==================== block 1
File: config.mk
export PLATFORM = sky130hd
export DESIGN_NAME = data_memory_responder
export DESIGN_NICKNAME = d
export VERILOG_FILES = /design/src/rtl/data_memory_responder.sv
export SDC_FILE = /design/constraint.sdc
export NUM_CORES = 1
export LEC_CHECK = 0
export CELL_PAD_IN_SITES_DETAIL_PLACEMENT = 0
export CELL_PAD_IN_SITES_GLOBAL_PLACEMENT = 1
export CORE_MARGIN = 2
export CORE_UTILIZATION = 46
export CTS_CLUSTER_DIAMETER = 150
export CTS_CLUSTER_SIZE = 40
export DETAILED_ROUTE_END_ITERATION = 6
export GPL_TIMING_DRIVEN = 0
export HOLD_SLACK_MARGIN = 0.03
export PLACE_DENSITY_LB_ADDON = 0.1
export SLEW_MARGIN = 5
export SYNTH_ARGS = -nofsm -noshare
export SYNTH_HDL_FRONTEND = slang
export SYNTH_SLANG_ARGS = --single-unit
File: constraint.sdc
create_clock -name clock -period 3.9 [get_ports clock]
set_input_delay 0.39 -clock clock [delete_from_list [all_inputs] [get_ports clock]]
set_output_delay 0.39 -clock clock [all_outputs]
set_load 0.01 [all_outputs]
File: src/rtl/data_memory_responder.sv
// Posted-write store buffer plus a single-outstanding load port,
// bridging the write stage onto an Avalon-MM master.
module data_memory_responder #(
  parameter int DEPTH = 4
) (
  input  logic        clock,
  input  logic        reset_n,
  input  logic        address_enable,
  input  logic [31:0] address,
  input  logic [31:0] data,
  output logic        data_valid,
  input  logic        read_enable,
  input  logic [31:0] read_address,
  output logic [31:0] read_data,
  output logic        read_valid,
  output logic        is_empty,
  output logic [31:0] avm_address,
  output logic [31:0] avm_writedata,
  output logic        avm_write,
  output logic        avm_read,
  input  logic        avm_waitrequest,
  input  logic [31:0] avm_readdata,
  input  logic        avm_readdatavalid
);
  localparam int AW = (DEPTH > 1) ? $clog2(DEPTH) : 1;
  localparam logic [AW:0] FULL = (AW+1)'(DEPTH);

  typedef enum logic [1:0] {
    IDLE, WRITE, READ, READ_WAIT
  } state_t;

  state_t state, state_next;

  logic [31:0] fifo_addr [DEPTH];
  logic [31:0] fifo_data [DEPTH];
  logic [AW-1:0] head, tail, head_inc;
  logic [AW:0] count;
  logic push, pop;

  logic        write_next, read_next;
  logic        valid_next;
  logic [31:0] address_next, writedata_next;
  logic [31:0] rdata_next;

  assign head_inc = head + 1'b1;
  assign data_valid = reset_n && address_enable
                      && (count < FULL);
  assign push = data_valid;
  assign is_empty = !reset_n
                    || (count == '0 && state == IDLE);

  always_comb begin
    state_next = state;
    pop = 1'b0;
    write_next = avm_write;
    read_next = avm_read;
    address_next = avm_address;
    writedata_next = avm_writedata;
    valid_next = 1'b0;
    rdata_next = read_data;
    unique case (state)
      IDLE: begin
        if (count != '0) begin
          state_next = WRITE;
          write_next = 1'b1;
          address_next = fifo_addr[head];
          writedata_next = fifo_data[head];
        end else if (read_enable && !read_valid) begin
          state_next = READ;
          read_next = 1'b1;
          address_next = read_address;
        end
      end
      WRITE: begin
        if (!avm_waitrequest) begin
          pop = 1'b1;
          // A lone entry being refilled this edge is still in flight.
          if (count > (AW+1)'(1)) begin
            address_next = fifo_addr[head_inc];
            writedata_next = fifo_data[head_inc];
          end else if (push) begin
            address_next = address;
            writedata_next = data;
          end else begin
            state_next = IDLE;
            write_next = 1'b0;
          end
        end
      end
      READ: begin
        if (!avm_waitrequest) begin
          state_next = READ_WAIT;
          read_next = 1'b0;
        end
      end
      READ_WAIT: begin
        if (avm_readdatavalid) begin
          state_next = IDLE;
          valid_next = 1'b1;
          rdata_next = avm_readdata;
        end
      end
      default: state_next = IDLE;
    endcase
  end

  always_ff @(posedge clock) begin
    if (push) begin
      fifo_addr[tail] <= address;
      fifo_data[tail] <= data;
    end
  end

  always_ff @(posedge clock or negedge reset_n) begin
    if (!reset_n) begin
      state <= IDLE;
      head <= '0;
      tail <= '0;
      count <= '0;
      avm_write <= 1'b0;
      avm_read <= 1'b0;
      avm_address <= '0;
      avm_writedata <= '0;
      read_valid <= 1'b0;
      read_data <= '0;
    end else begin
      state <= state_next;
      if (push) tail <= tail + 1'b1;
      if (pop) head <= head_inc;
      unique case ({push, pop})
        2'b10: count <= count + 1'b1;
        2'b01: count <= count - 1'b1;
        default: count <= count;
      endcase
      avm_write <= write_next;
      avm_read <= read_next;
      avm_address <= address_next;
      avm_writedata <= writedata_next;
      read_valid <= valid_next;
      read_data <= rdata_next;
    end
  end
endmodule

==================== block 2
File: config.mk
export PLATFORM = sky130hd
export DESIGN_NAME = fsm_alu_ext
export DESIGN_NICKNAME = d
export VERILOG_FILES = /design/src/rtl/fsm_pkg.sv /design/src/rtl/fsm_timeout_counter.sv /design/src/rtl/fsm_alu_ext.sv
export SDC_FILE = /design/constraint.sdc
export NUM_CORES = 1
export LEC_CHECK = 0
export CAP_MARGIN = 0
export CORE_ASPECT_RATIO = 2
export CORE_MARGIN = 2
export CORE_UTILIZATION = 41
export DETAILED_ROUTE_END_ITERATION = 10
export HOLD_SLACK_MARGIN = 0.1
export PLACE_DENSITY = 0.88
export SLEW_MARGIN = 20
export SYNTH_ARGS = -nofsm -noshare
export SYNTH_HDL_FRONTEND = slang
export SYNTH_HIERARCHICAL = 1
export SYNTH_SLANG_ARGS = --single-unit
File: constraint.sdc
create_clock -name clk -period 5.1 [get_ports clk]
set_clock_uncertainty 0.05 [all_clocks]
set_input_delay 1.02 -clock clk [delete_from_list [all_inputs] [get_ports clk]]
set_output_delay 1.02 -clock clk [all_outputs]
set_load 0.02 [all_outputs]
File: src/rtl/fsm_pkg.sv
// fsm_pkg: shared state encodings and instruction field constants for the ALU control FSM
package fsm_pkg;
  typedef enum logic [3:0] {
    S_IDLE,
    S_DECODE,
    S_EXEC_R,
    S_EXEC_I,
    S_MD_ISSUE,
    S_MD_WAIT,
    S_WRITEBACK,
    S_DONE,
    S_TRAP
  } state_e;
  localparam logic [1:0] SEL_RD_ALU = 2'b10;
  localparam logic [1:0] SEL_RD_MD  = 2'b11;
  localparam logic [6:0] OP_AUIPC   = 7'b0010111;
  localparam logic [6:0] OP_IMM_W   = 7'b0011011;
  localparam logic [6:0] F7_MULDIV  = 7'b0000001;
  localparam logic [2:0] F3_SLL     = 3'b001;
  localparam logic [2:0] F3_SRX     = 3'b101;
endpackage

File: src/rtl/fsm_timeout_counter.sv
// fsm_timeout_counter: clearable wait counter flagging the last cycle before LIMIT is reached
module fsm_timeout_counter #(
  parameter int LIMIT = 80,
  parameter int W = $clog2(LIMIT + 1)
) (
  input  logic clk,
  input  logic rst_n,
  input  logic clr,
  input  logic en,
  output logic tc
);
  logic [W-1:0] cnt_q, cnt_d;
  always_comb cnt_d = clr ? '0 : en ? cnt_q + 1'b1 : cnt_q;
  always_ff @(posedge clk) begin
    if (!rst_n) cnt_q <= '0;
    else cnt_q <= cnt_d;
  end
  assign tc = cnt_q == W'(LIMIT - 1);
endmodule

File: src/rtl/fsm_alu_ext.sv
// fsm_alu_ext: Moore control FSM for integer ALU, W-form and mul/div instructions with timeout trap
module fsm_alu_ext
  import fsm_pkg::*;
#(
  parameter int XLEN = 64,
  parameter bit MULDIV_EN = 1'b1,
  parameter int MD_TIMEOUT = 80
) (
  input  logic        clk,
  input  logic        rst_n,
  input  logic [31:0] insn,
  input  logic [31:0] code,
  input  logic        start,
  input  logic        md_ready,
  output logic        load_rs1,
  output logic        load_rs2,
  output logic        load_imm,
  output logic        load_alu,
  output logic        sel_alu_a,
  output logic        sel_alu_b,
  output logic        sub_sra,
  output logic        word_op,
  output logic        md_start,
  output logic [2:0]  md_op,
  output logic [1:0]  sel_rd,
  output logic        load_regfile,
  output logic        load_pc,
  output logic        done,
  output logic        error
);
  localparam int CW = $clog2(MD_TIMEOUT + 1);
  state_e state_q, state_d;
  logic [31:0] insn_q, insn_d;
  logic r_type_q, r_type_d;
  logic [6:0] opc, f7;
  logic [2:0] f3;
  logic md_path, md_go, illegal, md_clr, md_en, md_tc, unused_bits;
  assign opc = insn_q[6:0];
  assign f3 = insn_q[14:12];
  assign f7 = insn_q[31:25];
  assign md_path = r_type_q && f7 == F7_MULDIV;
  assign md_go = md_path && MULDIV_EN;
  assign illegal = (insn_q[3] && XLEN != 64)
                || (opc == OP_IMM_W && (f3 == F3_SLL || f3 == F3_SRX) && insn_q[25])
                || (md_path && !MULDIV_EN);
  assign md_clr = state_q == S_MD_ISSUE;
  assign md_en = state_q == S_MD_WAIT && !md_ready;
  assign unused_bits = ^{code[31:13], code[11:0], insn_q[24:15], insn_q[11:7]};
  fsm_timeout_counter #(.LIMIT(MD_TIMEOUT), .W(CW)) u_tmo (
    .clk  (clk),
    .rst_n(rst_n),
    .clr  (md_clr),
    .en   (md_en),
    .tc   (md_tc)
  );
  always_comb begin
    state_d = state_q;
    insn_d = insn_q;
    r_type_d = r_type_q;
    load_rs1 = 1'b0;
    load_rs2 = 1'b0;
    load_imm = 1'b0;
    load_alu = 1'b0;
    sel_alu_a = 1'b0;
    sel_alu_b = 1'b0;
    sub_sra = 1'b0;
    md_start = 1'b0;
    load_regfile = 1'b0;
    load_pc = 1'b0;
    done = 1'b0;
    error = 1'b0;
    sel_rd = SEL_RD_ALU;
    word_op = insn_q[3] && !(state_q inside {S_IDLE, S_DONE, S_TRAP});
    md_op = (state_q == S_MD_ISSUE || state_q == S_MD_WAIT) ? f3 : 3'b000;
    case (state_q)
      S_IDLE: begin
        if (start) begin
          state_d = S_DECODE;
          insn_d = insn;
          r_type_d = code[12];
        end
      end
      S_DECODE: begin
        load_rs1 = 1'b1;
        load_rs2 = 1'b1;
        load_imm = 1'b1;
        state_d = illegal ? S_TRAP : md_go ? S_MD_ISSUE : r_type_q ? S_EXEC_R : S_EXEC_I;
      end
      S_EXEC_R: begin
        load_alu = 1'b1;
        sub_sra = insn_q[30];
        state_d = S_WRITEBACK;
      end
      S_EXEC_I: begin
        load_alu = 1'b1;
        sel_alu_b = 1'b1;
        sel_alu_a = opc == OP_AUIPC;
        sub_sra = f3 == F3_SRX && insn_q[30];
        state_d = S_WRITEBACK;
      end
      S_MD_ISSUE: begin
        md_start = 1'b1;
        state_d = S_MD_WAIT;
      end
      S_MD_WAIT: state_d = md_ready ? S_WRITEBACK : md_tc ? S_TRAP : S_MD_WAIT;
      S_WRITEBACK: begin
        load_regfile = 1'b1;
        load_pc = 1'b1;
        sel_rd = md_go ? SEL_RD_MD : SEL_RD_ALU;
        state_d = S_DONE;
      end
      S_DONE: begin
        done = 1'b1;
        state_d = S_IDLE;
      end
      S_TRAP: begin
        done = 1'b1;
        error = 1'b1;
        state_d = S_IDLE;
      end
      default: state_d = S_IDLE;
    endcase
  end
  always_ff @(posedge clk) begin
    if (!rst_n) begin
      state_q <= S_IDLE;
      insn_q <= '0;
      r_type_q <= 1'b0;
    end else begin
      state_q <= state_d;
      insn_q <= insn_d;
      r_type_q <= r_type_d;
    end
  end
endmodule
==================== block 3
[config.mk]
export PLATFORM = sky130hd
export DESIGN_NAME = pipe_ctrl_stage
export DESIGN_NICKNAME = d
export VERILOG_FILES = /design/src/rtl/pipe_pkg.sv /design/src/rtl/sat_counter.sv /design/src/rtl/pipe_ctrl_stage.sv
export SDC_FILE = /design/constraint.sdc
export NUM_CORES = 1
export LEC_CHECK = 0
export CORE_ASPECT_RATIO = 0.5
export CORE_UTILIZATION = 36
export CTS_CLUSTER_DIAMETER = 150
export DETAILED_ROUTE_END_ITERATION = 7
export GPL_ROUTABILITY_DRIVEN = 0
export PLACE_DENSITY = 0.89
export SLEW_MARGIN = 20
export SYNTH_ARGS = -nofsm -noshare
export SYNTH_HDL_FRONTEND = slang
export SYNTH_SLANG_ARGS = --single-unit
[constraint.sdc]
create_clock -name clk -period 1.45 [get_ports clk]
set_input_delay 0.29 -clock clk [delete_from_list [all_inputs] [get_ports clk]]
set_output_delay 0.29 -clock clk [all_outputs]
set_load 0.01 [all_outputs]
[src/rtl/pipe_pkg.sv]
// Shared control-pipeline definitions: default field widths, stall-mode codes and the
// default-width control payload with its all-zero bubble constant.
package pipe_pkg;

   localparam int unsigned OP_W_DEF  = 5;
   localparam int unsigned REG_W_DEF = 5;
   localparam int unsigned F7_W_DEF  = 2;
   localparam int unsigned F3_W      = 3;

   localparam int unsigned STALL_BUBBLE = 0;
   localparam int unsigned STALL_HOLD   = 1;

   typedef struct packed {
      logic [OP_W_DEF-1:0]  op;
      logic [F3_W-1:0]      f3;
      logic [F7_W_DEF-1:0]  f7;
      logic [REG_W_DEF-1:0] rd;
      logic [REG_W_DEF-1:0] rs1;
      logic [REG_W_DEF-1:0] rs2;
   } ctrl_fields_t;

   localparam ctrl_fields_t CTRL_BUBBLE = '0;

endpackage

[src/rtl/sat_counter.sv]
// Generic saturating up-counter with synchronous clear (clear wins over inc).
module sat_counter #(
   parameter int unsigned W = 8
) (
   input  logic         clk,
   input  logic         rst,
   input  logic         clear,
   input  logic         inc,
   output logic [W-1:0] count
);

   localparam logic [W-1:0] MAX = '1;

   always_ff @(posedge clk or posedge rst) begin
      if (rst) begin
         count <= '0;
      end else if (clear) begin
         count <= '0;
      end else if (inc && (count != MAX)) begin
         count <= count + W'(1);
      end
   end

endmodule

[src/rtl/pipe_ctrl_stage.sv]
// Control-field pipeline register with flush/stall handling and stall-age hang detection.
// Optional bubble counter enabled by defining PIPE_CTRL_PERF_CNT_EN.
module pipe_ctrl_stage
   import pipe_pkg::*;
#(
   parameter int unsigned OP_W       = 5,
   parameter int unsigned F7_W       = 2,
   parameter int unsigned REG_W      = 5,
   parameter int unsigned STALL_MODE = 0,
   parameter int unsigned CNT_W      = 8,
   parameter int unsigned TIMEOUT    = 200
) (
   input  logic             clk,
   input  logic             rst,
   input  logic             stall,
   input  logic             flush,
   input  logic             in_valid,
   input  logic [OP_W-1:0]  in_op,
   input  logic [F3_W-1:0]  in_f3,
   input  logic [F7_W-1:0]  in_f7,
   input  logic [REG_W-1:0] in_rd,
   input  logic [REG_W-1:0] in_rs1,
   input  logic [REG_W-1:0] in_rs2,
   output logic             out_valid,
   output logic [OP_W-1:0]  out_op,
   output logic [F3_W-1:0]  out_f3,
   output logic [F7_W-1:0]  out_f7,
   output logic [REG_W-1:0] out_rd,
   output logic [REG_W-1:0] out_rs1,
   output logic [REG_W-1:0] out_rs2,
   output logic [CNT_W-1:0] stall_age,
   output logic             stall_timeout,
   output logic [31:0]      bubble_cnt
);

   localparam bit HOLD_MODE = (STALL_MODE == STALL_HOLD);

   typedef struct packed {
      logic [OP_W-1:0]  op;
      logic [F3_W-1:0]  f3;
      logic [F7_W-1:0]  f7;
      logic [REG_W-1:0] rd;
      logic [REG_W-1:0] rs1;
      logic [REG_W-1:0] rs2;
   } fields_t;

   fields_t fields_q, fields_d;
   logic    valid_q, valid_d;
   logic    bubble_c;

   // Dead entries load all-zero fields so rd=0 can never hit writeback or forwarding.
   always_comb begin
      valid_d  = valid_q;
      fields_d = fields_q;
      bubble_c = 1'b0;
      if (flush || (stall && !HOLD_MODE) || (!stall && !in_valid)) begin
         bubble_c = 1'b1;
      end
      if (bubble_c) begin
         valid_d  = 1'b0;
         fields_d = '0;
      end else if (!stall) begin
         valid_d      = 1'b1;
         fields_d.op  = in_op;
         fields_d.f3  = in_f3;
         fields_d.f7  = in_f7;
         fields_d.rd  = in_rd;
         fields_d.rs1 = in_rs1;
         fields_d.rs2 = in_rs2;
      end
   end

   always_ff @(posedge clk or posedge rst) begin
      if (rst) begin
         valid_q  <= 1'b0;
         fields_q <= '0;
      end else begin
         valid_q  <= valid_d;
         fields_q <= fields_d;
      end
   end

   assign out_valid = valid_q;
   assign out_op    = fields_q.op;
   assign out_f3    = fields_q.f3;
   assign out_f7    = fields_q.f7;
   assign out_rd    = fields_q.rd;
   assign out_rs1   = fields_q.rs1;
   assign out_rs2   = fields_q.rs2;

   // Flush does not reset the age: a stall still pending under a flush is still a stall.
   sat_counter #(.W(CNT_W)) u_stall_age (
      .clk   (clk),
      .rst   (rst),
      .clear (!stall),
      .inc   (stall),
      .count (stall_age)
   );

   assign stall_timeout = (stall_age >= CNT_W'(TIMEOUT));

`ifdef PIPE_CTRL_PERF_CNT_EN
   logic [31:0] bubble_q;

   always_ff @(posedge clk or posedge rst) begin
      if (rst) begin
         bubble_q <= '0;
      end else if (bubble_c) begin
         bubble_q <= bubble_q + 32'd1;
      end
   end

   assign bubble_cnt = bubble_q;
`else
   assign bubble_cnt = 32'd0;
`endif

endmodule

==================== block 4
## src/rtl/loader_pkg.sv

```systemverilog
// Shared types and constants for the instruction-memory program loader.
package loader_pkg;

  localparam int unsigned HDR_BYTES  = 2;
  localparam int unsigned WORD_BYTES = 4;
  localparam int unsigned CNT_W      = 8 * HDR_BYTES;

  typedef enum logic [2:0] {
    HDR0,
    HDR1,
    DATA,
    CSUM,
    DONE,
    ERR
  } state_e;

  // States in which the loader consumes stream bytes.
  function automatic logic accepts_bytes(input state_e s);
    return (s == HDR0) || (s == HDR1) || (s == DATA) || (s == CSUM);
  endfunction

endpackage

```

## src/rtl/imem_loader_byte_packer.sv

```systemverilog
// Packs big-endian data bytes into 32-bit words; pulses word_valid_o the cycle
// after the fourth byte of a word is accepted, with word_o holding that word.
module byte_packer
  import loader_pkg::*;
(
  input  logic        clk,
  input  logic        rst_n,
  input  logic        clear_i,
  input  logic        byte_valid_i,
  input  logic [7:0]  byte_i,
  output logic        last_byte_c,
  output logic        word_valid_o,
  output logic [31:0] word_o
);

  logic [1:0]  idx_q, idx_d;
  logic [31:0] shift_q, shift_d;
  logic        valid_q, valid_d;

  assign last_byte_c = byte_valid_i && (idx_q == 2'(WORD_BYTES - 1));

  always_comb begin
    idx_d   = idx_q;
    shift_d = shift_q;
    valid_d = 1'b0;
    if (clear_i) begin
      idx_d   = 2'd0;
      shift_d = 32'd0;
    end else if (byte_valid_i) begin
      shift_d = {shift_q[23:0], byte_i};
      idx_d   = idx_q + 2'd1;
      valid_d = last_byte_c;
    end
  end

  always_ff @(posedge clk or negedge rst_n) begin
    if (!rst_n) begin
      idx_q   <= 2'd0;
      shift_q <= 32'd0;
      valid_q <= 1'b0;
    end else begin
      idx_q   <= idx_d;
      shift_q <= shift_d;
      valid_q <= valid_d;
    end
  end

  assign word_valid_o = valid_q;
  assign word_o       = shift_q;

endmodule

```

## src/rtl/imem_loader.sv

```systemverilog
// Length-prefixed byte-stream loader for instruction memory; holds the CPU until
// the image is complete. Define LOADER_CHECKSUM_EN to require a trailing XOR byte.
module imem_loader
  import loader_pkg::*;
#(
  parameter int unsigned ADDR_W = 6
) (
  input  logic              clk,
  input  logic              pcrst,
  input  logic [7:0]        rx_data,
  input  logic              rx_valid,
  output logic              rx_ready,
  input  logic              reload,
  output logic              imem_we,
  output logic [ADDR_W-1:0] imem_addr,
  output logic [31:0]       imem_wdata,
  output logic              cpu_hold,
  output logic              done,
  output logic              err
);

  localparam logic [CNT_W:0] DEPTH = {{CNT_W{1'b0}}, 1'b1} << ADDR_W;

  state_e            state_q, state_d;
  logic [CNT_W-1:0]  n_q, n_d;
  logic [ADDR_W-1:0] word_q, word_d;
  logic [ADDR_W-1:0] addr_q, addr_d;
  logic [7:0]        csum_q, csum_d;
  logic              done_q, done_d;
  logic              err_q, err_d;
  logic              hold_q, hold_d;

  logic              accept_c;
  logic              reload_c;
  logic              pack_valid_c;
  logic              last_byte_c;
  logic              last_word_c;
  logic [CNT_W-1:0]  n_full_c;

  assign rx_ready     = accepts_bytes(state_q);
  assign accept_c     = rx_valid && rx_ready;
  assign pack_valid_c = accept_c && (state_q == DATA);
  assign n_full_c     = {n_q[CNT_W-1 -: 8], rx_data};
  assign last_word_c  = (CNT_W'(word_q) == (n_q - CNT_W'(1)));

  byte_packer u_packer (
    .clk          (clk),
    .rst_n        (pcrst),
    .clear_i      (reload_c),
    .byte_valid_i (pack_valid_c),
    .byte_i       (rx_data),
    .last_byte_c  (last_byte_c),
    .word_valid_o (imem_we),
    .word_o       (imem_wdata)
  );

  // Next-state, counter and checksum logic.
  always_comb begin
    state_d  = state_q;
    n_d      = n_q;
    word_d   = word_q;
    addr_d   = addr_q;
    csum_d   = csum_q;
    reload_c = 1'b0;
    case (state_q)
      HDR0: begin
        if (accept_c) begin
          n_d[CNT_W-1 -: 8] = rx_data;
          csum_d            = csum_q ^ rx_data;
          state_d           = HDR1;
        end
      end
      HDR1: begin
        if (accept_c) begin
          n_d    = n_full_c;
          csum_d = csum_q ^ rx_data;
          word_d = '0;
          if ({1'b0, n_full_c} > DEPTH) begin
            state_d = ERR;
          end else if (n_full_c == '0) begin
`ifdef LOADER_CHECKSUM_EN
            state_d = CSUM;
`else
            state_d = DONE;
`endif
          end else begin
            state_d = DATA;
          end
        end
      end
      DATA: begin
        if (accept_c) begin
          csum_d = csum_q ^ rx_data;
        end
        if (last_byte_c) begin
          addr_d = word_q;
          word_d = word_q + ADDR_W'(1);
          if (last_word_c) begin
`ifdef LOADER_CHECKSUM_EN
            state_d = CSUM;
`else
            state_d = DONE;
`endif
          end
        end
      end
      CSUM: begin
        if (accept_c) begin
          state_d = (rx_data == csum_q) ? DONE : ERR;
        end
      end
      DONE, ERR: begin
        if (reload) begin
          state_d  = HDR0;
          n_d      = '0;
          word_d   = '0;
          csum_d   = 8'd0;
          reload_c = 1'b1;
        end
      end
      default: state_d = HDR0;
    endcase
  end

  // cpu_hold lags DONE by one edge so the final write lands before release.
  always_comb begin
    done_d = (state_d == DONE);
    err_d  = (state_d == ERR);
    hold_d = (state_q != DONE) || reload_c;
  end

  always_ff @(posedge clk or negedge pcrst) begin
    if (!pcrst) begin
      state_q <= HDR0;
      n_q     <= '0;
      word_q  <= '0;
      addr_q  <= '0;
      csum_q  <= 8'd0;
      done_q  <= 1'b0;
      err_q   <= 1'b0;
      hold_q  <= 1'b1;
    end else begin
      state_q <= state_d;
      n_q     <= n_d;
      word_q  <= word_d;
      addr_q  <= addr_d;
      csum_q  <= csum_d;
      done_q  <= done_d;
      err_q   <= err_d;
      hold_q  <= hold_d;
    end
  end

  assign imem_addr = addr_q;
  assign done      = done_q;
  assign err       = err_q;
  assign cpu_hold  = hold_q;

endmodule

```

## config.mk

```make
export PLATFORM = sky130hd
export DESIGN_NAME = imem_loader
export DESIGN_NICKNAME = d
export VERILOG_FILES = /design/src/rtl/loader_pkg.sv /design/src/rtl/imem_loader_byte_packer.sv /design/src/rtl/imem_loader.sv
export SDC_FILE = /design/constraint.sdc
export NUM_CORES = 1
export LEC_CHECK = 0
export ABC_AREA = 1
export CAP_MARGIN = 25
export CORE_MARGIN = 2
export CORE_UTILIZATION = 51
export CTS_BUF_LIST = sky130_fd_sc_hd__clkbuf_4 sky130_fd_sc_hd__clkbuf_8
export CTS_CLUSTER_SIZE = 10
export DETAILED_ROUTE_END_ITERATION = 8
export PLACE_DENSITY_LB_ADDON = 0.08
export SKIP_CTS_REPAIR_TIMING = 1
export SKIP_LAST_GASP = 1
export SLEW_MARGIN = 20
export SYNTH_ARGS = -nofsm -noshare
export SYNTH_HDL_FRONTEND = slang
export SYNTH_SLANG_ARGS = --single-unit
export TNS_END_PERCENT = 100
```

## constraint.sdc

```tcl
create_clock -name clk -period 1.6 [get_ports clk]
set_input_delay 0.24 -clock clk [delete_from_list [all_inputs] [get_ports clk]]
set_output_delay 0.24 -clock clk [all_outputs]
set_load 0.01 [all_outputs]
```

==================== block 5
<file path="config.mk">
export PLATFORM = sky130hd
export DESIGN_NAME = reg_file
export DESIGN_NICKNAME = d
export VERILOG_FILES = /design/src/rtl/reg_file_pkg.sv /design/src/rtl/reg_file_reg_32bits.sv /design/src/rtl/reg_file.sv
export SDC_FILE = /design/constraint.sdc
export NUM_CORES = 1
export LEC_CHECK = 0
export CAP_MARGIN = 40
export CELL_PAD_IN_SITES_DETAIL_PLACEMENT = 1
export CELL_PAD_IN_SITES_GLOBAL_PLACEMENT = 2
export CORE_UTILIZATION = 30
export CTS_CLUSTER_SIZE = 30
export DETAILED_ROUTE_END_ITERATION = 8
export PLACE_DENSITY = 0.6
export SYNTH_ARGS = -nofsm -noshare
export SYNTH_HDL_FRONTEND = slang
export SYNTH_SLANG_ARGS = --single-unit
</file>
<file path="constraint.sdc">
create_clock -name clk -period 2.9 [get_ports clk]
set_clock_uncertainty 0.1 [all_clocks]
set_input_delay 0.435 -clock clk [delete_from_list [all_inputs] [get_ports clk]]
set_output_delay 0.435 -clock clk [all_outputs]
set_load 0.005 [all_outputs]
</file>
<file path="src/rtl/reg_file_pkg.sv">
// reg_file_pkg: shared widths and constants for the MIPS register file
package reg_file_pkg;
    localparam int DATA_W   = 32;
    localparam int ADDR_W   = 5;
    localparam int NUM_REGS = 2 ** ADDR_W;
    localparam logic [ADDR_W-1:0] REG_ZERO = 5'd0;
endpackage

</file>
<file path="src/rtl/reg_file_reg_32bits.sv">
// reg_32bits: plain enabled register; clearing is done by the caller driving d=0 with we=1
module reg_32bits
    import reg_file_pkg::*;
(
    input  logic              clk,
    input  logic [DATA_W-1:0] d,
    input  logic              we,
    output logic [DATA_W-1:0] q
);
    // load d on any enabled rising edge
    always_ff @(posedge clk)
        if (we) q <= d;
endmodule

</file>
<file path="src/rtl/reg_file.sv">
// reg_file: 32x32 register file, one sync write port, two async read ports, $0 hardwired to zero; define RF_WRITE_BYPASS_EN for write-through forwarding
module reg_file
    import reg_file_pkg::*;
(
    input  logic              clk,
    input  logic              rst,
    input  logic [ADDR_W-1:0] ra1,
    input  logic [ADDR_W-1:0] ra2,
    output logic [DATA_W-1:0] rd1,
    output logic [DATA_W-1:0] rd2,
    input  logic [ADDR_W-1:0] wa,
    input  logic [DATA_W-1:0] wd,
    input  logic              we
);
    logic [NUM_REGS-1:0][DATA_W-1:0] regs;
    logic [NUM_REGS-1:1]             en;
    logic [DATA_W-1:0]               d;

    // write decoder: reset enables every register with zero data; otherwise one-hot on wa when we
    always_comb begin
        d = rst ? '0 : wd;
        for (int k = 1; k < NUM_REGS; k++)
            en[k] = rst | (we && wa == ADDR_W'(k));
    end

    assign regs[0] = '0;

    for (genvar i = 1; i < NUM_REGS; i++) begin : g_reg
        reg_32bits u_reg (
            .clk (clk),
            .d   (d),
            .we  (en[i]),
            .q   (regs[i])
        );
    end

`ifdef RF_WRITE_BYPASS_EN
    logic wr_live;

    // forward the in-flight write-back value to a matching read port; $0 still reads zero
    always_comb begin
        wr_live = we && !rst && wa != REG_ZERO;
        rd1 = (ra1 == REG_ZERO) ? '0 : (wr_live && ra1 == wa) ? wd : regs[ra1];
        rd2 = (ra2 == REG_ZERO) ? '0 : (wr_live && ra2 == wa) ? wd : regs[ra2];
    end
`else
    // pure array read; regs[0] is tied to zero so $0 needs no special case
    always_comb begin
        rd1 = regs[ra1];
        rd2 = regs[ra2];
    end
`endif
endmodule

</file>
==> block_5/m3.png <==
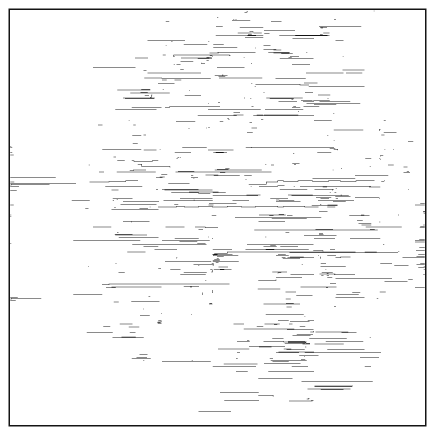
The wires run mostly horizontal. 278 nets have wire on it.
via count: 28,222
wirelength, routed: 167 mm
GR Util met3: 2.95%

==> block_5/m2.png <==
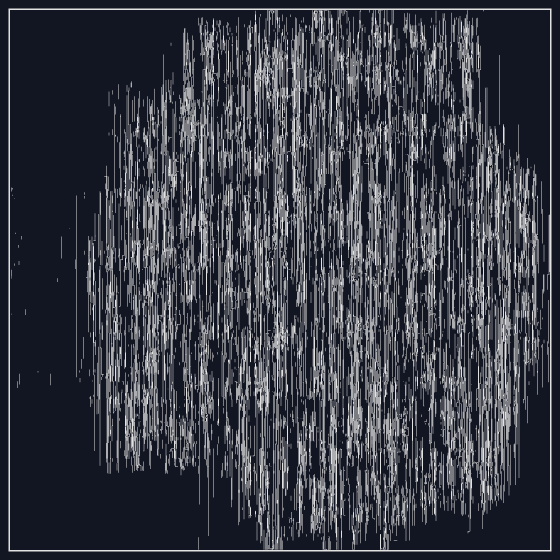
The wires run mostly vertical. 2,709 nets have wire on it. The layer holds 50% of the routed length.
met2 Track Usage GR: 36.0%

==> impl_metrics.csv, block 5 <==
group,metric,value,unit
cts,clk_pin_slew,0.06,ns
critical_path,cp.arrival,2.49,ns
synthesis,topCellsByArea,"edfxtp_1, mux4_2, a22o_1, mux2i_1, mux2_2",
cts,cts_tree,"done",
critical_path,start_kind,"register",
placed_design,placed_area,54200,um2
final_timing,final-setup-viol-count,22,
finish,fin_cells,5022,
finish,final_cell_mix,"edfxtp_1, mux4_2, buf_4, a22o_1, mux2i_1",
final_timing,hold_viol,0,
route,drc,0,
synthesis,ys_sh_simple,2.21,%
cts,cts.htree.levels,3,
power,netSwitchingFraction,25.5,%
status,violations,"negative setup slack",
cts,cts_sinks,992,
finish,largest-register,"g.u_reg.q",
cts,ctsHoldBuffers,0,
final_timing,layout_setup_ws,-0.121,ns
critical_path,cp_max_fo,2,
status,outcome,"finished with violations",
finish,nets,2939,
grt,grt_pass1_vias,30645,
finish,reg_top3,"g.u_reg.q: 992 flops",
critical_path,cp_data_required_time,2.37,ns
die,die-area,156000,um2
## block 5: cell type report
| type | count | area share (%) |
|---|---|---|
| clock buffers | 127 | 4.72 |
| well taps | 2044 | 4.38 |
| flip-flops and latches | 992 | 51.0 |
| multi-input cells | 1278 | 28.9 |
| repair buffers | 510 | 9.97 |
| inverters | 2 | 0.0150 |
| clock inverters | 69 | 1.00 |
## block 5: worst max-delay path, cell delays in order, from the launching register on
cell and delay [ns]:
edfxtp_1 0.40, buf_6 0.14, mux4_2 0.44, a22o_1 0.23, o21ai_1 0.12, buf_4 0.15, o31ai_4 0.13, buf_2 0.17
## block 5: metrics by stage
step,utilization (%),hold slack [ns]
floorplan,-,0.878
global placement,35.1,1.23
detailed placement,35.2,1.01
CTS,37.8,0.223
global route,37.9,0.258
finish,37.9,0.245
## block 5: final timing paths
kind / start / to / depth (start not counted)
min: rst / g_reg[9].u_reg.q[25] / 2
max: g_reg[27].u_reg.q[20] / rd2[20] / 7
## block 5: repair_timing
item,in CTS,in global routing
pin swaps,141,70
resized,433,21
buffers inserted,12,18
setup endpoints to repair,64,58
==> block_1/m1.png <==
Scale bar: 50 um.
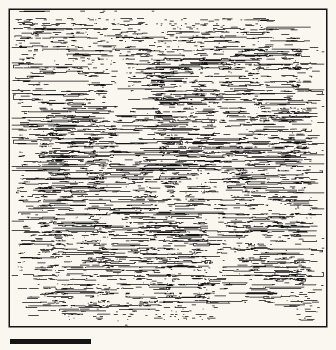
The wires run mostly horizontal. The layer carries 18,000 um of wire. The longest straight run is 58.4 um.
via count: 10,731
wirelength, routed: 44.4 mm
M1 GR Usage: 31.5%

==> impl_metrics.csv, block 1 <==
group,metric,value,unit
status,outcome,"complete, no violations",
cts,cts_buffer_depth,3,
synthesis,synthXorXnorAreaFrac,0.313,%
finish,nets,1438,
finish,seq_area,10400,um2
grt,globalRouteOverflowTotal,0,
critical_path,rr_endpoint,"fifo_data[3][18]",
finish,combGateArea,5910,um2
grt,grt_pass1_wl,66.9,mm
final_timing,hold_slack,0.352,ns
synthesis,ys_sh_adder,0.671,%
synthesis,synth.distinct_cells,34,
run,max_cap_violations,0,
critical_path,crit_path_top_delay_cell,"clkdlybuf4s50_1",
finish,final_cell_mix,"edfxtp_1, clkdlybuf4s50_1, mux4_2, dfrtp_1, nand3_1",
final_timing,rsz0062_at_grt,"false",
critical_path,crit_end,"data_valid",
[block 1: layer usage]
layer	wire length, um	share of wire [%]	vias to the layer above	track usage, %
li1	-	-	4673	-
met1	18000	41	5602	31.5
met2	22600	51	410	40.0
met3	3020	6.8	44	3.32
met4	686	1.5	2	4.41
met5	11	0.025	-	0
[block 1: stage by stage]
stage	setup WS [ns]	total power (W)	util, %
after floorplan	0.647	0.0105	-
after global placement	-5.64	0.0134	55.1
after detailed placement	0.736	0.0135	55.5
after CTS	0.432	0.0153	56.6
after global routing	0.311	0.0161	56.6
final	0.510	0.0152	56.6
[block 1: where the power goes]
group	internal [W]	switching (W)	leakage (nW)
logic	0.00387	0.00412	3.11
clock network	0.000653	0.00117	0.180
registers	0.00493	0.000418	3.60
[block 1: final cells by class]
class / instances / area share [%]
Buffer: 96 / 2.30
Clock inverter: 1 / 0.148
Multi-Input combinational cell: 572 / 29.2
Sequential cell: 364 / 51.3
Tap cell: 461 / 2.85
Timing Repair Buffer: 240 / 12.3
Inverter: 8 / 0.148
Antenna cell: 1 / 0.0124
Clock buffer: 20 / 1.74
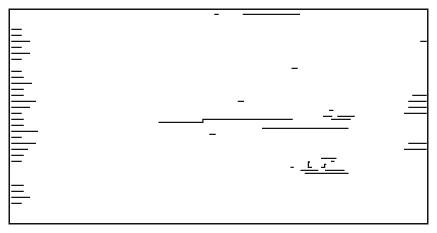
(block_3/m3.png)
The layer holds 6.1% of the routed length. The wires run mostly horizontal. The layer carries 206 um of wire. The longest straight run is 20.2 um.
GR Util met3: 3.43%
wirelength, routed: 3.37 mm
via count: 1,167

==> block_3/port_trees.png <==
Scale bar: 20 um.
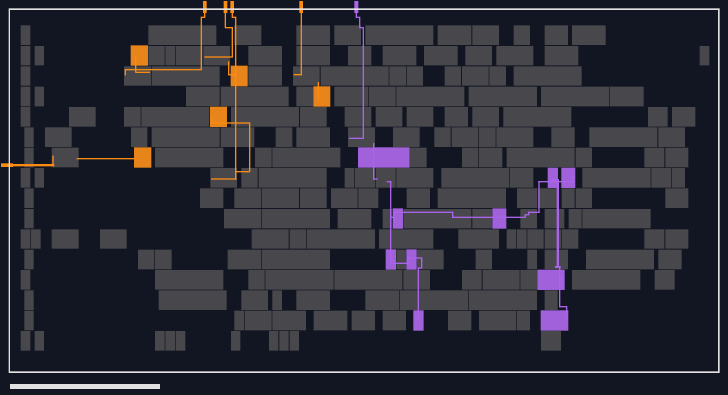
`stall`: drawn in purple, bits 1, direction input, edge top, end cells 10, wire 104 um. `in_rs1`: drawn in orange, bits 5, direction input, edge 4 top, 1 left, end cells 5, wire 102 um.
PortBufs: 64
num ports: 97

==> impl_metrics.csv, block 3 <==
group,metric,value,unit
synthesis,top_area_cell,"dfrtp_1",
grt,globalRouteOverflowTotal,0,
synthesis,synth_area,1540,um2
synthesis,synthCells,135,
grt,grt_max_degree,27,
synthesis,ys_warn_count,0,
final_timing,final-setup-viol-count,0,
finish,nets,244,
cts,cts_buffers,5,
synthesis,avgSynthCellArea,11.4,um2
finish,mostFrequentLayoutCell,"dfrtp_1",
die,fp_util,38.5,%
finish,top_area_cell_class,"registers",
finish,final_cell_mix,"dfrtp_1, conb_1, clkdlybuf4s50_1, and2_1, dlymetal6s2s_1",
finish,comb_share,22.3,%
finish,inverters,4,
cts,cts_root_buf,"clkbuf_8",
final_timing,hold_slack,0.301,ns
route,drc,0,
grt,grt_pass1_vias,983,
status,outcome,"complete, no violations",
finish,signal_buffers,76,
placed_design,hpwl,2.48,mm
final_timing,hold_viol,0,
die,tap_cells,54,
critical_path,worstSetupEndpointType,"output port",
finish,area_delta_synth_final,51.3,%
==> block 3: worst max-delay path: stages (launching register included) <==
cell and delay (ns):
dfrtp_1 0.38, o311a_1 0.34, buf_2 0.14
==> block 3: kinds of logic after synthesis <==
| logic type | count (synthesis) | synth area share (%) |
|---|---|---|
| compound gates | 13 | 6.34 |
| fa+ha+maj | 2 | 1.62 |
| buf+inv | 41 | 18.9 |
| flops | 34 | 55.2 |
| mux | 2 | 1.30 |
| other cells | 1 | 0.243 |
| simple gates | 42 | 16.3 |
==> block 3: what timing repair did <==
| item | in CTS | in global routing |
|---|---|---|
| gates cloned | 0 | 0 |
| endpoints found under the setup margin | 16 | 23 |
| hold buffers | 0 | 0 |
| buffers inserted | 3 | 0 |
| pin swaps | 0 | 3 |
| gates resized | 19 | 21 |
==> block 3: power breakdown <==
| group | internal (W) | total (W) | switching, W |
|---|---|---|---|
| sequential | 0.000973 | 0.000982 | 0.00000862 |
| clock | 0.000479 | 0.000805 | 0.000326 |
| combinational | 0.000134 | 0.000257 | 0.000123 |
==> block 3: state kept, by name (all words and copies together), names as in the netlist <==
signal,flops
out_f3,3
out_rs1,5
out_f7,2
out_valid,1
u_stall_age.count,8
out_rs2,5
out_rd,5
out_op,5
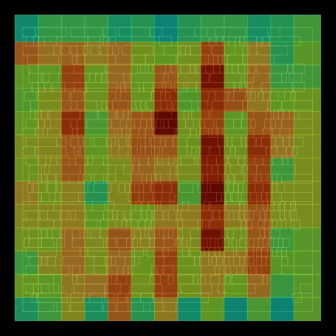
(block_4/congestion_map.png)
GR Util met3: 5.09%
GRT busiest layer: met2
final core utilization: 73.1%

==> impl_metrics.csv, block 4 <==
group,metric,value,unit
route,drt-total-wl,9.90,mm
status,outcome,"finished with violations",
power,peakVddDrop,864,uV
synthesis,muxShareOfSynthArea,0.587,%
route,ant_nets,0,
synthesis,ys_sh_simple,24.5,%
final_timing,final-setup-viol-count,6,
grt,globalRouteOverflowTotal,0,
critical_path,cpPeakStageDelay,0.40,ns
synthesis,yosys.area.top_type_share,49.6,%
final_timing,layout_setup_ws,-0.137,ns
status,violations,"negative setup slack",
route,vias_per_cell,5.12,
finish,area_delta_synth_final,38.1,%
die,dieHeight,90.7,um
run,warnings,27,
synthesis,synth-seq-cells,77,
## block 4: flip-flops by register name, summed over array words and instances, names as in the netlist
name / count
u_packer.word_valid_o: 1
u_packer.idx_q: 2
word_q: 6
imem_addr: 6
u_packer.word_o: 32
state_q: 3
csum_q: 8
err: 1
done: 1
n_q: 16
cpu_hold: 1
## block 4: power by group
group | internal, W | switching (W)
clock network | 0.000913 | 0.000771
logic | 0.00164 | 0.00201
registers | 0.00232 | 0.000345
total | 0.00486 | 0.00313
## block 4: routing by layer
metal	share of wire [%]	vias up	track usage, %
met3	4.5	18	5.09
met1	43	1678	32.1
met4	2.2	0	7.82
met2	50	88	42.8
met5	0	-	0
li1	-	1752	-
## block 4: layout make-up
class	count	area (um2)
Fill cell	552	1950
Sequential cell	77	1930
Multi-Input combinational cell	309	1680
Timing Repair Buffer	120	1070
Inverter	70	265
Clock buffer	10	131
Tap cell	99	124
Clock inverter	6	96.3
## block 4: worst min path at each step
stage,cells past startpoint,from,to
after floorplan,0,pcrst,csum_q[0]
after global placement,1,pcrst,n_q[12]
after detailed placement,1,pcrst,n_q[12]
after CTS,1,pcrst,n_q[12]
after global routing,2,pcrst,n_q[12]
final,2,pcrst,n_q[12]
==> block_2/port_trees.png <==
Scale bar: 10 um.
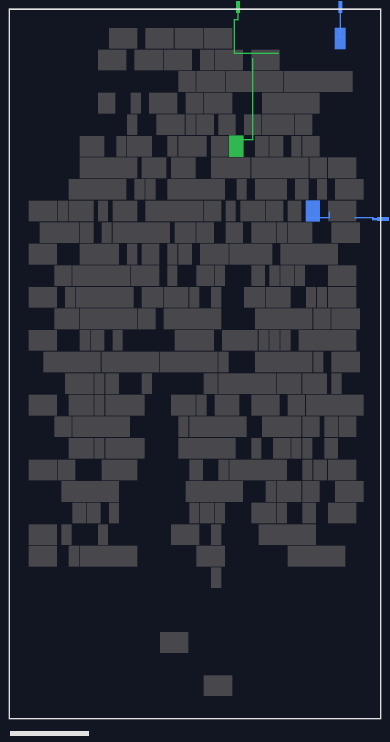
`done`: drawn in green, bits 1, direction output, edge top, end cells 1, wire 22.8 um. `sel_rd`: drawn in blue, bits 2, direction output, edge 1 right, 1 top, end cells 2, wire 10.2 um.
num ports: 86
PortBufs: 38

==> block_2/m2.png <==
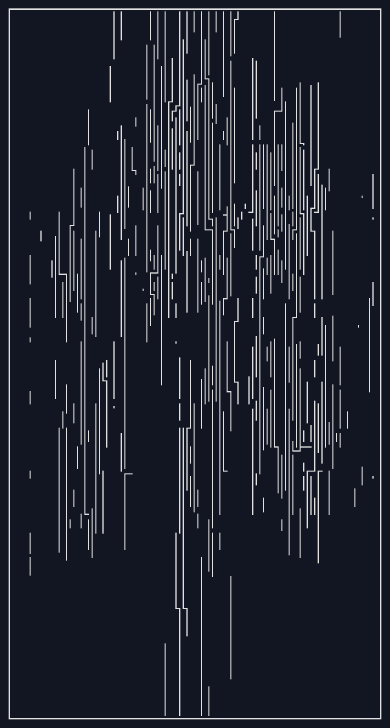
The layer carries 2,010 um of wire. The layer holds 59% of the routed length.
met2 Track Usage GR: 33.5%
via count: 1,349
wirelength, routed: 3.40 mm

==> impl_metrics.csv, block 2 <==
group,metric,value,unit
route,wl_per_cell,13.1,um
critical_path,cp_data_required_time,4.03,ns
status,outcome,"complete, no violations",
power,top_power_group,"sequential cells",
critical_path,timing.rr.start,"state_q[1]",
final_timing,worstMarginPinSlew,0.739,ns
finish,final_area,1940,um2
route,vias_per_cell,5.19,
synthesis,topCellsByArea,"dfxtp_1, nand2_1, a21oi_2, a21oi_1, nor2_1",
synthesis,ys_sh_adder,0.840,%
route,drt_iter0_markers,28,
power,peakVddDrop,304,uV
critical_path,worstSetupEndpointType,"output port",
final_timing,period_needed,3.39,ns
power,p_switching,0.000222,W
power,power.density,352,nW/um2
critical_path,cp.arrival,2.32,ns
synthesis,ys_cells,176,
critical_path,crit_type,"reg -> out",
cts,cts.htree.levels,2,
placed_design,placed_area,1830,um2
grt,grt_pass1_wl,5.52,mm
finish,nFillCells,350,
cts,cts_tree,"done",
finish,final_util,54.2,%
final_timing,final-setup-viol-count,0,
synthesis,top_cells_by_count,"nand2_1, dfxtp_1, a21oi_1",
grt,grt_max_degree,19,
die,die_x,46.6,um
power,p_seq_share,41.6,%
-- block 2: through the flow --
step	setup WS, ns	instances	hold slack (ns)
final	1.71	260	0.408
after global routing	1.64	260	0.433
after CTS	1.72	260	0.412
after detailed placement	2.03	252	0.404
after global placement	2.02	252	0.398
after floorplan	2.53	176	0.382
-- block 2: routing by layer --
| metal | wire [um] | up-vias | global-route usage, % |
|---|---|---|---|
| met1 | 1160 | 625 | 17.5 |
| li1 | - | 667 | - |
| met4 | 74 | 0 | 9.09 |
| met3 | 154 | 8 | 4.65 |
| met2 | 2010 | 49 | 33.5 |
| met5 | 0 | - | 0 |
-- block 2: how the worst max path moves through the flow --
stage                            to  slack, ns  cells past startpoint
after floorplan           sel_alu_a       2.53                      5
after global placement    sel_alu_a       2.02                      5
after detailed placement  sel_alu_a       2.03                      5
after CTS                 sel_alu_a       1.72                      5
after global routing      sel_alu_a       1.64                      5
final                     sel_alu_a       1.71                      5
-- block 2: area by class of cell --
type,instances,area [um2],area share (%)
clock buffers,7,96.3,4.98
clock inverters,1,5.00,0.259
inverters,4,15.0,0.776
multi-input cells,132,797,41.2
flip-flops and latches,29,581,30.0
well taps,49,61.3,3.17
repair buffers,38,380,19.7

==================== block 6
==> block_6/port_trees.png <==
Scale bar: 10 um.
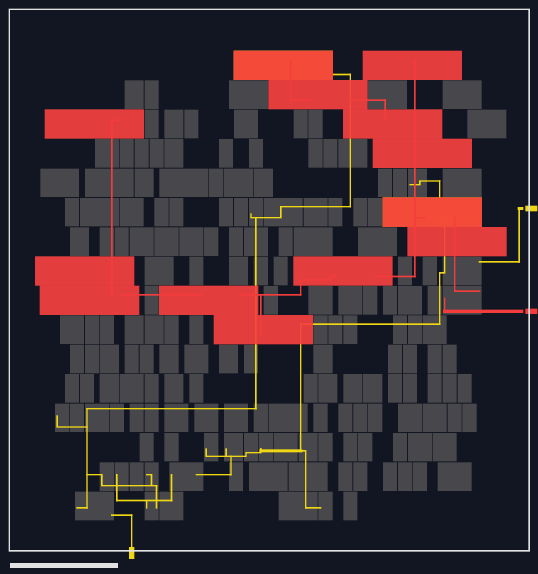

<file path="src/rtl/mux_sel_arbiter.sv">
// mux_sel_arbiter: round-robin arbiter driving the 4:1 mux select code,
// holding each grant for up to DWELL accepted beats before rotating priority.
module mux_sel_arbiter #(
   parameter int DWELL = 4,
   parameter int CNT_W = 4
) (
   input  logic       clk,
   input  logic       rst_n,
   input  logic [3:0] req,
   input  logic       ready,
   output logic [1:0] s,
   output logic [3:0] grant,
   output logic       valid
);
   typedef enum logic {IDLE, GRANT} state_t;
   state_t             state, state_nx;
   logic [1:0]         ptr, ptr_nx, s_nx;
   logic [CNT_W-1:0]   cnt, cnt_nx;
   logic [3:0]         grant_nx;
   logic               valid_nx, rel;
   logic [2:0]         hit_idle, hit_rel;
   // returns {found, index} of the first requester at or after p (mod 4)
   function automatic logic [2:0] find(input logic [1:0] p, input logic [3:0] r);
      logic [2:0] f;
      logic [1:0] idx;
      f = 3'b000;
      for (int i = 3; i >= 0; i--) begin
         idx = p + 2'(i);
         if (r[idx]) f = {1'b1, idx};
      end
      return f;
   endfunction
   always_ff @(posedge clk or negedge rst_n) begin
      if (!rst_n) begin
         state <= IDLE;
         s     <= 2'b00;
         ptr   <= 2'b00;
         cnt   <= '0;
         grant <= 4'b0000;
         valid <= 1'b0;
      end else begin
         state <= state_nx;
         s     <= s_nx;
         ptr   <= ptr_nx;
         cnt   <= cnt_nx;
         grant <= grant_nx;
         valid <= valid_nx;
      end
   end
   // a dropped request releases at once and its beat is never counted
   always_comb begin
      state_nx = state;
      s_nx     = s;
      ptr_nx   = ptr;
      cnt_nx   = cnt;
      hit_idle = find(ptr, req);
      hit_rel  = find(s + 2'd1, req);
      rel      = (state == GRANT) && (!req[s] || (ready && cnt == CNT_W'(DWELL - 1)));
      if (state == IDLE) begin
         if (hit_idle[2]) begin
            state_nx = GRANT;
            s_nx     = hit_idle[1:0];
            cnt_nx   = '0;
         end
      end else if (rel) begin
         ptr_nx   = s + 2'd1;
         cnt_nx   = '0;
         state_nx = hit_rel[2] ? GRANT : IDLE;
         s_nx     = hit_rel[2] ? hit_rel[1:0] : s;
      end else if (ready) begin
         cnt_nx = cnt + 1'b1;
      end
   end
   always_comb begin
      valid_nx = (state_nx == GRANT);
      grant_nx = valid_nx ? (4'b0001 << s_nx) : 4'b0000;
   end
endmodule
</file>
<file path="config.mk">
export PLATFORM = sky130hd
export DESIGN_NAME = mux_sel_arbiter
export DESIGN_NICKNAME = d
export VERILOG_FILES = /design/src/rtl/mux_sel_arbiter.sv
export SDC_FILE = /design/constraint.sdc
export NUM_CORES = 1
export LEC_CHECK = 0
export ABC_AREA = 1
export ABC_CLOCK_PERIOD_IN_PS = 5000
export CORE_AREA = 2 2 46 48
export DETAILED_ROUTE_END_ITERATION = 6
export DIE_AREA = 0 0 48 50
export GPL_ROUTABILITY_DRIVEN = 0
export PLACE_DENSITY_LB_ADDON = 0.15
export SYNTH_ARGS = -nofsm -noshare
export SYNTH_HDL_FRONTEND = slang
export SYNTH_SLANG_ARGS = --single-unit
</file>
<file path="constraint.sdc">
create_clock -name clk -period 5 [get_ports clk]
set_clock_uncertainty 0.15 [all_clocks]
set_input_delay 1 -clock clk [delete_from_list [all_inputs] [get_ports clk]]
set_output_delay 1 -clock clk [all_outputs]
set_load 0.01 [all_outputs]
</file>
==================== block 7
## src/rtl/sync_fifo_pkg.sv

```systemverilog
// Shared helpers for the single-clock FIFO: width math, threshold legality and
// the status-word bit layout used by the register wrapper.
package sync_fifo_pkg;

    localparam int FLAG_EMPTY  = 0;
    localparam int FLAG_AEMPTY = 1;
    localparam int FLAG_AFULL  = 2;
    localparam int FLAG_FULL   = 3;
    localparam int FLAG_OVF    = 4;
    localparam int FLAG_UDF    = 5;
    localparam int FLAG_W      = 6;

    function automatic int clog2(input int value);
        int r;
        int v;
        r = 0;
        v = value - 1;
        while (v > 0) begin
            r++;
            v = v >> 1;
        end
        return r;
    endfunction

    function automatic bit thresholds_legal(input int depth, input int aempty_t, input int afull_t);
        return (aempty_t > 0) && (aempty_t < afull_t) && (afull_t <= depth);
    endfunction

endpackage

```

## src/rtl/fifo_ram.sv

```systemverilog
// Dual-port storage: clocked write port, combinational read by address.
module fifo_ram #(
    parameter int addr_size  = 4,
    parameter int word_width = 8
) (
    input  logic                  clk,
    input  logic                  we,
    input  logic [addr_size-1:0]  waddr,
    input  logic [word_width-1:0] wdata,
    input  logic [addr_size-1:0]  raddr,
    output logic [word_width-1:0] rdata
);

    logic [word_width-1:0] mem [2**addr_size];

    always_ff @(posedge clk) begin
        if (we) begin
            mem[waddr] <= wdata;
        end
    end

    assign rdata = mem[raddr];

endmodule

```

## src/rtl/sync_fifo_ctrl.sv

```systemverilog
// Single-clock FIFO controller: pointers, occupancy, registered status flags,
// registered read port with valid strobe and sticky overflow/underflow.
module sync_fifo_ctrl
    import sync_fifo_pkg::*;
#(
    parameter int addr_size     = 4,
    parameter int word_width    = 8,
    parameter int afull_thresh  = 2**addr_size - 2,
    parameter int aempty_thresh = 2
) (
    input  logic                  clk,
    input  logic                  rst,
    input  logic                  wr_en,
    input  logic [word_width-1:0] data_w,
    input  logic                  rd_en,
    output logic [word_width-1:0] data_r,
    output logic                  data_r_valid,
    output logic                  full,
    output logic                  empty,
    output logic                  almost_full,
    output logic                  almost_empty,
    output logic [addr_size:0]    count,
    output logic                  overflow,
    output logic                  underflow,
    input  logic                  clr_err
);

    localparam int DEPTH = 2**addr_size;
    localparam logic [addr_size:0] DEPTH_C  = (addr_size+1)'(DEPTH);
    localparam logic [addr_size:0] AFULL_C  = (addr_size+1)'(afull_thresh);
    localparam logic [addr_size:0] AEMPTY_C = (addr_size+1)'(aempty_thresh);

    if (!thresholds_legal(DEPTH, aempty_thresh, afull_thresh)) begin : g_bad_thresh
        $error("sync_fifo_ctrl: illegal almost-empty/almost-full thresholds");
    end

    logic [addr_size-1:0]  wr_ptr_q, wr_ptr_d;
    logic [addr_size-1:0]  rd_ptr_q, rd_ptr_d;
    logic [addr_size:0]    count_q, count_d;
    logic                  full_q, full_d;
    logic                  empty_q, empty_d;
    logic                  afull_q, afull_d;
    logic                  aempty_q, aempty_d;
    logic [word_width-1:0] data_r_q, data_r_d;
    logic                  valid_q, valid_d;
    logic                  ovf_q, ovf_d;
    logic                  udf_q, udf_d;
    logic [word_width-1:0] ram_rdata;
    logic                  wr_ok, rd_ok;

    // Accept decisions use the registered flags, so a full FIFO can still pop
    // while rejecting the same-cycle push (and vice versa when empty).
    assign wr_ok = wr_en & ~full_q;
    assign rd_ok = rd_en & ~empty_q;

    fifo_ram #(
        .addr_size  (addr_size),
        .word_width (word_width)
    ) u_ram (
        .clk   (clk),
        .we    (wr_ok),
        .waddr (wr_ptr_q),
        .wdata (data_w),
        .raddr (rd_ptr_q),
        .rdata (ram_rdata)
    );

    always_comb begin
        wr_ptr_d = wr_ok ? wr_ptr_q + 1'b1 : wr_ptr_q;
        rd_ptr_d = rd_ok ? rd_ptr_q + 1'b1 : rd_ptr_q;

        count_d = count_q;
        if (wr_ok && !rd_ok) begin
            count_d = count_q + 1'b1;
        end else if (rd_ok && !wr_ok) begin
            count_d = count_q - 1'b1;
        end

        // Flags come from the next count so they line up with count itself.
        full_d   = (count_d == DEPTH_C);
        empty_d  = (count_d == '0);
        afull_d  = (count_d >= AFULL_C);
        aempty_d = (count_d <= AEMPTY_C);

        data_r_d = rd_ok ? ram_rdata : data_r_q;
        valid_d  = rd_ok;

        ovf_d = (ovf_q & ~clr_err) | (wr_en & full_q);
        udf_d = (udf_q & ~clr_err) | (rd_en & empty_q);
    end

    always_ff @(posedge clk or posedge rst) begin
        if (rst) begin
            wr_ptr_q <= '0;
            rd_ptr_q <= '0;
            count_q  <= '0;
            full_q   <= 1'b0;
            empty_q  <= 1'b1;
            afull_q  <= 1'b0;
            aempty_q <= 1'b1;
            data_r_q <= '0;
            valid_q  <= 1'b0;
            ovf_q    <= 1'b0;
            udf_q    <= 1'b0;
        end else begin
            wr_ptr_q <= wr_ptr_d;
            rd_ptr_q <= rd_ptr_d;
            count_q  <= count_d;
            full_q   <= full_d;
            empty_q  <= empty_d;
            afull_q  <= afull_d;
            aempty_q <= aempty_d;
            data_r_q <= data_r_d;
            valid_q  <= valid_d;
            ovf_q    <= ovf_d;
            udf_q    <= udf_d;
        end
    end

    assign data_r       = data_r_q;
    assign data_r_valid = valid_q;
    assign full         = full_q;
    assign empty        = empty_q;
    assign almost_full  = afull_q;
    assign almost_empty = aempty_q;
    assign count        = count_q;
    assign overflow     = ovf_q;
    assign underflow    = udf_q;

endmodule

```

## config.mk

```make
export PLATFORM = sky130hd
export DESIGN_NAME = sync_fifo_ctrl
export DESIGN_NICKNAME = d
export VERILOG_FILES = /design/src/rtl/sync_fifo_pkg.sv /design/src/rtl/fifo_ram.sv /design/src/rtl/sync_fifo_ctrl.sv
export SDC_FILE = /design/constraint.sdc
export NUM_CORES = 1
export LEC_CHECK = 0
export ABC_AREA = 1
export CAP_MARGIN = 10
export CORE_AREA = 2 2 118 149
export CTS_CLUSTER_DIAMETER = 120
export DETAILED_ROUTE_END_ITERATION = 6
export DIE_AREA = 0 0 120 151
export PLACE_DENSITY = 0.52
export SETUP_SLACK_MARGIN = 0.3
export SYNTH_ARGS = -nofsm -noshare
export SYNTH_HDL_FRONTEND = slang
export SYNTH_SLANG_ARGS = --single-unit
```

## constraint.sdc

```tcl
create_clock -name clk -period 4.1 [get_ports clk]
set_clock_uncertainty 0.05 [all_clocks]
set_input_delay 0.41 -clock clk [delete_from_list [all_inputs] [get_ports clk]]
set_output_delay 0.41 -clock clk [all_outputs]
set_load 0.01 [all_outputs]
```

==================== block 8
[config.mk]
export PLATFORM = sky130hd
export DESIGN_NAME = pakout_flat
export DESIGN_NICKNAME = d
export VERILOG_FILES = /design/src/rtl/pakout_if.sv /design/src/rtl/pakout.sv /design/src/flat_wrapper.sv
export SDC_FILE = /design/constraint.sdc
export NUM_CORES = 1
export LEC_CHECK = 0
export CAP_MARGIN = 20
export CORE_ASPECT_RATIO = 1.4
export CORE_MARGIN = 2
export CORE_UTILIZATION = 48
export CTS_CLUSTER_DIAMETER = 80
export CTS_CLUSTER_SIZE = 24
export DETAILED_ROUTE_END_ITERATION = 8
export GPL_TIMING_DRIVEN = 0
export PLACE_DENSITY = 0.81
export SETUP_SLACK_MARGIN = 0.2
export SLEW_MARGIN = 20
export SYNTH_ARGS = -nofsm -noshare
export SYNTH_HDL_FRONTEND = slang
export SYNTH_SLANG_ARGS = --single-unit
[constraint.sdc]
create_clock -name i_clk -period 3.39 [get_ports i_clk]
set_clock_uncertainty 0.2 [all_clocks]
set_input_delay 0.678 -clock i_clk [delete_from_list [all_inputs] [get_ports i_clk]]
set_output_delay 0.678 -clock i_clk [all_outputs]
set_load 0.05 [all_outputs]
[src/rtl/pakout_if.sv]
// Four-phase request/acknowledge channel with a data payload.
// The master drives req and data; the slave answers with ack.
interface pakout_if #(
  parameter int DW = 1
) ();
  logic          req;
  logic          ack;
  logic [DW-1:0] data;

  modport master (output req, output data, input ack);
  modport slave  (input req, input data, output ack);
endinterface

[src/rtl/pakout.sv]
// Packet serializer: accepts one wide {addr, cnt, words} packet on rcv0 and
// emits each word as an {addr, word} message on snd0 before releasing rcv0.
module pakout #(
  parameter int ASZ = 6,
  parameter int DSZ = 4,
  parameter int PKW = 4,
  parameter int CSZ = 3
) (
  input  logic     i_clk,
  input  logic     reset,
  output logic     ready,
  pakout_if.slave  rcv0,
  pakout_if.master snd0,
  output logic     err
);

  localparam int RW = ASZ + CSZ + PKW * DSZ;
  localparam int SW = ASZ + DSZ;
  localparam int IW = (PKW > 1) ? $clog2(PKW) : 1;

  typedef enum logic [1:0] {
    RCV_WAIT,
    SND_REQ,
    SND_REL,
    RCV_ACK
  } state_e;

  state_e                   state_q, state_d;
  logic [IW-1:0]            idx_q, idx_d;
  logic [CSZ-1:0]           eff_cnt_q, eff_cnt_d;
  logic [ASZ-1:0]           addr_q, addr_d;
  logic [PKW-1:0][DSZ-1:0]  words_q, words_d;
  logic                     snd_req_q, snd_req_d;
  logic [SW-1:0]            snd_data_q, snd_data_d;
  logic                     rcv_ack_q, rcv_ack_d;
  logic                     err_q, err_d;
  logic                     ready_q, ready_d;

  logic [ASZ-1:0]           in_addr;
  logic [CSZ-1:0]           in_cnt;
  logic [PKW-1:0][DSZ-1:0]  in_words;
  logic                     last_word;

  assign in_addr   = rcv0.data[RW-1 -: ASZ];
  assign in_cnt    = rcv0.data[PKW*DSZ +: CSZ];
  assign in_words  = rcv0.data[PKW*DSZ-1:0];
  assign last_word = (CSZ'(idx_q) == eff_cnt_q - CSZ'(1));

  always_comb begin
    // NOTE: every signal gets a default first so no path through the case
    // leaves one unassigned, which would otherwise infer a latch.
    state_d    = state_q;
    idx_d      = idx_q;
    eff_cnt_d  = eff_cnt_q;
    addr_d     = addr_q;
    words_d    = words_q;
    snd_req_d  = snd_req_q;
    snd_data_d = snd_data_q;
    rcv_ack_d  = rcv_ack_q;
    err_d      = err_q;

    unique case (state_q)
      RCV_WAIT: begin
        if (rcv0.req) begin
          addr_d  = in_addr;
          words_d = in_words;
          idx_d   = '0;
          if (in_cnt == '0) begin
            state_d = RCV_ACK;
          end else begin
            eff_cnt_d = (in_cnt > CSZ'(PKW)) ? CSZ'(PKW) : in_cnt;
            err_d     = err_q | (in_cnt > CSZ'(PKW));
            state_d   = SND_REQ;
          end
        end
      end
      // req is raised one cycle into the state, so an ack that is already
      // high on entry is only honoured after req has actually been driven.
      SND_REQ: begin
        if (!snd_req_q) begin
          snd_req_d  = 1'b1;
          snd_data_d = {addr_q, words_q[idx_q]};
        end else if (snd0.ack) begin
          snd_req_d = 1'b0;
          state_d   = SND_REL;
        end
      end
      SND_REL: begin
        if (!snd0.ack) begin
          if (last_word) begin
            state_d = RCV_ACK;
          end else begin
            idx_d   = idx_q + IW'(1);
            state_d = SND_REQ;
          end
        end
      end
      RCV_ACK: begin
        if (!rcv_ack_q) begin
          rcv_ack_d = 1'b1;
        end else if (!rcv0.req) begin
          rcv_ack_d = 1'b0;
          state_d   = RCV_WAIT;
        end
      end
      default: state_d = RCV_WAIT;
    endcase

    ready_d = (state_d == RCV_WAIT);
  end

  // NOTE: non-blocking assignments in clocked blocks so every flop samples
  // the pre-edge value of every other flop, independent of statement order.
  always_ff @(posedge i_clk) begin
    if (reset) begin
      state_q    <= RCV_WAIT;
      idx_q      <= '0;
      snd_req_q  <= 1'b0;
      snd_data_q <= '0;
      rcv_ack_q  <= 1'b0;
      err_q      <= 1'b0;
      ready_q    <= 1'b0;
    end else begin
      state_q    <= state_d;
      idx_q      <= idx_d;
      snd_req_q  <= snd_req_d;
      snd_data_q <= snd_data_d;
      rcv_ack_q  <= rcv_ack_d;
      err_q      <= err_d;
      ready_q    <= ready_d;
    end
  end

  // NOTE: the captured packet is plain payload, always written before it is
  // read, so it is deliberately left out of reset.
  always_ff @(posedge i_clk) begin
    addr_q    <= addr_d;
    words_q   <= words_d;
    eff_cnt_q <= eff_cnt_d;
  end

  assign ready     = ready_q;
  assign err       = err_q;
  assign snd0.req  = snd_req_q;
  assign snd0.data = snd_data_q;
  assign rcv0.ack  = rcv_ack_q;

endmodule

[src/flat_wrapper.sv]
// flat-port wrapper written by rule: the top's interface ports become plain ports
module pakout_flat 
#(
  parameter int ASZ = 6,
  parameter int DSZ = 4,
  parameter int PKW = 4,
  parameter int CSZ = 3
)
  (i_clk, reset, ready, err, rcv0_req, rcv0_data, rcv0_ack, snd0_req, snd0_data, snd0_ack);
  pakout_if #(.DW((ASZ + CSZ + PKW * DSZ))) rcv0_i ();
  pakout_if #(.DW((ASZ + DSZ))) snd0_i ();
  input  logic i_clk;
  input  logic reset;
  output logic ready;
  output logic err;
  input wire logic [$bits(rcv0_i.req)-1:0] rcv0_req;
  input wire logic [$bits(rcv0_i.data)-1:0] rcv0_data;
  output wire logic [$bits(rcv0_i.ack)-1:0] rcv0_ack;
  output wire logic [$bits(snd0_i.req)-1:0] snd0_req;
  output wire logic [$bits(snd0_i.data)-1:0] snd0_data;
  input wire logic [$bits(snd0_i.ack)-1:0] snd0_ack;
  assign rcv0_i.req = rcv0_req;
  assign rcv0_i.data = rcv0_data;
  assign rcv0_ack = rcv0_i.ack;
  assign snd0_req = snd0_i.req;
  assign snd0_data = snd0_i.data;
  assign snd0_i.ack = snd0_ack;
  pakout #(.ASZ(ASZ), .DSZ(DSZ), .PKW(PKW), .CSZ(CSZ)) u_core (.i_clk(i_clk), .reset(reset), .ready(ready), .rcv0(rcv0_i), .snd0(snd0_i), .err(err));
endmodule
==================== block 9
## src/rtl/adc_sample_rx_if.sv

```systemverilog
// adc_sample_rx_if: bundles the serial ADC pins and the sample-side outputs of
// adc_sample_rx.
//   master : the capture block (drives ADC cs_n/sclk and the sample outputs)
//   slave  : the surroundings (drive en and the ADC data line, observe the rest)
// Signals:
//   en        sample strobe, one cycle
//   adc_miso  serial data from the ADC
//   adc_cs_n  ADC chip select, active low
//   adc_sclk  ADC serial clock, idles high
//   dout      signed left-justified 16-bit sample
//   valid     one-cycle pulse when dout updates
//   busy      frame or quiet period in progress
//   overrun   one-cycle pulse for an en that arrived while busy
//   fmt_err   sticky leading-bit error flag
interface adc_sample_rx_if;
    logic        en;
    logic        adc_miso;
    logic        adc_cs_n;
    logic        adc_sclk;
    logic [15:0] dout;
    logic        valid;
    logic        busy;
    logic        overrun;
    logic        fmt_err;

    modport master (
        input  en,
        input  adc_miso,
        output adc_cs_n,
        output adc_sclk,
        output dout,
        output valid,
        output busy,
        output overrun,
        output fmt_err
    );

    modport slave (
        output en,
        output adc_miso,
        input  adc_cs_n,
        input  adc_sclk,
        input  dout,
        input  valid,
        input  busy,
        input  overrun,
        input  fmt_err
    );
endinterface

```

## src/rtl/adc_sample_rx.sv

```systemverilog
// adc_sample_rx: reads one 16-bit frame from a 12-bit serial ADC per en strobe
// and turns the offset-binary code into a signed, left-justified 16-bit sample.
// Ports:
//   clk    system clock
//   reset  synchronous, active-high reset
//   bus    adc_sample_rx_if.master (en, adc_miso in; adc_cs_n, adc_sclk, dout,
//          valid, busy, overrun, fmt_err out)
// Parameters:
//   CLK_DIV    SCLK half-period in clk cycles (>= 1)
//   QUIET_CYC  cs_n-high cycles after a frame before the next may start (>= 1)
// Frame timing (en seen in cycle T): cs_n low from T+1, sclk high for CLK_DIV
// cycles then toggling every CLK_DIV cycles, 16 rising edges, valid in cycle
// T+2+32*CLK_DIV, then QUIET_CYC quiet cycles before returning to idle.
module adc_sample_rx #(
    parameter int unsigned CLK_DIV   = 2,
    parameter int unsigned QUIET_CYC = 4
) (
    input logic            clk,
    input logic            reset,
    adc_sample_rx_if.master bus
);

    localparam int unsigned DivW   = (CLK_DIV > 1) ? $clog2(CLK_DIV) : 1;
    localparam int unsigned QuietW = (QUIET_CYC > 1) ? $clog2(QUIET_CYC) : 1;
    localparam logic [DivW-1:0]   DivLast   = DivW'(CLK_DIV - 1);
    localparam logic [QuietW-1:0] QuietLast = QuietW'(QUIET_CYC - 1);

    typedef enum logic [2:0] {
        StIdle,
        StSetup,
        StShift,
        StDone,
        StQuiet
    } state_e;

    state_e            state_q;
    logic [DivW-1:0]   div_cnt_q;
    logic [3:0]        bit_cnt_q;
    logic [QuietW-1:0] quiet_cnt_q;
    logic [15:0]       shift_q;
    logic              cs_n_q;
    logic              sclk_q;
    logic [15:0]       dout_q;
    logic              valid_q;
    logic              busy_q;
    logic              overrun_q;
    logic              fmt_err_q;

    logic [15:0] shift_next;
    logic        sample_now;

    // Shift register contents including the bit being sampled this cycle, so
    // the final conversion can happen on the same edge as the last sample.
    assign shift_next = {shift_q[14:0], bus.adc_miso};

    // First cycle of each sclk high phase is the rising-edge sample point.
    assign sample_now = (state_q == StShift) && sclk_q && (div_cnt_q == '0);

    always_ff @(posedge clk) begin
        if (reset) begin
            state_q     <= StIdle;
            div_cnt_q   <= '0;
            bit_cnt_q   <= '0;
            quiet_cnt_q <= '0;
            shift_q     <= '0;
            cs_n_q      <= 1'b1;
            sclk_q      <= 1'b1;
            dout_q      <= '0;
            valid_q     <= 1'b0;
            busy_q      <= 1'b0;
            overrun_q   <= 1'b0;
            fmt_err_q   <= 1'b0;
        end else begin
            valid_q   <= 1'b0;
            // Any en outside idle, including the last quiet cycle, is dropped.
            overrun_q <= bus.en && (state_q != StIdle);

            case (state_q)
                StIdle: begin
                    if (bus.en) begin
                        state_q   <= StSetup;
                        cs_n_q    <= 1'b0;
                        busy_q    <= 1'b1;
                        div_cnt_q <= '0;
                        bit_cnt_q <= '0;
                    end
                end

                StSetup: begin
                    if (div_cnt_q == DivLast) begin
                        div_cnt_q <= '0;
                        sclk_q    <= 1'b0;
                        state_q   <= StShift;
                    end else begin
                        div_cnt_q <= div_cnt_q + 1'b1;
                    end
                end

                StShift: begin
                    if (div_cnt_q == DivLast) begin
                        div_cnt_q <= '0;
                        sclk_q    <= ~sclk_q;
                    end else begin
                        div_cnt_q <= div_cnt_q + 1'b1;
                    end

                    if (sample_now) begin
                        shift_q   <= shift_next;
                        bit_cnt_q <= bit_cnt_q + 1'b1;
                        if (bit_cnt_q == 4'd15) begin
                            // Last bit: close the frame and park sclk high,
                            // overriding the toggle above when CLK_DIV is 1.
                            state_q   <= StDone;
                            cs_n_q    <= 1'b1;
                            sclk_q    <= 1'b1;
                            valid_q   <= 1'b1;
                            // Offset binary to two's complement: flip the MSB.
                            dout_q    <= {~shift_next[11], shift_next[10:0], 4'b0000};
                            fmt_err_q <= fmt_err_q | (|shift_next[15:12]);
                        end
                    end
                end

                StDone: begin
                    state_q     <= StQuiet;
                    quiet_cnt_q <= '0;
                end

                StQuiet: begin
                    if (quiet_cnt_q == QuietLast) begin
                        state_q <= StIdle;
                        busy_q  <= 1'b0;
                    end else begin
                        quiet_cnt_q <= quiet_cnt_q + 1'b1;
                    end
                end

                default: begin
                    state_q <= StIdle;
                end
            endcase
        end
    end

    assign bus.adc_cs_n = cs_n_q;
    assign bus.adc_sclk = sclk_q;
    assign bus.dout     = dout_q;
    assign bus.valid    = valid_q;
    assign bus.busy     = busy_q;
    assign bus.overrun  = overrun_q;
    assign bus.fmt_err  = fmt_err_q;

endmodule
```

## src/flat_wrapper.sv

```systemverilog
// flat-port wrapper written by rule: the top's interface ports become plain ports
module adc_sample_rx_flat 
#(
    parameter int unsigned CLK_DIV   = 2,
    parameter int unsigned QUIET_CYC = 4
)
  (clk, reset, bus_en, bus_adc_miso, bus_adc_cs_n, bus_adc_sclk, bus_dout, bus_valid, bus_busy, bus_overrun, bus_fmt_err);
  adc_sample_rx_if bus_i ();
  input logic clk;
  input logic reset;
  input wire logic [$bits(bus_i.en)-1:0] bus_en;
  input wire logic [$bits(bus_i.adc_miso)-1:0] bus_adc_miso;
  output wire logic [$bits(bus_i.adc_cs_n)-1:0] bus_adc_cs_n;
  output wire logic [$bits(bus_i.adc_sclk)-1:0] bus_adc_sclk;
  output wire logic [$bits(bus_i.dout)-1:0] bus_dout;
  output wire logic [$bits(bus_i.valid)-1:0] bus_valid;
  output wire logic [$bits(bus_i.busy)-1:0] bus_busy;
  output wire logic [$bits(bus_i.overrun)-1:0] bus_overrun;
  output wire logic [$bits(bus_i.fmt_err)-1:0] bus_fmt_err;
  assign bus_i.en = bus_en;
  assign bus_i.adc_miso = bus_adc_miso;
  assign bus_adc_cs_n = bus_i.adc_cs_n;
  assign bus_adc_sclk = bus_i.adc_sclk;
  assign bus_dout = bus_i.dout;
  assign bus_valid = bus_i.valid;
  assign bus_busy = bus_i.busy;
  assign bus_overrun = bus_i.overrun;
  assign bus_fmt_err = bus_i.fmt_err;
  adc_sample_rx #(.CLK_DIV(CLK_DIV), .QUIET_CYC(QUIET_CYC)) u_core (.clk(clk), .reset(reset), .bus(bus_i));
endmodule
```

## config.mk

```make
export PLATFORM = sky130hd
export DESIGN_NAME = adc_sample_rx_flat
export DESIGN_NICKNAME = d
export VERILOG_FILES = /design/src/rtl/adc_sample_rx_if.sv /design/src/rtl/adc_sample_rx.sv /design/src/flat_wrapper.sv
export SDC_FILE = /design/constraint.sdc
export NUM_CORES = 1
export LEC_CHECK = 0
export ABC_CLOCK_PERIOD_IN_PS = 1400
export CORE_ASPECT_RATIO = 1.75
export CORE_MARGIN = 2
export CORE_UTILIZATION = 51
export CTS_BUF_LIST = sky130_fd_sc_hd__clkbuf_2
export CTS_CLUSTER_DIAMETER = 50
export DETAILED_ROUTE_END_ITERATION = 10
export HOLD_SLACK_MARGIN = 0.03
export PLACE_DENSITY = 0.78
export SYNTH_ARGS = -nofsm -noshare
export SYNTH_HDL_FRONTEND = slang
export SYNTH_SLANG_ARGS = --single-unit
```

## constraint.sdc

```tcl
create_clock -name clk -period 1.4 [get_ports clk]
set_input_delay 0.21 -clock clk [delete_from_list [all_inputs] [get_ports clk]]
set_output_delay 0.21 -clock clk [all_outputs]
set_load 0.02 [all_outputs]
```

==> block_7/m1.png <==
Scale bar: 20 um.
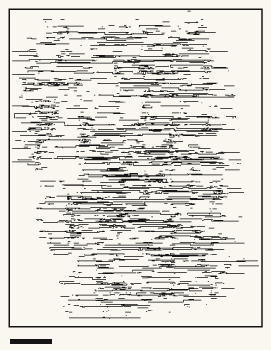
The layer carries 6,900 um of wire. The wires run mostly horizontal. 600 nets have wire on it. The layer holds 43% of the routed length.
wirelength, routed: 16.0 mm
M1 GR Usage: 23.6%
via count: 4,260

==> impl_metrics.csv, block 7 <==
group,metric,value,unit
status,outcome,"complete, no violations",
finish,fin_cells,858,
cts,cts_root_buf,"clkbuf_16",
synthesis,synth.distinct_cells,26,
die,dieHeight,151,um
route,drt_iter0_markers,343,
critical_path,cp_data_required_time,4.40,ns
finish,nets,645,
finish,nFillCells,1554,
finish,n_antenna_cell,0,
synthesis,ys_sh_adder,1.33,%
die,num_rows,53,
cts,cts.htree.levels,4,
finish,comb_cells,390,
critical_path,cp_max_fo,26,
synthesis,synthFlopType,"edfxtp_1",
grt,grt_usage,19.0,%
synthesis,synthXorXnorAreaFrac,1.06,%
finish,comb_share,23.5,%
synthesis,synth_nets,618,
synthesis,top_area_cell,"edfxtp_1",
## block 7: power by group
group / total [W] / switching, W / internal [W]
Sequential: 0.00215 / 0.000177 / 0.00197
Clock: 0.00152 / 0.000600 / 0.000923
Combinational: 0.00177 / 0.00120 / 0.000572
Total: 0.00544 / 0.00197 / 0.00346
## block 7: critical path, cell delays in order, from the launching register on
cell and delay (ns):
dfrtp_1 0.94, inv_2 0.41, nand3_1 0.25, nand3_1 0.14, nand2_1 0.11, nand2_1 0.05
nand2_1 0.10, nand2_1 0.06, nand2_1 0.08
## block 7: sequential cells by signal, indices dropped and copies added, names as in the netlist, 4 cells and up
| name | cells |
|---|---|
| u_ram.mem | 128 |
| wr_ptr_q | 4 |
| rd_ptr_q | 4 |
| count | 5 |
| data_r | 8 |
## block 7: stage by stage
stage	setup WS [ns]	area (um2)	util, %
global placement	1.56	7040	42.3
finish	1.84	7620	45.8
global route	1.69	7620	45.8
floorplan	2.39	6600	-
detailed placement	1.49	7040	42.3
CTS	1.85	7620	45.8
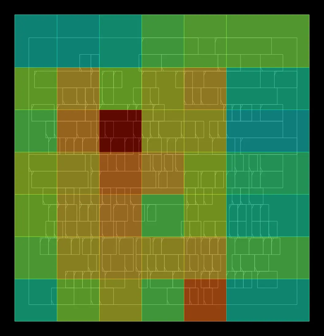
(block_6/congestion_map.png)
gr usage total: 21.0%
detailed-route wire length per cell: 10.3 um
GR Util met3: 5.49%
met2 Track Usage GR: 34.0%

About block_6/port_trees.png:
`rst_n`: drawn in red, bits 1, direction input, edge right, end cells 13, wire 90.9 um. `s`: drawn in yellow, bits 2, direction output, edge 1 right, 1 bottom, end cells 2, wire 175 um.
PortBufs: 13
num ports: 14

==> impl_metrics.csv, block 6 <==
group,metric,value,unit
critical_path,cp_max_fo,11,
placed_design,hpwl,1.76,mm
critical_path,cp.arrival,1.50,ns
grt,antenna_found_initial,0,
synthesis,ys_sh_adder,1.17,%
critical_path,worstPathCellList,"clkdlybuf4s50_1",
status,outcome,"complete, no violations",
die,die-area,2400,um2
finish,final_cell_mix,"nand2_1, nand2_2, inv_1, nand3_1",
power,p_switching,0.000467,W
synthesis,top_logic_kind,"simple AND/OR/NAND/NOR gates",
synthesis,ys_sh_simple,54.2,%
critical_path,cp_top_family,"buffers and inverters",
finish,area_delta_synth_final,15.7,%
route,drc,0,
synthesis,top_area_cell,"dfrtp_1",
cts,cts_tree,"done",
critical_path,path_buffers,1,
grt,globalRouteOverflowTotal,0,
finish,fin_cells,211,
finish,drive_gt1_share,17.9,%
finish,n_antenna_cell,0,
finish,seq_area,325,um2
finish,combGateArea,631,um2
final_timing,period_used_share,52.9,%
die,fp_util,56.1,%
cts,ctsHoldBuffers,0,
cts,cts.htree.levels,1,
finish,mostFrequentLayoutCell,"nand2_1",
route,vias,1060,
## block 6: cell type report
class	instances	share of cell area [%]
sequential	13	26.3
timing repair buffer	13	10.5
multi-input combinational	133	51.1
tap	27	2.74
inverter	21	7.19
clock buffer	4	2.13
## block 6: path summary, 6_finish.rpt
check                        from  depth (start not counted)        to
min in group asynchronous   rst_n                          1     state
hold reg to reg            cnt[0]                          1    cnt[0]
setup reg to reg             s[0]                         13  grant[1]
hold / removal             cnt[0]                          1    cnt[0]
max in group asynchronous   rst_n                          1  grant[0]
setup / recovery             s[0]                          1      s[0]
## block 6: through the flow
step | utilization [%] | instance area (um2)
global route | 64.9 | 1230
global placement | 63.6 | 1210
detailed placement | 63.6 | 1210
finish | 64.9 | 1230
CTS | 64.9 | 1230
floorplan | - | 1070
## block 6: routing by layer
metal  part of all wire (%)  GRT usage (%)
met1                     47           27.8
met2                     49           34.0
met3                    4.0           5.49
met4                   0.28           4.05
met5                      0              0
## block 6: state kept, by name, summed over array words and instances, names as in the netlist
name / cells
cnt: 4
grant: 4
ptr: 2
s: 2
state: 1
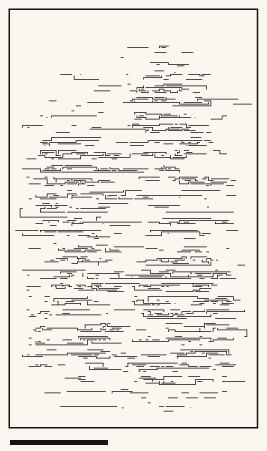
(block_9/m1.png)
Scale bar: 20 um.
The layer holds 41% of the routed length. 230 nets have wire on it.
wirelength, routed: 4.44 mm
via count: 1,791

==> block_9/congestion_map.png <==
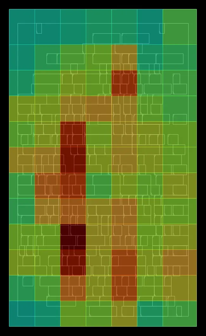
final core utilization: 66.1%
met2 Track Usage GR: 38.3%

==> impl_metrics.csv, block 9 <==
group,metric,value,unit
grt,globalRouteOverflowTotal,0,
cts,clk_pin_slew,0.24,ns
run,max_cap_violations,0,
route,wl_met1,1.84,mm
synthesis,avgSynthCellArea,8.44,um2
synthesis,synthCells,229,
status,outcome,"complete, no violations",
grt,grt_busiest_layer,"met2",
synthesis,ys_seq_share,44.6,%
die,fp_util,53.2,%
synthesis,ys_sh_adder,1.30,%
synthesis,top_area_cell,"dfxtp_1",
die,die-area,4320,um2
die,core_area,3630,um2
route,drt_iter0_markers,36,
finish,final_cell_mix,"dfxtp_1, a21oi_1, o21ai_0, buf_4, nand3_1",
critical_path,rr_worst_depth,3,
synthesis,edf_count,0,
[block 9: how the worst max path moves through the flow]
stage / from / endpoint / slack (ns) / cells past startpoint
final: u_core.bus.dout[5] / bus_dout[5] / 0.06 / 1
after detailed placement: u_core.bit_cnt_q[1] / u_core.bus.dout[9] / -0.004 / 5
after CTS: u_core.quiet_cnt_q[0] / u_core.quiet_cnt_q[1] / 0.005 / 5
after floorplan: u_core.state_q[0] / u_core.bit_cnt_q[2] / -0.03 / 5
after global placement: u_core.bit_cnt_q[1] / u_core.bus.dout[15] / 0.04 / 5
after global routing: u_core.bit_cnt_q[0] / u_core.bit_cnt_q[2] / -0.01 / 4
[block 9: area by class of cell]
cell class / count / area (um2) / area share, %
clock buffers: 6 / 30.0 / 1.25
clock inverters: 2 / 12.5 / 0.521
inverters: 3 / 11.3 / 0.469
flip-flops and latches: 43 / 872 / 36.3
multi-input cells: 156 / 967 / 40.3
repair buffers: 47 / 449 / 18.7
well taps: 46 / 57.6 / 2.40
[block 9: power breakdown]
group          switching [W]  internal, W
sequential         0.0000203      0.00125
clock               0.000416     0.000127
combinational       0.000211     0.000148
==> block_8/congestion_map.png <==
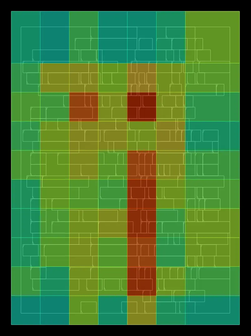
GR Util met3: 5.82%
met2 Track Usage GR: 29.5%
GRT busiest layer: met2
detailed-route wire length per cell: 13.4 um
final core utilization: 67.4%

==> impl_metrics.csv, block 8 <==
group,metric,value,unit
placed_design,hpwl,2.23,mm
critical_path,rr_endpoint,"u_core.eff_cnt_q[1]",
synthesis,edf_count,25,
placed_design,placed_area,2180,um2
die,tap_cells,40,
route,met3_length,167,um
cts,cts_buffer_depth,2,
finish,area_delta_synth_final,33.9,%
finish,seq_area,1110,um2
route,drt-total-wl,2.94,mm
synthesis,aoi_share,9.20,%
finish,final_area,2280,um2
die,die-area,4040,um2
critical_path,crit_type,"in -> reg",
finish,largest-register,"u_core.words_q",
status,outcome,"complete, no violations",
critical_path,cp_data_required_time,3.17,ns
-- block 8: cell usage in the layout, fill, tap and decap left out, drive strengths merged --
cell            n
nor3            3
edfxtp         25
mux4            4
a31oi           1
nor2b           8
a31o            1
a311oi          1
xor2            2
a2111oi         1
dfxtp          18
or3b            1
a21oi          14
or2             1
o21ai           2
nor3b           1
o21a            1
clkdlybuf4s50  41
nor2            3
a21o            2
and2b           1
inv             3
nand2b          1
nand4           2
buf             6
clkinv          1
nand3           2
ha              1
xnor2           2
nand2          21
clkbuf         10
-- block 8: how the worst max path moves through the flow --
| stage | start | end | slack, ns | depth (start not counted) |
|---|---|---|---|---|
| CTS | rcv0_req | u_core.eff_cnt_q[1] | 0.84 | 4 |
| finish | rcv0_req | u_core.eff_cnt_q[1] | 0.88 | 4 |
| global placement | rcv0_req | u_core.eff_cnt_q[1] | -0.14 | 3 |
| floorplan | rcv0_req | u_core.eff_cnt_q[0] | 0.77 | 2 |
| global route | rcv0_req | u_core.eff_cnt_q[2] | 0.75 | 4 |
| detailed placement | rcv0_req | u_core.eff_cnt_q[2] | 0.54 | 4 |

==> gallery <==
Met3 routing.
image #1
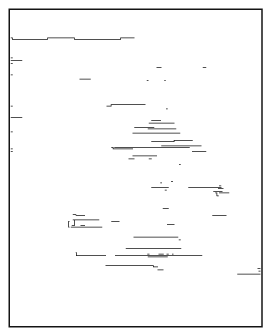
image #2
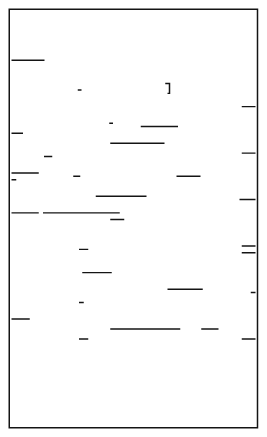
image #3
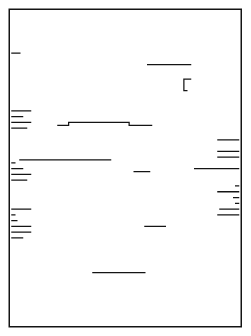
image #4
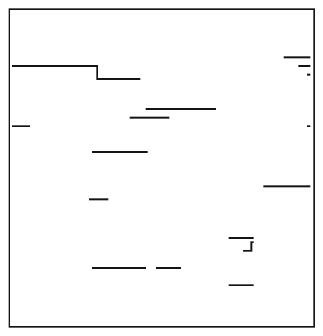
- block 6 = image #4
- block 9 = image #2
- block 8 = image #3
- block 7 = image #1

Key to image #3:
The longest straight run is 21.4 um. The layer holds 5.7% of the routed length. The layer carries 167 um of wire.



==> gallery <==
Track usage over the die.
Plate I
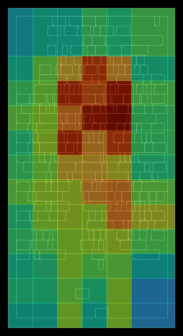
Plate II
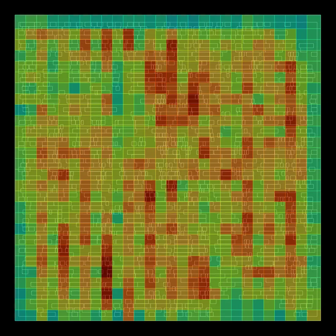
Plate III
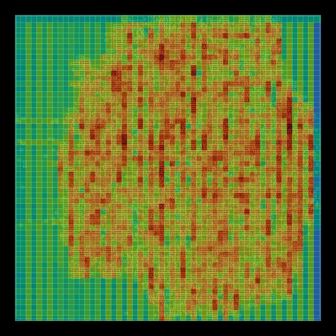
Plate IV
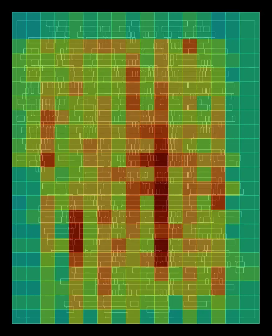
Plate V
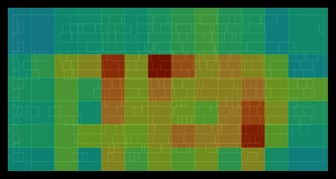
Plate IV comes from block 7.
Plate V comes from block 3.
Plate I comes from block 2.
Plate II comes from block 1.
Plate III comes from block 5.


==> gallery <==
Met3 routing.
picture 1
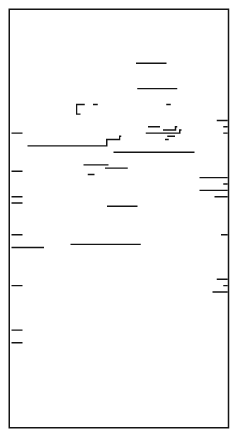
picture 2
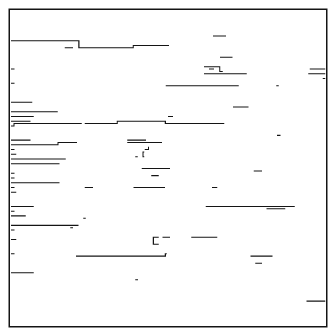
picture 3
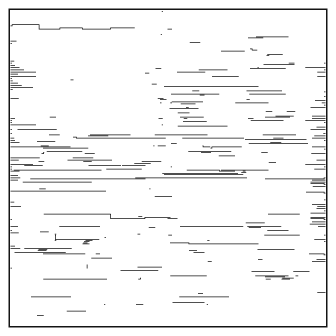
block 4 -> picture 2
block 1 -> picture 3
block 2 -> picture 1

Power figures rest on the tool's default switching activity, not on a simulated workload.
